==================== imem_loader
==> imem_loader/clock_wires.png <==
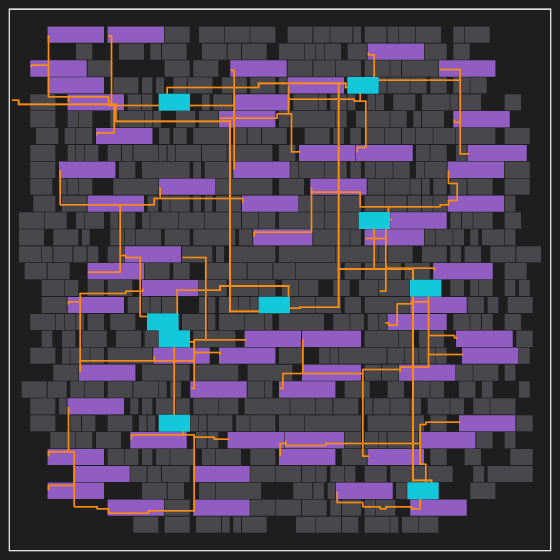

[src/rtl/imem_loader_pkg.sv]
// Shared constants for the instruction-memory loader: FSM state encoding,
// default end-of-program marker and byte-index width.
package imem_loader_pkg;

   localparam int STATE_W = 3;
   localparam int BYTE_W  = 8;
   localparam int IDX_W   = 2;

   localparam logic [STATE_W-1:0] S_IDLE    = 3'd0;
   localparam logic [STATE_W-1:0] S_COLLECT = 3'd1;
   localparam logic [STATE_W-1:0] S_WRITE   = 3'd2;
   localparam logic [STATE_W-1:0] S_CSUM    = 3'd3;
   localparam logic [STATE_W-1:0] S_DONE    = 3'd4;
   localparam logic [STATE_W-1:0] S_ERROR   = 3'd5;

   localparam logic [31:0] END_WORD_DEF = 32'hFFFF_FFFF;

endpackage

[src/rtl/imem_loader_assembler.sv]
// Byte-to-word shift register: bytes land big-endian (first byte in [31:24]),
// word_valid flags the cycle the fourth byte of a word is accepted.
module imem_loader_assembler
   import imem_loader_pkg::*;
#(
   parameter int B = 32
) (
   input  logic              clk,
   input  logic              reset,
   input  logic              i_clear,
   input  logic              i_accept,
   input  logic [BYTE_W-1:0] i_byte,
   output logic              o_word_valid,
   output logic [B-1:0]      o_word
);

   logic [IDX_W-1:0] r_idx;
   logic [B-1:0]     r_word;
   logic [IDX_W-1:0] w_lane;

   // Lane 3-idx equals the bitwise inverse of a 2-bit index.
   assign w_lane = ~r_idx;

   always_ff @(posedge clk or negedge reset) begin
      if (!reset) begin
         r_idx  <= '0;
         r_word <= '0;
      end else if (i_clear) begin
         r_idx  <= '0;
      end else if (i_accept) begin
         r_word[{w_lane, 3'b000} +: BYTE_W] <= i_byte;
         r_idx                              <= r_idx + 1'b1;
      end
   end

   assign o_word_valid = i_accept && (r_idx == '1);
   assign o_word       = r_word;

endmodule

[src/rtl/imem_loader.sv]
// Program loader: assembles a byte stream into 32-bit words, writes them to
// instruction memory from address 0 and holds the pipeline until the end
// marker is stored. Define IMEM_LOADER_CHECKSUM_EN for a trailing XOR check byte.
module imem_loader
   import imem_loader_pkg::*;
#(
   parameter int          B        = 32,
   parameter int          ADDR_W   = 10,
   parameter logic [31:0] END_WORD = END_WORD_DEF
) (
   input  logic               clk,
   input  logic               reset,
   input  logic               start,
   input  logic [BYTE_W-1:0]  rx_data,
   input  logic               rx_valid,
   output logic               rx_ready,
   output logic               imem_we,
   output logic [ADDR_W-1:0]  imem_addr,
   output logic [B-1:0]       imem_wdata,
   output logic               pipe_hold,
   output logic               done,
   output logic               error,
   output logic               csum_err,
   output logic [ADDR_W:0]    word_count,
   output logic [STATE_W-1:0] o_dbg_state
);

   logic [STATE_W-1:0] r_state;
   logic [ADDR_W-1:0]  r_addr;
   logic [ADDR_W:0]    r_count;
   logic               r_done;
   logic               r_error;
   logic               r_pipe_hold;
   logic               w_accept;
   logic               w_restart;
   logic               w_word_valid;
   logic [B-1:0]       w_word;

   // Handshake: a byte transfers on any rising edge where rx_valid and
   // rx_ready are both high; rx_ready is a pure decode of the registered state.
`ifdef IMEM_LOADER_CHECKSUM_EN
   logic [BYTE_W-1:0] r_csum;
   logic              r_csum_err;
   assign rx_ready = (r_state == S_COLLECT) || (r_state == S_CSUM);
   assign csum_err = r_csum_err;
`else
   assign rx_ready = (r_state == S_COLLECT);
   assign csum_err = 1'b0;
`endif

   assign w_accept  = rx_valid && rx_ready;
   assign w_restart = start && ((r_state == S_IDLE) || (r_state == S_DONE) ||
                                (r_state == S_ERROR));

   imem_loader_assembler #(.B(B)) u_asm (
      .clk          (clk),
      .reset        (reset),
      .i_clear      (w_restart),
      .i_accept     (w_accept && (r_state == S_COLLECT)),
      .i_byte       (rx_data),
      .o_word_valid (w_word_valid),
      .o_word       (w_word)
   );

   always_ff @(posedge clk or negedge reset) begin
      if (!reset) begin
         r_state     <= S_IDLE;
         r_addr      <= '0;
         r_count     <= '0;
         r_done      <= 1'b0;
         r_error     <= 1'b0;
         r_pipe_hold <= 1'b1;
`ifdef IMEM_LOADER_CHECKSUM_EN
         r_csum      <= '0;
         r_csum_err  <= 1'b0;
`endif
      end else begin
         case (r_state)
            S_IDLE, S_DONE, S_ERROR: begin
               if (start) begin
                  r_addr      <= '0;
                  r_count     <= '0;
                  r_done      <= 1'b0;
                  r_error     <= 1'b0;
                  r_pipe_hold <= 1'b1;
`ifdef IMEM_LOADER_CHECKSUM_EN
                  r_csum      <= '0;
                  r_csum_err  <= 1'b0;
`endif
                  r_state     <= S_COLLECT;
               end
            end
            S_COLLECT: begin
               if (w_accept) begin
`ifdef IMEM_LOADER_CHECKSUM_EN
                  r_csum <= r_csum ^ rx_data;
`endif
                  if (w_word_valid) r_state <= S_WRITE;
               end
            end
            S_WRITE: begin
               r_count <= r_count + 1'b1;
               if (w_word == END_WORD) begin
`ifdef IMEM_LOADER_CHECKSUM_EN
                  r_state     <= S_CSUM;
`else
                  r_done      <= 1'b1;
                  r_pipe_hold <= 1'b0;
                  r_state     <= S_DONE;
`endif
               end else if (r_addr == '1) begin
                  // Memory full without seeing the marker.
                  r_error <= 1'b1;
                  r_state <= S_ERROR;
               end else begin
                  r_addr  <= r_addr + 1'b1;
                  r_state <= S_COLLECT;
               end
            end
`ifdef IMEM_LOADER_CHECKSUM_EN
            S_CSUM: begin
               if (w_accept) begin
                  if (rx_data == r_csum) begin
                     r_done      <= 1'b1;
                     r_pipe_hold <= 1'b0;
                     r_state     <= S_DONE;
                  end else begin
                     r_error    <= 1'b1;
                     r_csum_err <= 1'b1;
                     r_state    <= S_ERROR;
                  end
               end
            end
`endif
            default: r_state <= S_IDLE;
         endcase
      end
   end

   assign imem_we     = (r_state == S_WRITE);
   assign imem_addr   = r_addr;
   assign imem_wdata  = w_word;
   assign pipe_hold   = r_pipe_hold;
   assign done        = r_done;
   assign error       = r_error;
   assign word_count  = r_count;
   assign o_dbg_state = r_state;

endmodule

[config.mk]
export PLATFORM = sky130hd
export DESIGN_NAME = imem_loader
export DESIGN_NICKNAME = d
export VERILOG_FILES = /design/src/rtl/imem_loader_pkg.sv /design/src/rtl/imem_loader_assembler.sv /design/src/rtl/imem_loader.sv
export SDC_FILE = /design/constraint.sdc
export NUM_CORES = 1
export LEC_CHECK = 0
export CORE_UTILIZATION = 40
export DETAILED_ROUTE_END_ITERATION = 16
export PLACE_DENSITY = 0.7
export SETUP_SLACK_MARGIN = 0.5
export SYNTH_ARGS = -nofsm -noshare
export SYNTH_HDL_FRONTEND = slang
export SYNTH_SLANG_ARGS = --single-unit
[constraint.sdc]
create_clock -name clk -period 1.8 [get_ports clk]
set_clock_uncertainty 0.15 [all_clocks]
set_input_delay 0.27 -clock clk [delete_from_list [all_inputs] [get_ports clk]]
set_output_delay 0.27 -clock clk [all_outputs]
set_load 0.01 [all_outputs]
==================== shot_resolver
$ cat src/rtl/battleship_pkg.sv
// Shared fleet geometry, board cell layout and resolver state encoding for the battleship game blocks.
package battleship_pkg;

  localparam int BOARD_DIM   = 10;
  localparam int SHIP_COUNT  = 5;
  localparam int TOTAL_CELLS = 17;

  // Packed per-ship lengths, ship id 1 in the least significant 3 bits
  localparam logic [3*SHIP_COUNT-1:0] SHIP_LEN = {3'd2, 3'd3, 3'd3, 3'd4, 3'd5};

  localparam int CELL_W   = 10;
  localparam int ID_LSB   = 0;
  localparam int ID_MSB   = 3;
  localparam int HIT_BIT  = 4;
  localparam int SHOT_BIT = 5;

  typedef enum logic [1:0] {
    ST_IDLE = 2'd0,
    ST_READ = 2'd1,
    ST_EVAL = 2'd2,
    ST_DONE = 2'd3
  } state_e;

  function automatic logic is_ship(input logic [3:0] id);
    return (id != 4'd0) && (int'(id) <= SHIP_COUNT);
  endfunction

  function automatic logic [2:0] ship_len(input logic [3:0] id);
    logic [2:0] len;
    len = 3'd0;
    for (int i = 1; i <= SHIP_COUNT; i++) begin
      if (int'(id) == i) len = SHIP_LEN[(i-1)*3 +: 3];
    end
    return len;
  endfunction

endpackage

$ cat src/rtl/ship_tracker.sv
// Per-ship damage counters with sunk detection, remaining undamaged cell count and sticky game over.
module ship_tracker
  import battleship_pkg::*;
(
  input  logic       clk_i,
  input  logic       rst_i,
  input  logic       soft_rst_i,
  input  logic       hit_i,
  input  logic [3:0] ship_id_i,
  output logic       sunk_o,
  output logic [4:0] hits_remaining_o,
  output logic       game_over_o
);

  logic [2:0] cnt_q [SHIP_COUNT];
  logic [4:0] rem_q;
  logic       go_q;
  logic [2:0] cur;
  logic [2:0] len;
  logic       bump;

  // Saturating counters keep a corrupt board (extra cells for one id) from wrapping
  always_comb begin
    cur = 3'd0;
    for (int i = 0; i < SHIP_COUNT; i++) begin
      if (int'(ship_id_i) == i + 1) cur = cnt_q[i];
    end
    len    = ship_len(ship_id_i);
    bump   = hit_i && is_ship(ship_id_i) && (cur < len);
    sunk_o = bump && ((cur + 3'd1) == len);
  end

  always_ff @(posedge clk_i or posedge rst_i) begin
    if (rst_i) begin
      for (int i = 0; i < SHIP_COUNT; i++) cnt_q[i] <= 3'd0;
      rem_q <= 5'(TOTAL_CELLS);
      go_q  <= 1'b0;
    end else if (soft_rst_i) begin
      for (int i = 0; i < SHIP_COUNT; i++) cnt_q[i] <= 3'd0;
      rem_q <= 5'(TOTAL_CELLS);
      go_q  <= 1'b0;
    end else if (bump) begin
      for (int i = 0; i < SHIP_COUNT; i++) begin
        if (int'(ship_id_i) == i + 1) cnt_q[i] <= cur + 3'd1;
      end
      if (rem_q != 5'd0) rem_q <= rem_q - 5'd1;
      if (rem_q == 5'd1) go_q <= 1'b1;
    end
  end

  assign hits_remaining_o = rem_q;
  assign game_over_o      = go_q;

endmodule

$ cat src/rtl/shot_resolver.sv
// Resolves opponent shots against the local board: read cell, classify, write back, report result.
// Sole writer of the local board during play; fleet damage is kept in ship_tracker.
module shot_resolver
  import battleship_pkg::*;
(
  input  logic              Clock,
  input  logic              Reset,
  input  logic              SoftReset,
  input  logic              ShotValid,
  output logic              ShotReady,
  input  logic [3:0]        ShotRow,
  input  logic [3:0]        ShotCol,
  output logic [3:0]        RMyPosRow,
  output logic [3:0]        RMyPosCol,
  input  logic [CELL_W-1:0] RMyPosData,
  output logic              WMyPosEnable,
  output logic [3:0]        WMyPosRow,
  output logic [3:0]        WMyPosCol,
  output logic [CELL_W-1:0] WMyPosData,
  output logic              ResultValid,
  output logic              ResultHit,
  output logic              ResultSunk,
  output logic              ResultRepeat,
  output logic              ResultInvalid,
  output logic [3:0]        ResultShipId,
  output logic [4:0]        HitsRemaining,
  output logic              GameOver
);

  state_e     state_q, state_d;
  logic [3:0] row_q, row_d, col_q, col_d;
  logic       valid_q, valid_d, hit_q, hit_d, sunk_q, sunk_d;
  logic       rep_q, rep_d, inv_q, inv_d;
  logic [3:0] id_q, id_d;

  logic [3:0] cell_id;
  logic       cell_shot, cell_ship;
  logic       trk_hit, trk_sunk, game_over;
  logic [4:0] hits_rem;

  assign cell_id   = RMyPosData[ID_MSB:ID_LSB];
  assign cell_shot = RMyPosData[SHOT_BIT];
  assign cell_ship = is_ship(cell_id);
  assign trk_hit   = (state_q == ST_EVAL) && !cell_shot && cell_ship && !SoftReset;

  ship_tracker u_tracker (
    .clk_i            (Clock),
    .rst_i            (Reset),
    .soft_rst_i       (SoftReset),
    .hit_i            (trk_hit),
    .ship_id_i        (cell_id),
    .sunk_o           (trk_sunk),
    .hits_remaining_o (hits_rem),
    .game_over_o      (game_over)
  );

  always_ff @(posedge Clock or posedge Reset) begin
    if (Reset) begin
      state_q <= ST_IDLE;
      row_q   <= 4'd0;
      col_q   <= 4'd0;
      valid_q <= 1'b0;
      hit_q   <= 1'b0;
      sunk_q  <= 1'b0;
      rep_q   <= 1'b0;
      inv_q   <= 1'b0;
      id_q    <= 4'd0;
    end else begin
      state_q <= state_d;
      row_q   <= row_d;
      col_q   <= col_d;
      valid_q <= valid_d;
      hit_q   <= hit_d;
      sunk_q  <= sunk_d;
      rep_q   <= rep_d;
      inv_q   <= inv_d;
      id_q    <= id_d;
    end
  end

  always_comb begin
    state_d      = state_q;
    row_d        = row_q;
    col_d        = col_q;
    valid_d      = 1'b0;
    hit_d        = 1'b0;
    sunk_d       = 1'b0;
    rep_d        = 1'b0;
    inv_d        = 1'b0;
    id_d         = 4'd0;
    ShotReady    = (state_q == ST_IDLE) && !game_over;
    WMyPosEnable = 1'b0;
    WMyPosData   = '0;

    unique case (state_q)
      ST_IDLE: begin
        if (ShotValid && ShotReady) begin
          row_d = ShotRow;
          col_d = ShotCol;
          if ((ShotRow >= 4'(BOARD_DIM)) || (ShotCol >= 4'(BOARD_DIM))) begin
            state_d = ST_DONE;
            valid_d = 1'b1;
            inv_d   = 1'b1;
          end else begin
            state_d = ST_READ;
          end
        end
      end
      ST_READ: state_d = ST_EVAL;
      ST_EVAL: begin
        state_d = ST_DONE;
        valid_d = 1'b1;
        if (cell_shot) begin
          rep_d = 1'b1;
        end else begin
          WMyPosEnable         = 1'b1;
          WMyPosData           = RMyPosData;
          WMyPosData[SHOT_BIT] = 1'b1;
          if (cell_ship) begin
            WMyPosData[HIT_BIT] = 1'b1;
            hit_d  = 1'b1;
            id_d   = cell_id;
            sunk_d = trk_sunk;
          end
        end
      end
      ST_DONE: state_d = ST_IDLE;
      default: state_d = ST_IDLE;
    endcase

    // New-game clear takes priority: drop any write or result that was about to happen
    if (SoftReset) begin
      state_d      = ST_IDLE;
      row_d        = 4'd0;
      col_d        = 4'd0;
      valid_d      = 1'b0;
      hit_d        = 1'b0;
      sunk_d       = 1'b0;
      rep_d        = 1'b0;
      inv_d        = 1'b0;
      id_d         = 4'd0;
      WMyPosEnable = 1'b0;
      WMyPosData   = '0;
    end
  end

  assign RMyPosRow     = row_q;
  assign RMyPosCol     = col_q;
  assign WMyPosRow     = row_q;
  assign WMyPosCol     = col_q;
  assign ResultValid   = valid_q;
  assign ResultHit     = hit_q;
  assign ResultSunk    = sunk_q;
  assign ResultRepeat  = rep_q;
  assign ResultInvalid = inv_q;
  assign ResultShipId  = id_q;
  assign HitsRemaining = hits_rem;
  assign GameOver      = game_over;

endmodule

$ cat config.mk
export PLATFORM = sky130hd
export DESIGN_NAME = shot_resolver
export DESIGN_NICKNAME = d
export VERILOG_FILES = /design/src/rtl/battleship_pkg.sv /design/src/rtl/ship_tracker.sv /design/src/rtl/shot_resolver.sv
export SDC_FILE = /design/constraint.sdc
export NUM_CORES = 1
export LEC_CHECK = 0
export CAP_MARGIN = 40
export CORE_UTILIZATION = 47
export CTS_CLUSTER_DIAMETER = 150
export DETAILED_ROUTE_END_ITERATION = 16
export GPL_TIMING_DRIVEN = 0
export PLACE_DENSITY_LB_ADDON = 0.08
export SLEW_MARGIN = 40
export SYNTH_ARGS = -nofsm -noshare
export SYNTH_HDL_FRONTEND = slang
export SYNTH_SLANG_ARGS = --single-unit
$ cat constraint.sdc
create_clock -name Clock -period 3.1 [get_ports Clock]
set_input_delay 0.31 -clock Clock [delete_from_list [all_inputs] [get_ports Clock]]
set_output_delay 0.31 -clock Clock [all_outputs]
set_load 0.005 [all_outputs]
==================== c17_bist_driver
===== config.mk =====
export PLATFORM = sky130hd
export DESIGN_NAME = c17_bist_driver
export DESIGN_NICKNAME = d
export VERILOG_FILES = /design/src/rtl/c17_bist_driver.sv
export SDC_FILE = /design/constraint.sdc
export NUM_CORES = 1
export LEC_CHECK = 0
export CAP_MARGIN = 10
export CORE_MARGIN = 2
export CORE_UTILIZATION = 45
export DETAILED_ROUTE_END_ITERATION = 10
export PLACE_DENSITY = 0.81
export SYNTH_ARGS = -nofsm -noshare
export SYNTH_HDL_FRONTEND = slang
export SYNTH_SLANG_ARGS = --single-unit

===== constraint.sdc =====
create_clock -name CK -period 1.47 [get_ports CK]
set_input_delay 0.147 -clock CK [delete_from_list [all_inputs] [get_ports CK]]
set_output_delay 0.147 -clock CK [all_outputs]
set_load 0.05 [all_outputs]

===== src/rtl/c17_bist_driver.sv =====
// ----------------------------------------------------------------------------
// c17_bist_driver
//
// Pattern source and response sink for the c17 benchmark netlist. A 5-bit
// LFSR (x^5+x^3+1) drives the five c17 inputs one pattern per cycle while an
// 8-bit MISR (x^8+x^4+x^3+x^2+1) compacts the two c17 outputs. After
// PAT_COUNT patterns the signature is frozen and compared with GOLDEN_SIG.
//
// Parameters:
//   PAT_COUNT  : patterns applied per run (1..255)
//   LFSR_SEED  : first pattern; zero is replaced by 5'b00001
//   GOLDEN_SIG : expected signature after PAT_COUNT patterns
//
// Ports:
//   CK    in   clock, rising edge
//   RST   in   synchronous active-high reset, overrides everything
//   START in   one-cycle run request (honoured in IDLE and DONE only)
//   PAT   out  [4:0] pattern: [0]=X1 [1]=X2 [2]=X3 [3]=X6 [4]=X7
//   RESP  in   [1:0] c17 response: [0]=X22 [1]=X23
//   BUSY  out  high while patterns are applied (exactly PAT_COUNT cycles)
//   DONE  out  high while SIG holds a completed signature
//   SIG   out  [7:0] MISR contents
//   PASS  out  DONE & (SIG == GOLDEN_SIG)
// ----------------------------------------------------------------------------
module c17_bist_driver #(
    parameter int          PAT_COUNT  = 31,
    parameter logic [4:0]  LFSR_SEED  = 5'b00001,
    parameter logic [7:0]  GOLDEN_SIG = 8'h00
) (
    input  logic       CK,
    input  logic       RST,
    input  logic       START,
    output logic [4:0] PAT,
    input  logic [1:0] RESP,
    output logic       BUSY,
    output logic       DONE,
    output logic [7:0] SIG,
    output logic       PASS
);

    // An all-zero seed would lock the LFSR, so it is promoted to 1.
    localparam logic [4:0] EFF_SEED = (LFSR_SEED == 5'd0) ? 5'd1 : LFSR_SEED;
    localparam logic [7:0] LAST_CNT = 8'(PAT_COUNT - 1);
    localparam logic [7:0] MISR_POLY = 8'h1D;

    typedef enum logic [1:0] {
        ST_IDLE = 2'd0,
        ST_RUN  = 2'd1,
        ST_DONE = 2'd2
    } state_t;

    state_t     stateReg;
    logic [4:0] patReg;
    logic [7:0] sigReg;
    logic [7:0] cntReg;
    logic       busyReg;
    logic       doneReg;
    logic       passReg;

    logic [4:0] patNext;
    logic [7:0] sigNext;

    // LFSR step: shift left, feedback tap PAT[4]^PAT[2] into bit 0.
    assign patNext = {patReg[3:0], patReg[4] ^ patReg[2]};

    // MISR step, one bit per slice: shifted bit, polynomial feedback from
    // SIG[7], and the response bits folded into the two low positions.
    generate
        for (genvar gi = 0; gi < 8; gi++) begin : g_misr
            logic shiftBit;
            logic respBit;
            if (gi == 0) begin : g_lsb
                assign shiftBit = 1'b0;
            end else begin : g_upper
                assign shiftBit = sigReg[gi-1];
            end
            if (gi < 2) begin : g_resp
                assign respBit = RESP[gi];
            end else begin : g_noresp
                assign respBit = 1'b0;
            end
            assign sigNext[gi] = shiftBit ^ (sigReg[7] & MISR_POLY[gi]) ^ respBit;
        end
    endgenerate

    always_ff @(posedge CK) begin
        if (RST) begin
            stateReg <= ST_IDLE;
            patReg   <= EFF_SEED;
            sigReg   <= 8'h00;
            cntReg   <= 8'd0;
            busyReg  <= 1'b0;
            doneReg  <= 1'b0;
            passReg  <= 1'b0;
        end else begin
            case (stateReg)
                ST_IDLE, ST_DONE: begin
                    // A restart from DONE behaves exactly like one from IDLE.
                    if (START) begin
                        stateReg <= ST_RUN;
                        patReg   <= EFF_SEED;
                        sigReg   <= 8'h00;
                        cntReg   <= 8'd0;
                        busyReg  <= 1'b1;
                        doneReg  <= 1'b0;
                        passReg  <= 1'b0;
                    end
                end
                ST_RUN: begin
                    // The pattern on PAT this cycle produces RESP, which is
                    // captured on this edge; START is ignored here.
                    patReg <= patNext;
                    sigReg <= sigNext;
                    cntReg <= cntReg + 8'd1;
                    if (cntReg == LAST_CNT) begin
                        stateReg <= ST_DONE;
                        busyReg  <= 1'b0;
                        doneReg  <= 1'b1;
                        // Compare against the signature being written now so
                        // PASS is valid on the same cycle DONE rises.
                        passReg  <= (sigNext == GOLDEN_SIG);
                    end
                end
                default: begin
                    stateReg <= ST_IDLE;
                    busyReg  <= 1'b0;
                    doneReg  <= 1'b0;
                    passReg  <= 1'b0;
                end
            endcase
        end
    end

    assign PAT  = patReg;
    assign SIG  = sigReg;
    assign BUSY = busyReg;
    assign DONE = doneReg;
    assign PASS = passReg;

endmodule

==> shot_resolver/clock_wires.png <==
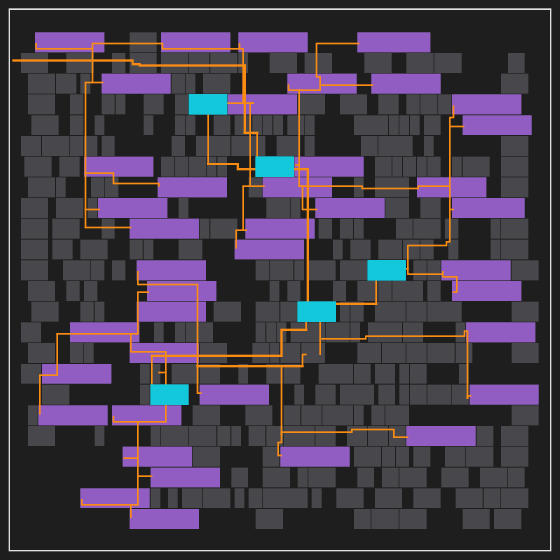
clock wires -> orange  # length 535 microns
flip-flops -> purple  # count 40
clock-net drivers -> cyan  # count 5
routed clock nets = 6

==> flow_summary.json, shot_resolver <==
{
  "status": "finished, final reports clean",
  "holdWs_ns": 0.383,
  "die_h_microns": 70.9,
  "vias": 2005,
  "syn_area_per_cell_sq_um": 9.18,
  "synth_top_area_share_pct": 42.6,
  "busiest_layer": "met2",
  "grtUsageMet1_pct": 27.2,
  "slew_viol_final": 0,
  "core_sq_um": 4440,
  "dieWidth_microns": 70.9,
  "rsz0062_at_grt": "no",
  "sh_seq_area_pct": 32.5,
  "firstDrtPassIters": 8,
  "final_util_pct": 69.4,
  "io_pins": 65,
  "hold_path.class": "primary input to register",
  "nNonClkBuffers": 89,
  "hold_viol": 0,
  "grt_pass1_wl_microns": 8540,
  "grt.met3_usage_pct": 4.42,
  "first_iter_violations": 90,
  "cts_tree": "yes",
  "largest_area_cell": "dfrtp_1",
  "worstHoldStart": "SoftReset",
  "rr_worst_depth": 8,
  "clk_pin_slew_ns": 0.08,
  "routed-wl-met3_microns": 225,
  "crit_fanout": 11,
  "worst_path_dominant_cell_family": "buffers and inverters",
  "tap_cells": 52,
  "postCtsResizedCells": 3,
  "fin_crit_sh_pct": 93.3,
  "antenna_found_initial": 0,
  "wl_per_cell_microns": 13.7,
  "ys_sh_aoi_pct": 9.43
}
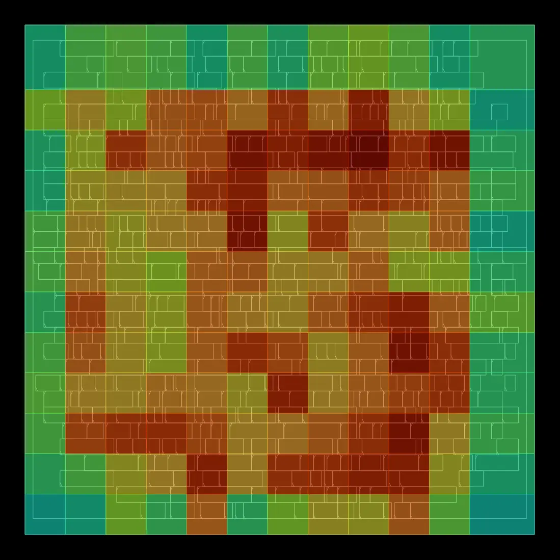
(imem_loader/congestion_map.png)
Routed wire per std cell: 18.5 microns
grt peak-use layer: met2

==> imem_loader/ff_map.png <==
Other sequential cells in the stronger grey, the rest of the logic in the fainter grey.
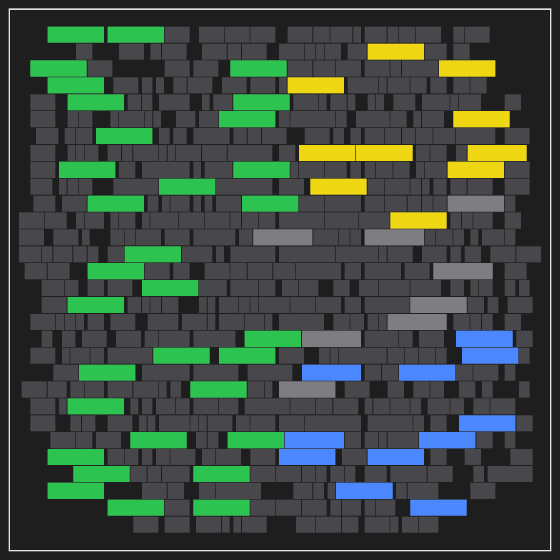
word_count -> blue  # flops 11, where lower right
u_asm.o_word -> green  # flops 32
imem_addr -> yellow  # flops 10
Seq. pwr: 1.96 mW
final core occ: 81.4%
register cell area after layout: 1540 sq um
Seq area share: 27.5%

Notes on imem_loader/clock_wires.png above:
clock-net drivers -> cyan  # count 9
flip-flops -> purple  # count 61
clock wires -> orange  # length 914 microns
flops lie = all over the die
clock power share: 15.2%
Clock Power: 1.12 mW
worst skew pair latency: 0.35 ns

==> flow_summary.json, imem_loader <==
{
  "status": "finished, final reports clean",
  "period_minus_slack_ns": 1.76,
  "hold_viol": 0,
  "yosysWarnings": 0,
  "grt_max_degree": 62,
  "pg_comb_mw": 4.26,
  "nNonClkBuffers": 193,
  "power.total_mw": 7.34,
  "synth_area_sq_um": 2890,
  "cpPeakStageDelay_ns": 0.39,
  "async_flop_share_pct": 100,
  "ctsHtreeMaxLevel": 3,
  "firstDrtPassIters": 6,
  "drc_errors": 0,
  "post-route-cell-area_sq_um": 5590
}
==> c17_bist_driver/port_trees.png <==
Bar = 20 microns.
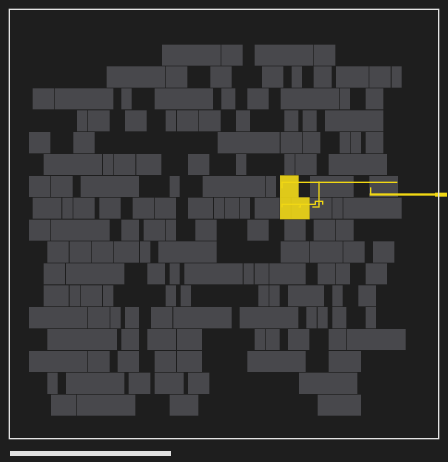
START -> yellow  # bits 1, direction input, end cells 3, wire 34.2 microns

==> flow_summary.json, c17_bist_driver <==
{
  "status": "finished, final reports clean",
  "r2r-end": "PASS$_SDFFE_PP0P_",
  "cp.depth": 5,
  "nNonClkBuffers": 33,
  "crit_arrival_ns": 1.58,
  "grt_max_degree": 20,
  "hold_viol": 0,
  "tap_cells": 28,
  "hold_path.class": "register to register",
  "antenna_found_initial": 0,
  "cts_tree": "yes",
  "dieWidth_microns": 53.2,
  "rows": 17,
  "core_sq_um": 2250,
  "syn_area_per_cell_sq_um": 8.79,
  "simple_gate_share_pct": 22.2,
  "highest_layer": "met4",
  "whs_path_depth": 2,
  "seqPwrFrac_pct": 58.1,
  "reg2reg_from": "cntReg[1]$_SDFFE_PP0P_",
  "cts_setup_buffers": 0,
  "hold_end": "PASS$_SDFFE_PP0P_",
  "p_leak_nw": 0.601,
  "skew_ns": 0.00717,
  "grt_usage_pct": 20.6
}

==> notes/layouts.md <==
Pictures saved along the way, in no particular order.

M1 wires.
picture 1
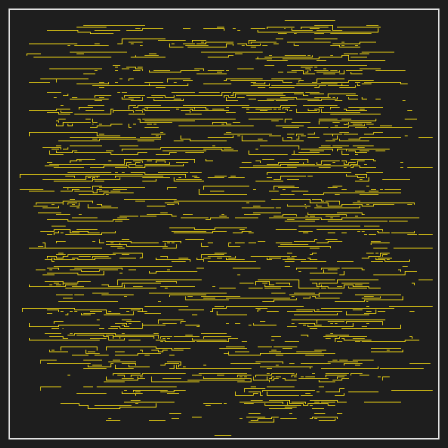
picture 2
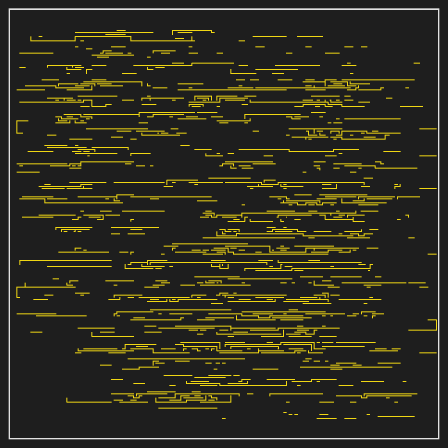
picture 3
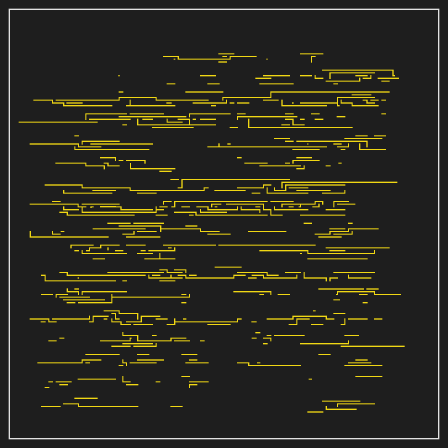
| picture | from |
|---|---|
| picture 1 | imem_loader |
| picture 2 | shot_resolver |
| picture 3 | c17_bist_driver |


==================== alu_seq
==> alu_seq/congestion_map.png <==
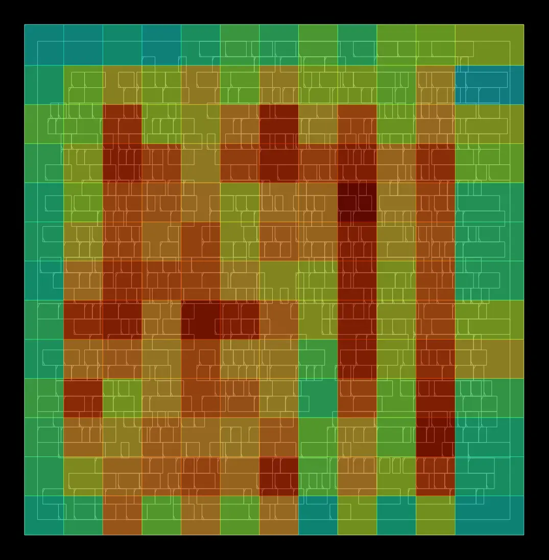

==> src/rtl/alu_seq.sv <==
// alu_seq: sequential ALU; single-cycle ADD/SUB/logic/SHIFT, WIDTH-cycle MUL/DIV.
// Ports: clk, reset_n (sync, active-low), start/op/mode/a/b/cin in; busy, done,
// result, result_hi, zout, cout, dbz out. Macro ALU_SEQ_DIVIDE_EN enables DIV.
module alu_seq #(
  parameter int WIDTH = 8,
  parameter int SHW   = $clog2(WIDTH)
) (
  input  logic             clk,
  input  logic             reset_n,
  input  logic             start,
  input  logic [2:0]       op,
  input  logic [1:0]       mode,
  input  logic [WIDTH-1:0] a,
  input  logic [WIDTH-1:0] b,
  input  logic             cin,
  output logic             busy,
  output logic             done,
  output logic [WIDTH-1:0] result,
  output logic [WIDTH-1:0] result_hi,
  output logic             zout,
  output logic             cout,
  output logic             dbz
);

  localparam int CW = $clog2(WIDTH + 1);

  localparam logic [2:0] OP_ADD = 3'b000;
  localparam logic [2:0] OP_SUB = 3'b001;
  localparam logic [2:0] OP_AND = 3'b010;
  localparam logic [2:0] OP_OR  = 3'b011;
  localparam logic [2:0] OP_XOR = 3'b100;
  localparam logic [2:0] OP_SHF = 3'b101;
  localparam logic [2:0] OP_MUL = 3'b110;
  localparam logic [2:0] OP_DIV = 3'b111;

  typedef enum logic {IDLE, EXEC} state_t;

  state_t state, state_nx;

  logic [CW-1:0]    cnt;
  logic             accept;

  // Working registers: acc is MUL high half / DIV partial remainder,
  // wq is MUL multiplier / DIV dividend-then-quotient, wd the other operand.
  logic [WIDTH-1:0] acc, wq, wd;
  logic [WIDTH-1:0] acc_nx, wq_nx;

  logic [WIDTH-1:0] s_res, s_hi;
  logic             s_c, s_d, s_multi;

  logic [WIDTH:0]   sum;
  logic [WIDTH:0]   wide;
  logic [WIDTH:0]   madd;
  logic [SHW-1:0]   sh;

`ifdef ALU_SEQ_DIVIDE_EN
  logic             is_div;
  logic [WIDTH:0]   shl, diff;
`endif

  assign busy   = (state == EXEC);
  assign accept = start & ~busy;
  assign sh     = b[SHW-1:0];

  always_comb begin
    s_res   = '0;
    s_hi    = '0;
    s_c     = 1'b0;
    s_d     = 1'b0;
    s_multi = 1'b0;
    sum     = '0;
    wide    = '0;
    unique case (op)
      OP_ADD: begin
        sum   = {1'b0, a} + {1'b0, b}
              + {{WIDTH{1'b0}}, mode[0] & cin};
        s_res = sum[WIDTH-1:0];
        s_c   = sum[WIDTH];
      end
      OP_SUB: begin
        // a + ~b + 1 - borrow; carry out set means no borrow
        sum   = {1'b0, a} + {1'b0, ~b}
              + {{WIDTH{1'b0}}, mode[0] ? cin : 1'b1};
        s_res = sum[WIDTH-1:0];
        s_c   = sum[WIDTH];
      end
      OP_AND: s_res = a & b;
      OP_OR:  s_res = a | b;
      OP_XOR: s_res = a ^ b;
      OP_SHF: begin
        // extra guard bit catches the last bit shifted out
        if (mode[0]) begin
          if (mode[1])
            wide = $signed({a, 1'b0}) >>> sh;
          else
            wide = {a, 1'b0} >> sh;
          s_res = wide[WIDTH:1];
          s_c   = wide[0];
        end else begin
          wide  = {1'b0, a} << sh;
          s_res = wide[WIDTH-1:0];
          s_c   = wide[WIDTH];
        end
      end
      OP_MUL: s_multi = 1'b1;
      OP_DIV: begin
`ifdef ALU_SEQ_DIVIDE_EN
        if (b == '0) begin
          s_res = '1;
          s_hi  = a;
          s_d   = 1'b1;
        end else begin
          s_multi = 1'b1;
        end
`endif
      end
    endcase
  end

  always_comb begin
    madd   = {1'b0, acc} + (wq[0] ? {1'b0, wd} : '0);
    acc_nx = madd[WIDTH:1];
    wq_nx  = {madd[0], wq[WIDTH-1:1]};
`ifdef ALU_SEQ_DIVIDE_EN
    shl  = {acc, wq[WIDTH-1]};
    diff = shl - {1'b0, wd};
    if (is_div) begin
      if (!diff[WIDTH]) begin
        acc_nx = diff[WIDTH-1:0];
        wq_nx  = {wq[WIDTH-2:0], 1'b1};
      end else begin
        acc_nx = shl[WIDTH-1:0];
        wq_nx  = {wq[WIDTH-2:0], 1'b0};
      end
    end
`endif
  end

  always_comb begin
    state_nx = state;
    unique case (state)
      IDLE: if (accept && s_multi) state_nx = EXEC;
      EXEC: if (cnt == CW'(1))     state_nx = IDLE;
    endcase
  end

  always_ff @(posedge clk) begin
    if (!reset_n) begin
      state     <= IDLE;
      cnt       <= '0;
      done      <= 1'b0;
      result    <= '0;
      result_hi <= '0;
      zout      <= 1'b0;
      cout      <= 1'b0;
      dbz       <= 1'b0;
      acc       <= '0;
      wq        <= '0;
      wd        <= '0;
`ifdef ALU_SEQ_DIVIDE_EN
      is_div    <= 1'b0;
`endif
    end else begin
      state <= state_nx;
      done  <= 1'b0;
      if (state == EXEC) begin
        acc <= acc_nx;
        wq  <= wq_nx;
        cnt <= cnt - CW'(1);
        if (cnt == CW'(1)) begin
          done      <= 1'b1;
          result    <= wq_nx;
          result_hi <= acc_nx;
          zout      <= (wq_nx == '0);
          dbz       <= 1'b0;
`ifdef ALU_SEQ_DIVIDE_EN
          cout      <= ~is_div & (acc_nx != '0);
`else
          cout      <= (acc_nx != '0);
`endif
        end
      end else if (accept) begin
        if (s_multi) begin
          cnt <= CW'(WIDTH);
          acc <= '0;
          wq  <= a;
          wd  <= b;
`ifdef ALU_SEQ_DIVIDE_EN
          is_div <= (op == OP_DIV);
`endif
        end else begin
          done      <= 1'b1;
          result    <= s_res;
          result_hi <= s_hi;
          zout      <= (s_res == '0);
          cout      <= s_c;
          dbz       <= s_d;
        end
      end
    end
  end

endmodule

==> config.mk <==
export PLATFORM = sky130hd
export DESIGN_NAME = alu_seq
export DESIGN_NICKNAME = d
export VERILOG_FILES = /design/src/rtl/alu_seq.sv
export SDC_FILE = /design/constraint.sdc
export NUM_CORES = 1
export LEC_CHECK = 0
export CORE_AREA = 2 2 86 88
export CTS_CLUSTER_SIZE = 28
export DETAILED_ROUTE_END_ITERATION = 10
export DIE_AREA = 0 0 88 90
export PLACE_DENSITY = 0.86
export SYNTH_ARGS = -nofsm -noshare
export SYNTH_HDL_FRONTEND = slang
export SYNTH_SLANG_ARGS = --single-unit
==> constraint.sdc <==
create_clock -name clk -period 8 [get_ports clk]
set_input_delay 1.2 -clock clk [delete_from_list [all_inputs] [get_ports clk]]
set_output_delay 1.2 -clock clk [all_outputs]
set_load 0.005 [all_outputs]
==================== axilite_req_arbiter
===== src/rtl/axilite_req_arbiter.sv =====
// Round-robin arbiter multiplexing NUM_REQ requesters onto one AXI-lite master CPU port.
// Define AXIL_ARB_FIXED_PRIO_EN to switch to fixed priority (lowest index wins).
module axilite_req_arbiter #(
    parameter int NUM_REQ   = 4,
    parameter int PARAM_A_W = 32,
    parameter int PARAM_D_W = 8,
    localparam int ID_W     = $clog2(NUM_REQ)
) (
    input  logic                           clk,
    input  logic                           rst,
    input  logic [NUM_REQ-1:0]             req_valid,
    input  logic [NUM_REQ-1:0]             req_is_write,
    input  logic [NUM_REQ*PARAM_A_W-1:0]   req_addr,
    input  logic [NUM_REQ*PARAM_D_W-1:0]   req_wdata,
    output logic [NUM_REQ-1:0]             req_ready,
    output logic [NUM_REQ-1:0]             resp_valid,
    input  logic [NUM_REQ-1:0]             resp_ready,
    output logic [PARAM_D_W-1:0]           resp_rdata,
    output logic                           resp_err,
    output logic [ID_W-1:0]                owner_id,
    output logic                           m_cpu_read,
    output logic                           m_cpu_write,
    output logic [PARAM_A_W-1:0]           m_cpu_r_addr,
    output logic [PARAM_A_W-1:0]           m_cpu_w_addr,
    output logic [PARAM_D_W-1:0]           m_cpu_w_data,
    output logic                           m_cpu_stall,
    input  logic                           m_axi_ready,
    input  logic [2:0]                     m_axi_error,
    input  logic [PARAM_D_W-1:0]           m_axi_r_data,
    input  logic                           m_rd_done,
    input  logic                           m_wr_done
);

    typedef enum logic [1:0] {
        ST_IDLE,
        ST_ISSUE,
        ST_WAIT,
        ST_RESP
    } state_t;

    state_t                 state_reg, state_next;
    logic [ID_W-1:0]        owner_reg, owner_next;
    logic                   op_reg, op_next;
    logic [PARAM_A_W-1:0]   addr_reg, addr_next;
    logic [PARAM_D_W-1:0]   wdata_reg, wdata_next;
    logic [PARAM_D_W-1:0]   rdata_reg, rdata_next;
    logic                   err_reg, err_next;
`ifndef AXIL_ARB_FIXED_PRIO_EN
    logic [ID_W-1:0]        last_grant_reg, last_grant_next;
`endif

    logic [PARAM_A_W-1:0]   addr_arr  [NUM_REQ];
    logic [PARAM_D_W-1:0]   wdata_arr [NUM_REQ];
    logic                   grant_found;
    logic [ID_W-1:0]        grant_idx;
    logic [ID_W-1:0]        cand_idx;
    int                     cand;

    generate
        for (genvar gi = 0; gi < NUM_REQ; gi++) begin : g_unpack
            assign addr_arr[gi]  = req_addr[gi*PARAM_A_W +: PARAM_A_W];
            assign wdata_arr[gi] = req_wdata[gi*PARAM_D_W +: PARAM_D_W];
        end
    endgenerate

    // Winner search: first requesting index after the last grant, wrapping.
    always_comb begin
        grant_found = 1'b0;
        grant_idx   = '0;
        cand        = 0;
        cand_idx    = '0;
        for (int k = 0; k < NUM_REQ; k++) begin
`ifdef AXIL_ARB_FIXED_PRIO_EN
            cand = k;
`else
            cand = (int'(last_grant_reg) + 1 + k) % NUM_REQ;
`endif
            cand_idx = ID_W'(cand);
            if (!grant_found && req_valid[cand_idx]) begin
                grant_found = 1'b1;
                grant_idx   = cand_idx;
            end
        end
    end

    always_ff @(posedge clk) begin
        if (rst) begin
            state_reg      <= ST_IDLE;
            owner_reg      <= '0;
            op_reg         <= 1'b0;
            addr_reg       <= '0;
            wdata_reg      <= '0;
            rdata_reg      <= '0;
            err_reg        <= 1'b0;
`ifndef AXIL_ARB_FIXED_PRIO_EN
            last_grant_reg <= ID_W'(NUM_REQ - 1);
`endif
        end else begin
            state_reg      <= state_next;
            owner_reg      <= owner_next;
            op_reg         <= op_next;
            addr_reg       <= addr_next;
            wdata_reg      <= wdata_next;
            rdata_reg      <= rdata_next;
            err_reg        <= err_next;
`ifndef AXIL_ARB_FIXED_PRIO_EN
            last_grant_reg <= last_grant_next;
`endif
        end
    end

    always_comb begin
        state_next      = state_reg;
        owner_next      = owner_reg;
        op_next         = op_reg;
        addr_next       = addr_reg;
        wdata_next      = wdata_reg;
        rdata_next      = rdata_reg;
        err_next        = err_reg;
`ifndef AXIL_ARB_FIXED_PRIO_EN
        last_grant_next = last_grant_reg;
`endif
        case (state_reg)
            ST_IDLE: begin
                if (grant_found) begin
                    state_next = ST_ISSUE;
                    owner_next = grant_idx;
                    op_next    = req_is_write[grant_idx];
                    addr_next  = addr_arr[grant_idx];
                    wdata_next = wdata_arr[grant_idx];
                end
            end
            ST_ISSUE: begin
                // The master drops its idle flag once it has taken the request.
                if (!m_axi_ready) begin
                    state_next = ST_WAIT;
                end
            end
            ST_WAIT: begin
                if (|m_axi_error) begin
                    err_next   = 1'b1;
                    rdata_next = '0;
                    state_next = ST_RESP;
                end else if (m_rd_done || m_wr_done) begin
                    err_next   = 1'b0;
                    rdata_next = op_reg ? '0 : m_axi_r_data;
                    state_next = ST_RESP;
                end
            end
            ST_RESP: begin
                if (resp_ready[owner_reg]) begin
`ifndef AXIL_ARB_FIXED_PRIO_EN
                    last_grant_next = owner_reg;
`endif
                    state_next = ST_IDLE;
                end
            end
            default: state_next = ST_IDLE;
        endcase
    end

    always_comb begin
        req_ready    = '0;
        resp_valid   = '0;
        m_cpu_read   = 1'b0;
        m_cpu_write  = 1'b0;
        m_cpu_r_addr = '0;
        m_cpu_w_addr = '0;
        m_cpu_w_data = '0;
        m_cpu_stall  = 1'b0;
        if (state_reg == ST_IDLE && grant_found) begin
            req_ready[grant_idx] = 1'b1;
        end
        if (state_reg == ST_RESP) begin
            resp_valid[owner_reg] = 1'b1;
        end
        if (state_reg == ST_ISSUE) begin
            m_cpu_read  = ~op_reg;
            m_cpu_write = op_reg;
            if (op_reg) begin
                m_cpu_w_addr = addr_reg;
                m_cpu_w_data = wdata_reg;
            end else begin
                m_cpu_r_addr = addr_reg;
            end
        end
        // Hold off the master's response handshake until the owner can take it.
        if (state_reg == ST_WAIT) begin
            m_cpu_stall = ~resp_ready[owner_reg];
        end
    end

    assign resp_rdata = rdata_reg;
    assign resp_err   = err_reg;
    assign owner_id   = owner_reg;

endmodule


===== config.mk =====
export PLATFORM = sky130hd
export DESIGN_NAME = axilite_req_arbiter
export DESIGN_NICKNAME = d
export VERILOG_FILES = /design/src/rtl/axilite_req_arbiter.sv
export SDC_FILE = /design/constraint.sdc
export NUM_CORES = 1
export LEC_CHECK = 0
export ABC_AREA = 1
export CORE_MARGIN = 3
export CORE_UTILIZATION = 43
export CTS_BUF_LIST = sky130_fd_sc_hd__clkbuf_4
export CTS_CLUSTER_SIZE = 20
export DETAILED_ROUTE_END_ITERATION = 8
export MAX_ROUTING_LAYER = met4
export PLACE_DENSITY = 0.85
export SLEW_MARGIN = 20
export SYNTH_ARGS = -nofsm -noshare
export SYNTH_HDL_FRONTEND = slang
export SYNTH_SLANG_ARGS = --single-unit

===== constraint.sdc =====
create_clock -name clk -period 6.3 [get_ports clk]
set_clock_uncertainty 0.1 [all_clocks]
set_input_delay 0.63 -clock clk [delete_from_list [all_inputs] [get_ports clk]]
set_output_delay 0.63 -clock clk [all_outputs]
set_load 0.01 [all_outputs]

==================== adc_spi_responder_flat
## src/rtl/adc_spi_responder_if.sv

```systemverilog
// Serial ADC bus between the board ADC controller (master) and the
// responder model (slave). All three controller-driven lines are
// asynchronous to the responder's system clock.
interface adc_spi_responder_if;
    logic ADC_SCLK;
    logic ADC_CS_N;
    logic ADC_DIN;
    logic ADC_DOUT;

    modport master (
        output ADC_SCLK,
        output ADC_CS_N,
        output ADC_DIN,
        input  ADC_DOUT
    );

    modport slave (
        input  ADC_SCLK,
        input  ADC_CS_N,
        input  ADC_DIN,
        output ADC_DOUT
    );
endinterface

```

## src/rtl/adc_spi_responder.sv

```systemverilog
// Responder for an 8-channel 12-bit serial ADC with ADC128S022-style
// framing. The controller's SCLK/CS_N/DIN are oversampled on CLOCK; the
// channel address sent in one frame selects the data returned in the next.
module adc_spi_responder #(
    parameter int SYNC_STAGES    = 2,
    parameter int BITS_PER_FRAME = 16
) (
    input  logic                CLOCK,
    input  logic                RESET,
    adc_spi_responder_if.slave  adc,
    input  logic [11:0]         CH0,
    input  logic [11:0]         CH1,
    input  logic [11:0]         CH2,
    input  logic [11:0]         CH3,
    input  logic [11:0]         CH4,
    input  logic [11:0]         CH5,
    input  logic [11:0]         CH6,
    input  logic [11:0]         CH7,
    output logic                FRAME_DONE,
    output logic [2:0]          LAST_ADDR,
    output logic                FRAME_ERR
);

    typedef enum logic [1:0] {IDLE, ACTIVE, WRAP} state_t;

    localparam logic [3:0] LAST_BIT = 4'(BITS_PER_FRAME - 1);

    logic [SYNC_STAGES-1:0] sclk_sync;
    logic [SYNC_STAGES-1:0] cs_sync;
    logic [SYNC_STAGES-1:0] din_sync;
    logic                   sclk_s;
    logic                   cs_s;
    logic                   din_s;
    logic                   sclk_d;
    logic                   cs_d;
    logic                   sclk_rise;
    logic                   sclk_fall;
    logic                   cs_fall;
    logic                   cs_rise;

    state_t      state, state_nxt;
    logic [3:0]  bit_cnt, bit_cnt_nxt;
    logic [15:0] shift_reg, shift_nxt;
    logic [2:0]  addr_next, addr_next_nxt;
    logic [2:0]  cur_addr, cur_addr_nxt;
    logic [2:0]  last_addr_q, last_addr_nxt;
    logic        dout_q, dout_nxt;
    logic        done_q, done_nxt;
    logic        err_q, err_nxt;
    logic [11:0] ch_sel;
    logic [15:0] load_word;

    // Synchronizer chains plus one extra delayed copy for edge detection;
    // CS resets high so a held-low chip select does not look like a new frame.
    always_ff @(posedge CLOCK) begin
        if (RESET) begin
            sclk_sync <= '0;
            cs_sync   <= '1;
            din_sync  <= '0;
            sclk_d    <= 1'b0;
            cs_d      <= 1'b1;
        end else begin
            sclk_sync <= {sclk_sync[SYNC_STAGES-2:0], adc.ADC_SCLK};
            cs_sync   <= {cs_sync[SYNC_STAGES-2:0], adc.ADC_CS_N};
            din_sync  <= {din_sync[SYNC_STAGES-2:0], adc.ADC_DIN};
            sclk_d    <= sclk_s;
            cs_d      <= cs_s;
        end
    end

    assign sclk_s    = sclk_sync[SYNC_STAGES-1];
    assign cs_s      = cs_sync[SYNC_STAGES-1];
    assign din_s     = din_sync[SYNC_STAGES-1];
    assign sclk_rise = sclk_s & ~sclk_d;
    assign sclk_fall = ~sclk_s & sclk_d;
    assign cs_fall   = ~cs_s & cs_d;
    assign cs_rise   = cs_s & ~cs_d;

    // Channel mux feeding the shift register at frame load time only, so
    // later changes on CHn cannot disturb a frame already in flight.
    always_comb begin
        ch_sel = CH0;
        case (cur_addr)
            3'd0: ch_sel = CH0;
            3'd1: ch_sel = CH1;
            3'd2: ch_sel = CH2;
            3'd3: ch_sel = CH3;
            3'd4: ch_sel = CH4;
            3'd5: ch_sel = CH5;
            3'd6: ch_sel = CH6;
            3'd7: ch_sel = CH7;
            default: ch_sel = CH0;
        endcase
    end

    assign load_word = {4'b0000, ch_sel};

    // Frame FSM register bank.
    always_ff @(posedge CLOCK) begin
        if (RESET) begin
            state       <= IDLE;
            bit_cnt     <= '0;
            shift_reg   <= '0;
            addr_next   <= '0;
            cur_addr    <= '0;
            last_addr_q <= '0;
            dout_q      <= 1'b0;
            done_q      <= 1'b0;
            err_q       <= 1'b0;
        end else begin
            state       <= state_nxt;
            bit_cnt     <= bit_cnt_nxt;
            shift_reg   <= shift_nxt;
            addr_next   <= addr_next_nxt;
            cur_addr    <= cur_addr_nxt;
            last_addr_q <= last_addr_nxt;
            dout_q      <= dout_nxt;
            done_q      <= done_nxt;
            err_q       <= err_nxt;
        end
    end

    // Next-state logic: CS rise is checked before SCLK edges so it always wins.
    always_comb begin
        state_nxt     = state;
        bit_cnt_nxt   = bit_cnt;
        shift_nxt     = shift_reg;
        addr_next_nxt = addr_next;
        cur_addr_nxt  = cur_addr;
        last_addr_nxt = last_addr_q;
        dout_nxt      = dout_q;
        done_nxt      = 1'b0;
        err_nxt       = 1'b0;

        case (state)
            IDLE: begin
                dout_nxt    = 1'b0;
                bit_cnt_nxt = '0;
                if (cs_fall) begin
                    shift_nxt = load_word;
                    dout_nxt  = load_word[15];
                    state_nxt = ACTIVE;
                end
            end

            ACTIVE: begin
                if (cs_rise) begin
                    err_nxt     = (bit_cnt != 4'd0);
                    dout_nxt    = 1'b0;
                    bit_cnt_nxt = '0;
                    state_nxt   = IDLE;
                end else if (sclk_rise) begin
                    case (bit_cnt)
                        4'd2: addr_next_nxt[2] = din_s;
                        4'd3: addr_next_nxt[1] = din_s;
                        4'd4: addr_next_nxt[0] = din_s;
                        default: ;
                    endcase
                    if (bit_cnt == LAST_BIT) begin
                        cur_addr_nxt  = addr_next_nxt;
                        last_addr_nxt = addr_next_nxt;
                        done_nxt      = 1'b1;
                        bit_cnt_nxt   = '0;
                        state_nxt     = WRAP;
                    end else begin
                        bit_cnt_nxt = bit_cnt + 4'd1;
                    end
                end else if (sclk_fall && bit_cnt != 4'd0) begin
                    shift_nxt = {shift_reg[14:0], 1'b0};
                    dout_nxt  = shift_reg[14];
                end
            end

            WRAP: begin
                if (cs_rise) begin
                    dout_nxt  = 1'b0;
                    state_nxt = IDLE;
                end else if (sclk_fall) begin
                    shift_nxt = load_word;
                    dout_nxt  = load_word[15];
                    state_nxt = ACTIVE;
                end
            end

            default: state_nxt = IDLE;
        endcase
    end

    assign adc.ADC_DOUT = dout_q;
    assign FRAME_DONE   = done_q;
    assign FRAME_ERR    = err_q;
    assign LAST_ADDR    = last_addr_q;

endmodule

```

## src/flat_wrapper.sv

```systemverilog
// flat-port wrapper written by rule: the top's interface ports become plain ports
module adc_spi_responder_flat 
#(
    parameter int SYNC_STAGES    = 2,
    parameter int BITS_PER_FRAME = 16
)
  (CLOCK, RESET, CH0, CH1, CH2, CH3, CH4, CH5, CH6, CH7, FRAME_DONE, LAST_ADDR, FRAME_ERR, adc_ADC_SCLK, adc_ADC_CS_N, adc_ADC_DIN, adc_ADC_DOUT);
  adc_spi_responder_if adc_i ();
  input  logic CLOCK;
  input  logic RESET;
  input  logic [11:0] CH0;
  input  logic [11:0] CH1;
  input  logic [11:0] CH2;
  input  logic [11:0] CH3;
  input  logic [11:0] CH4;
  input  logic [11:0] CH5;
  input  logic [11:0] CH6;
  input  logic [11:0] CH7;
  output logic FRAME_DONE;
  output logic [2:0] LAST_ADDR;
  output logic FRAME_ERR;
  input wire logic [$bits(adc_i.ADC_SCLK)-1:0] adc_ADC_SCLK;
  input wire logic [$bits(adc_i.ADC_CS_N)-1:0] adc_ADC_CS_N;
  input wire logic [$bits(adc_i.ADC_DIN)-1:0] adc_ADC_DIN;
  output wire logic [$bits(adc_i.ADC_DOUT)-1:0] adc_ADC_DOUT;
  assign adc_i.ADC_SCLK = adc_ADC_SCLK;
  assign adc_i.ADC_CS_N = adc_ADC_CS_N;
  assign adc_i.ADC_DIN = adc_ADC_DIN;
  assign adc_ADC_DOUT = adc_i.ADC_DOUT;
  adc_spi_responder #(.SYNC_STAGES(SYNC_STAGES), .BITS_PER_FRAME(BITS_PER_FRAME)) u_core (.CLOCK(CLOCK), .RESET(RESET), .adc(adc_i), .CH0(CH0), .CH1(CH1), .CH2(CH2), .CH3(CH3), .CH4(CH4), .CH5(CH5), .CH6(CH6), .CH7(CH7), .FRAME_DONE(FRAME_DONE), .LAST_ADDR(LAST_ADDR), .FRAME_ERR(FRAME_ERR));
endmodule
```

## config.mk

```make
export PLATFORM = sky130hd
export DESIGN_NAME = adc_spi_responder_flat
export DESIGN_NICKNAME = d
export VERILOG_FILES = /design/src/rtl/adc_spi_responder_if.sv /design/src/rtl/adc_spi_responder.sv /design/src/flat_wrapper.sv
export SDC_FILE = /design/constraint.sdc
export NUM_CORES = 1
export LEC_CHECK = 0
export ABC_CLOCK_PERIOD_IN_PS = 2100
export CAP_MARGIN = 20
export CORE_ASPECT_RATIO = 2
export CORE_MARGIN = 4
export CORE_UTILIZATION = 42
export CTS_CLUSTER_DIAMETER = 100
export DETAILED_ROUTE_END_ITERATION = 8
export GPL_ROUTABILITY_DRIVEN = 0
export PLACE_DENSITY = 0.81
export SLEW_MARGIN = 20
export SYNTH_ARGS = -nofsm -noshare
export SYNTH_HDL_FRONTEND = slang
export SYNTH_SLANG_ARGS = --single-unit
export TNS_END_PERCENT = 50
```

## constraint.sdc

```tcl
create_clock -name CLOCK -period 2.1 [get_ports CLOCK]
set_input_delay 0.315 -clock CLOCK [delete_from_list [all_inputs] [get_ports CLOCK]]
set_output_delay 0.315 -clock CLOCK [all_outputs]
set_load 0.005 [all_outputs]
```

==================== fetch_queue
==> src/rtl/fetch_queue.sv <==
`default_nettype none
// ============================================================================
// fetch_queue : instruction fetch engine feeding a circular instruction queue
// Rev 1.0
// ============================================================================

package fetch_queue_pkg;
  typedef struct packed {
    logic        valid;
    logic [63:0] addr;
  } ibus_req_t;

  typedef struct packed {
    logic        addr_ok;
    logic        data_ok;
    logic [31:0] data;
  } ibus_resp_t;
endpackage

module fetch_queue
  import fetch_queue_pkg::*;
#(
  parameter int          DEPTH  = 4,
  parameter logic [63:0] PCINIT = 64'h8000_0000
) (
  input  logic                   clk,
  input  logic                   rst,
  output ibus_req_t              ireq,
  input  ibus_resp_t             iresp,
  input  logic                   redirect_valid,
  input  logic [63:0]            redirect_pc,
  output logic                   out_valid,
  input  logic                   out_ready,
  output logic [31:0]            out_ins,
  output logic [63:0]            out_pc,
  output logic                   out_misalign,
  output logic [$clog2(DEPTH):0] count
);

  localparam int PTR_W = $clog2(DEPTH);
  localparam int CNT_W = PTR_W + 1;

  typedef enum logic [1:0] {
    IDLE = 2'd0,
    WAIT = 2'd1,
    DROP = 2'd2,
    HALT = 2'd3
  } state_t;

  typedef struct packed {
    logic [31:0] ins;
    logic [63:0] pc;
    logic        misalign;
  } entry_t;

  state_t             state_q, state_d;
  logic [63:0]        pc_q, pc_d;
  logic [63:0]        req_addr_q, req_addr_d;
  logic [PTR_W-1:0]   head_q, head_d;
  logic [PTR_W-1:0]   tail_q, tail_d;
  logic [CNT_W-1:0]   count_q, count_d;
  entry_t             mem_q [DEPTH];

  logic               push;
  logic               pop;
  logic               flush;
  entry_t             push_entry;
  logic               full;
  logic [63:0]        seq_pc;
  logic [CNT_W-1:0]   count_pp;
  logic               unused_addr_ok;

  assign unused_addr_ok = iresp.addr_ok;

  assign full      = (count_q == CNT_W'(DEPTH));
  assign out_valid = (count_q != '0) && !redirect_valid;
  assign pop       = out_valid && out_ready;
  assign seq_pc    = req_addr_q + 64'd4;
  // occupancy once the word returned this cycle lands and any pop retires
  assign count_pp  = count_q + CNT_W'(1) - CNT_W'(pop);

  always_comb begin
    state_d    = state_q;
    pc_d       = pc_q;
    req_addr_d = req_addr_q;
    push       = 1'b0;
    flush      = 1'b0;
    push_entry = '0;
    unique case (state_q)
      IDLE: begin
        if (redirect_valid) begin
          flush = 1'b1;
          pc_d  = redirect_pc;
        end else if (!full) begin
          if (pc_q[1:0] == 2'b00) begin
            req_addr_d = pc_q;
            state_d    = WAIT;
          end else begin
            push                = 1'b1;
            push_entry.pc       = pc_q;
            push_entry.misalign = 1'b1;
            state_d             = HALT;
          end
        end
      end
      WAIT: begin
        if (redirect_valid) begin
          flush   = 1'b1;
          pc_d    = redirect_pc;
          state_d = iresp.data_ok ? IDLE : DROP;
        end else if (iresp.data_ok) begin
          push           = 1'b1;
          push_entry.ins = iresp.data;
          push_entry.pc  = req_addr_q;
          pc_d           = seq_pc;
          if ((count_pp < CNT_W'(DEPTH)) && (seq_pc[1:0] == 2'b00)) begin
            req_addr_d = seq_pc;
          end else begin
            state_d = IDLE;
          end
        end
      end
      DROP: begin
        // the queue was already flushed on entry, so a redirect only moves the pc
        if (redirect_valid) begin
          pc_d = redirect_pc;
        end
        if (iresp.data_ok) begin
          state_d = IDLE;
        end
      end
      HALT: begin
        if (redirect_valid) begin
          flush   = 1'b1;
          pc_d    = redirect_pc;
          state_d = IDLE;
        end
      end
      default: state_d = IDLE;
    endcase
  end

  always_comb begin
    head_d  = head_q;
    tail_d  = tail_q;
    count_d = count_q;
    if (flush) begin
      head_d  = '0;
      tail_d  = '0;
      count_d = '0;
    end else begin
      if (push) begin
        tail_d = tail_q + PTR_W'(1);
      end
      if (pop) begin
        head_d = head_q + PTR_W'(1);
      end
      count_d = count_q + CNT_W'(push) - CNT_W'(pop);
    end
  end

  always_ff @(posedge clk) begin
    if (rst) begin
      state_q    <= IDLE;
      pc_q       <= PCINIT;
      req_addr_q <= PCINIT;
      head_q     <= '0;
      tail_q     <= '0;
      count_q    <= '0;
    end else begin
      state_q    <= state_d;
      pc_q       <= pc_d;
      req_addr_q <= req_addr_d;
      head_q     <= head_d;
      tail_q     <= tail_d;
      count_q    <= count_d;
    end
  end

  // payload storage needs no reset: contents are only visible behind count
  always_ff @(posedge clk) begin
    if (push && !flush && !rst) begin
      mem_q[tail_q] <= push_entry;
    end
  end

  assign ireq.valid   = (state_q == WAIT) || (state_q == DROP);
  assign ireq.addr    = req_addr_q;
  assign out_ins      = mem_q[head_q].ins;
  assign out_pc       = mem_q[head_q].pc;
  assign out_misalign = mem_q[head_q].misalign;
  assign count        = count_q;

endmodule

`default_nettype wire
==> config.mk <==
export PLATFORM = sky130hd
export DESIGN_NAME = fetch_queue
export DESIGN_NICKNAME = d
export VERILOG_FILES = /design/src/rtl/fetch_queue.sv
export SDC_FILE = /design/constraint.sdc
export NUM_CORES = 1
export LEC_CHECK = 0
export CAP_MARGIN = 20
export CORE_ASPECT_RATIO = 2
export CORE_MARGIN = 4
export CORE_UTILIZATION = 50
export CTS_CLUSTER_DIAMETER = 60
export DETAILED_ROUTE_END_ITERATION = 16
export HOLD_SLACK_MARGIN = 0.1
export PLACE_DENSITY = 0.75
export SLEW_MARGIN = 10
export SYNTH_ARGS = -nofsm -noshare
export SYNTH_HDL_FRONTEND = slang
export SYNTH_SLANG_ARGS = --single-unit
==> constraint.sdc <==
create_clock -name clk -period 5.6 [get_ports clk]
set_clock_uncertainty 0.05 [all_clocks]
set_input_delay 1.68 -clock clk [delete_from_list [all_inputs] [get_ports clk]]
set_output_delay 1.68 -clock clk [all_outputs]
set_load 0.1 [all_outputs]

==> screenshots <==
M1 wires.
image #1
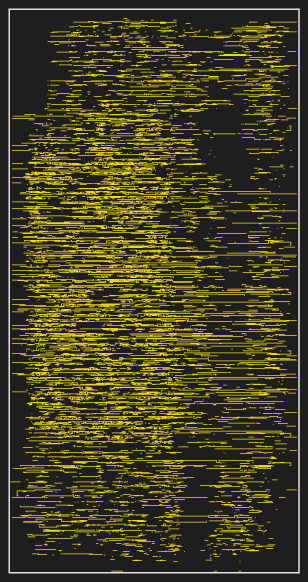
image #2
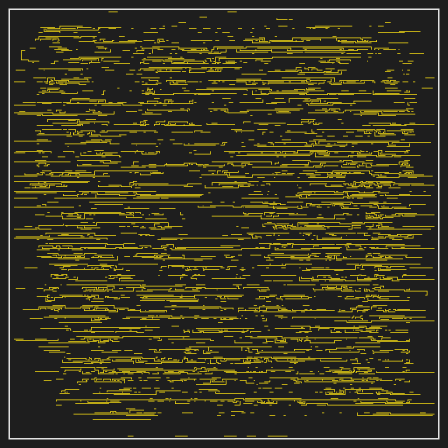
image #3
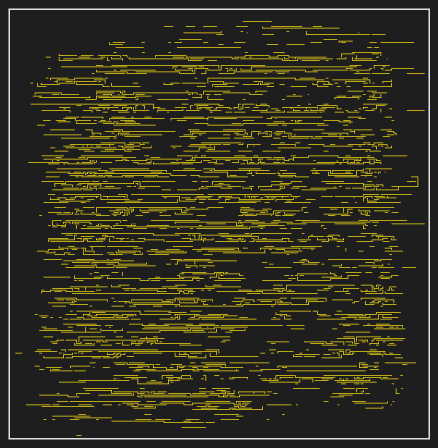
image #4
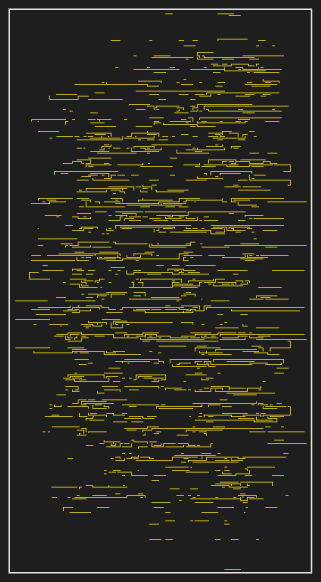
| picture | from |
|---|---|
| image #2 | axilite_req_arbiter |
| image #1 | fetch_queue |
| image #4 | adc_spi_responder_flat |
| image #3 | alu_seq |

==> adc_spi_responder_flat/ff_map.png <==
Other sequential cells in the stronger grey, the rest of the logic in the fainter grey.
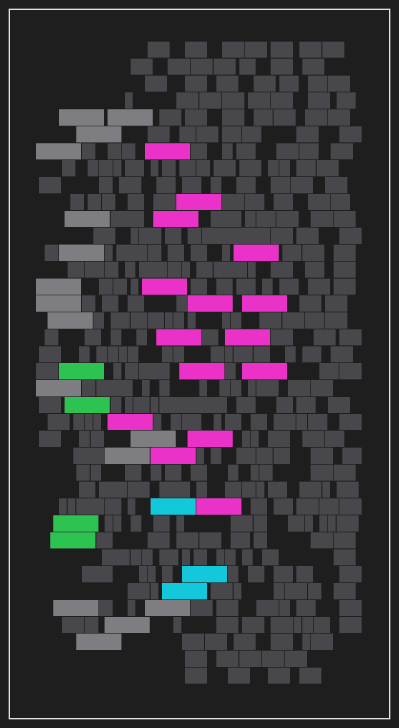
u_core.cur_addr -> cyan  # flops 3
u_core.bit_cnt -> green  # flops 4
u_core.shift_reg -> magenta  # flops 15, where centre
not coloured = 16

==> flow_summary.json, adc_spi_responder_flat <==
{
  "status": "finished, final reports clean",
  "grt.met3_usage_pct": 3.28,
  "cts_setup_buffers": 0,
  "synth_top_area_share_pct": 32.3,
  "edf_count": 0,
  "hold_viol": 0,
  "vias": 2591,
  "routed-wl-met3_microns": 434,
  "synth_cells": 282,
  "sh_seq_area_pct": 21.0,
  "place_hpwl_microns": 6390,
  "slew_viol_final": 0,
  "numPortBuffers": 106,
  "synthXorXnorAreaFrac_pct": 0,
  "cellPowerDensity_nw_per_um2": 503,
  "maxPowerGroup": "clock",
  "power.total_mw": 1.82,
  "post-route-cell-area_sq_um": 3620,
  "max_cap_viol_count": 0,
  "synth.most_common_cell": "dfxtp_1",
  "syn_area_per_cell_sq_um": 8.34,
  "seqPwrFrac_pct": 41.4,
  "critPathCaptureType": "register",
  "clk_pin_slew_ns": 0.08,
  "logic_family": "AND-OR/OR-AND gates",
  "holdBufCountCts": 0,
  "fill_cells": 478,
  "area_growth_pct": 54.0,
  "rr_worst_depth": 6,
  "synth_cell_types": 47,
  "core_sq_um": 5420,
  "ys_seq_share_pct": 32.3,
  "dieArea_sq_um": 6930,
  "p_int_mw": 1.45,
  "dieWidth_microns": 60.9,
  "fin_ws_ns": 0.197,
  "crit_fanout": 10,
  "holdWs_ns": 0.416,
  "firstDrtPassIters": 4,
  "whs_path_depth": 1,
  "switchingPower_mw": 0.369
}
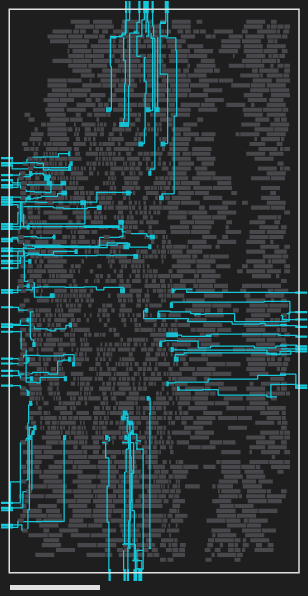
(fetch_queue/port_trees.png)
Bar = 50 microns.
redirect_pc -> cyan  # bits 64, direction input, end cells 65, wire 3,810 microns

==> fetch_queue/ff_map.png <==
Other sequential cells in the stronger grey, the rest of the logic in the fainter grey.
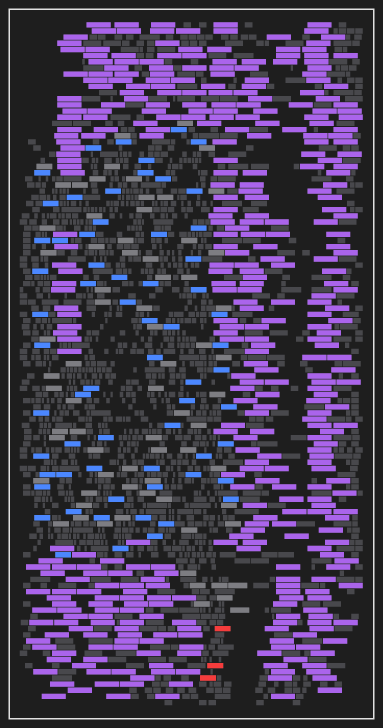
count -> red  # flops 3
mem_q -> purple  # flops 388, where all over the die
pc_q -> blue  # flops 64
register cell area after layout: 14,400 sq um
Seq. pwr: 4.87 mW

==> flow_summary.json, fetch_queue <==
{
  "status": "finished, final reports clean",
  "gp_congestion": 0.933,
  "nets": 2078,
  "power.total_mw": 11.8,
  "rr_worst_depth": 7,
  "clk_latency_ns": 0.58,
  "cts_setup_buffers": 0,
  "sh_seq_area_pct": 51.6,
  "initial_core_util_pct": 50.6,
  "topCellsByArea": "edfxtp_1 (50%), dfxtp_1 (12%), mux4_2 (9.4%), o21ai_0 (2.2%), nand2_1 (1.8%)",
  "wl_per_cell_microns": 26.4,
  "area_growth_pct": 20.7,
  "io_pins": 268,
  "ctsHtreeMaxLevel": 2,
  "met2_usage_pct": 47.2,
  "top_register": "mem_q",
  "logic_family": "AND-OR/OR-AND gates",
  "synth_top_area_share_pct": 50.3,
  "common_cells": "edfxtp_1 (388), dfxtp_1 (139), nand2_1 (110), clkbuf_1 (104), o21ai_0 (104)",
  "tap_cells": 565,
  "p_leak_nw": 8.93,
  "ys_cells": 1746,
  "clk_pin_slew_ns": 0.07,
  "routed_wl_microns": 67700,
  "maxPowerGroup": "sequential cells",
  "simple_gate_share_pct": 10.3,
  "ant_nets": 0,
  "fill_cells": 3535,
  "antenna_found_initial": 3,
  "drive_above_1_share_pct": 12.9,
  "ys_seq_share_pct": 62.3,
  "synthXorXnorAreaFrac_pct": 1.93,
  "fa_ha_area_share_pct": 0.788,
  "pg_comb_mw": 3.81,
  "grt_overflow": 0,
  "reg2reg_slack_ns": 2.04
}
==> alu_seq/clock_wires.png <==
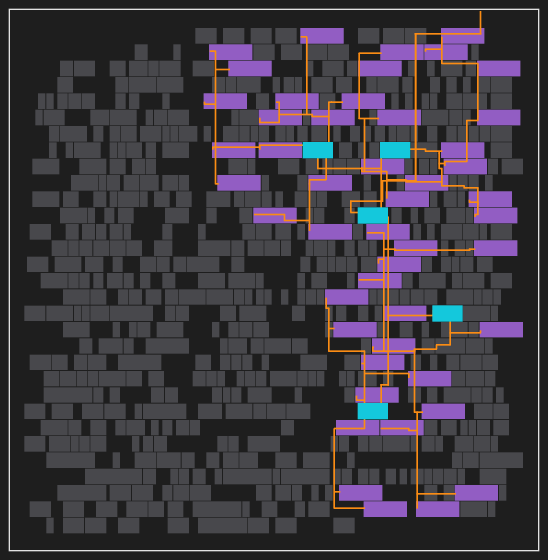
clock wires -> orange  # length 532 microns
clock-net drivers -> cyan  # count 5
flip-flops -> purple  # count 48
routed clock nets = 6
Clock Skews: 0.0119 ns
worst skew pair latency: 0.30 ns
Clock Power: 0.149 mW
clock power share: 25.5%

## Picture notes: alu_seq/congestion_map.png
M3 GR Usage: 3.49%
met2 Use GR: 51.8%
final core occ: 68.8%
Routed wire per std cell: 18.9 microns

==> flow_summary.json, alu_seq <==
{
  "placed_area_sq_um": 4740,
  "worst-path-buf-inv": 1,
  "startpoint": "mode[0]",
  "rows": 31,
  "whs_path_depth": 2,
  "p_comb_share_pct": 31.3,
  "dieWidth_microns": 88,
  "cts_setup_buffers": 0,
  "cts_tree": "yes",
  "maxPowerGroup": "sequential cells",
  "fin_ws_ns": 3.50,
  "postCtsResizedCells": 0,
  "regArea_sq_um": 961,
  "drive_above_1_share_pct": 6.26,
  "fin_cells": 674,
  "status": "finished, final reports clean",
  "rr_worst_depth": 5,
  "numPortBuffers": 44,
  "synth.most_common_cell": "a21oi_1",
  "holdWs_ns": 0.459,
  "first_iter_violations": 426,
  "worstSetupEndpoint": "cout$_SDFFE_PN0P_",
  "warnings": 46,
  "dpl_worst_slack_ns": 3.19,
  "comb_area_sq_um": 3050
}
==> axilite_req_arbiter/port_trees.png <==
Bar = 20 microns.
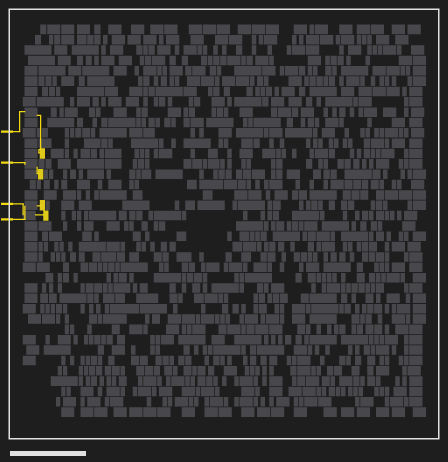
resp_ready -> yellow  # bits 4, direction input, end cells 4, wire 42.7 microns

==> axilite_req_arbiter/clock_wires.png <==
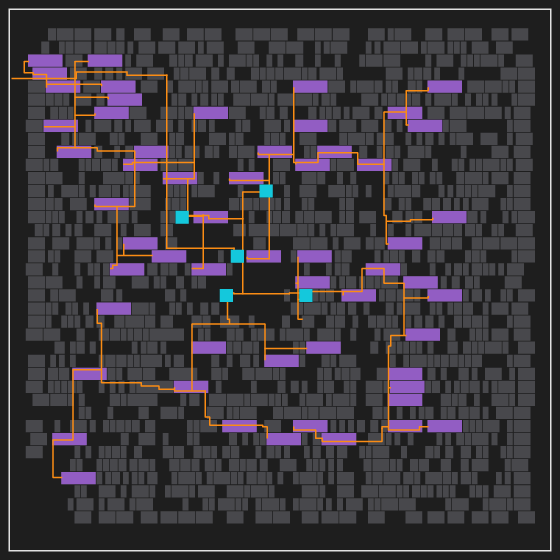
flip-flops -> purple  # count 56
clock wires -> orange  # length 733 microns
clock-net drivers -> cyan  # count 5
flops lie = all over the die
routed clock nets = 6

==> flow_summary.json, axilite_req_arbiter <==
{
  "ctsHtreeMaxLevel": 2,
  "p_comb_share_pct": 67.2,
  "routed-wl-met3_microns": 1310,
  "p_leak_nw": 3.72,
  "slew_viol_final": 0,
  "sh_seq_area_pct": 14.6,
  "pg_comb_mw": 1.51,
  "powerSeq_mw": 0.563,
  "edf_count": 0,
  "hold_viol": 0,
  "grtUsageMet1_pct": 35.6,
  "r2r-end": "addr_reg[9]$_SDFFE_PP0P_",
  "dieWidth_microns": 113,
  "logic_family": "simple AND/OR/NAND/NOR gates",
  "rr_worst_depth": 14,
  "common_cells": "inv_1 (209), nand2_1 (209), nand3_1 (116), nor2_1 (78), nand4_1 (62)",
  "holdWs_ns": 0.377,
  "ys_seq_share_pct": 23.0,
  "status": "finished, final reports clean",
  "drc_errors": 0,
  "seqPwrFrac_pct": 25.0,
  "hold_end": "resp_rdata[3]$_SDFFE_PP0P_",
  "whs_path_depth": 2,
  "period_minus_slack_ns": 4.88,
  "ys_cells": 886,
  "initial_core_util_pct": 44.4,
  "cpPeakStageDelay_ns": 0.67,
  "largest_reg_flops": 32,
  "die_h_microns": 113,
  "first_iter_violations": 539,
  "ant_nets": 0,
  "yosys_register_bits": 56,
  "synth_top_area_share_pct": 23.0,
  "final_util_pct": 70.1,
  "core_sq_um": 11000,
  "cts_tree": "yes",
  "clock.fmax_mhz": 205,
  "fin_crit_sh_pct": 77.4,
  "hold_path.class": "register to register"
}


==> layout pictures side by side <==
Wires at chosen ports, followed through buffers.
Bar = 20 microns.
panel A
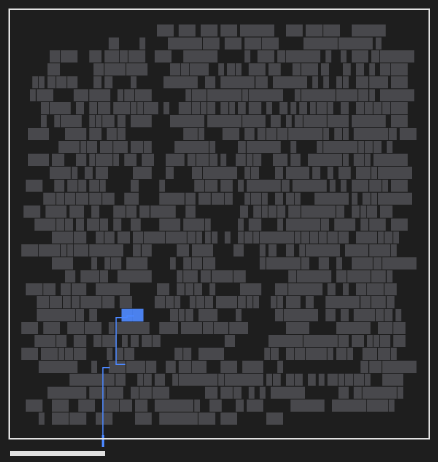
panel B
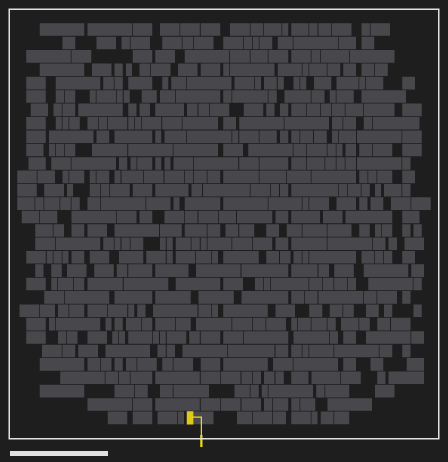
panel C
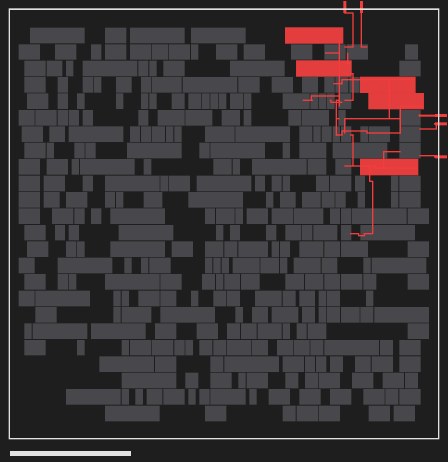
panel D
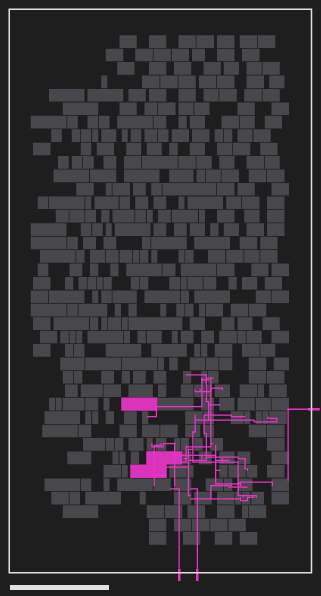
shot_resolver -> panel C
adc_spi_responder_flat -> panel D
alu_seq -> panel A
imem_loader -> panel B
Of these, fewest cells: panel C

Key to panel C:
HitsRemaining -> red  # bits 5, direction output, end cells 5, wire 154 microns


==> gallery <==
Track usage over the die.
(a)
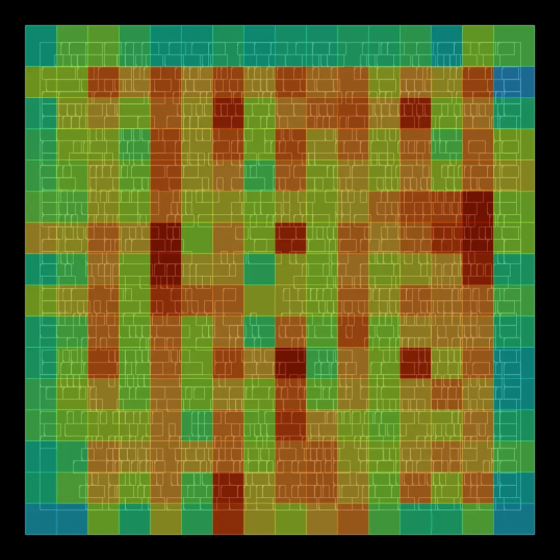
(b)
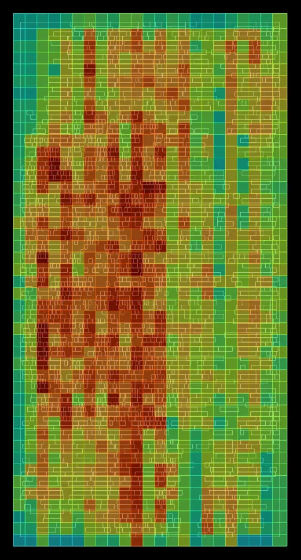
(c)
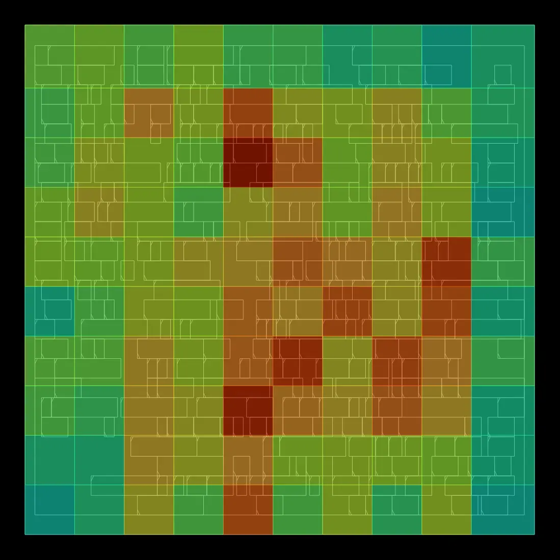
(d)
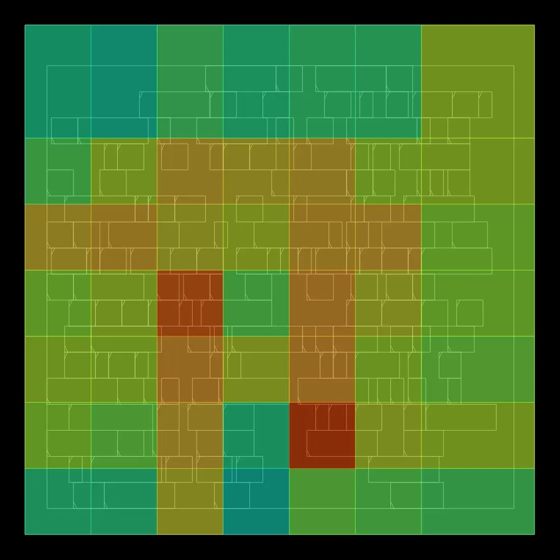
(e)
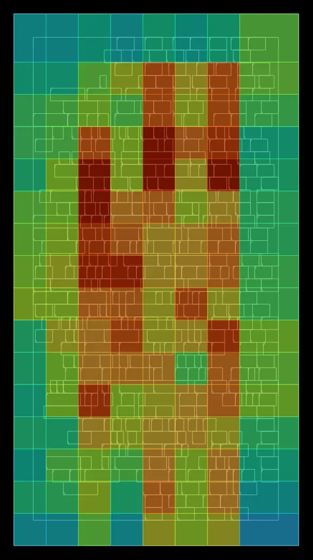
- (d) = c17_bist_driver
- (a) = axilite_req_arbiter
- (e) = adc_spi_responder_flat
- (b) = fetch_queue
- (c) = shot_resolver

Power and IR drop assume default switching activity.
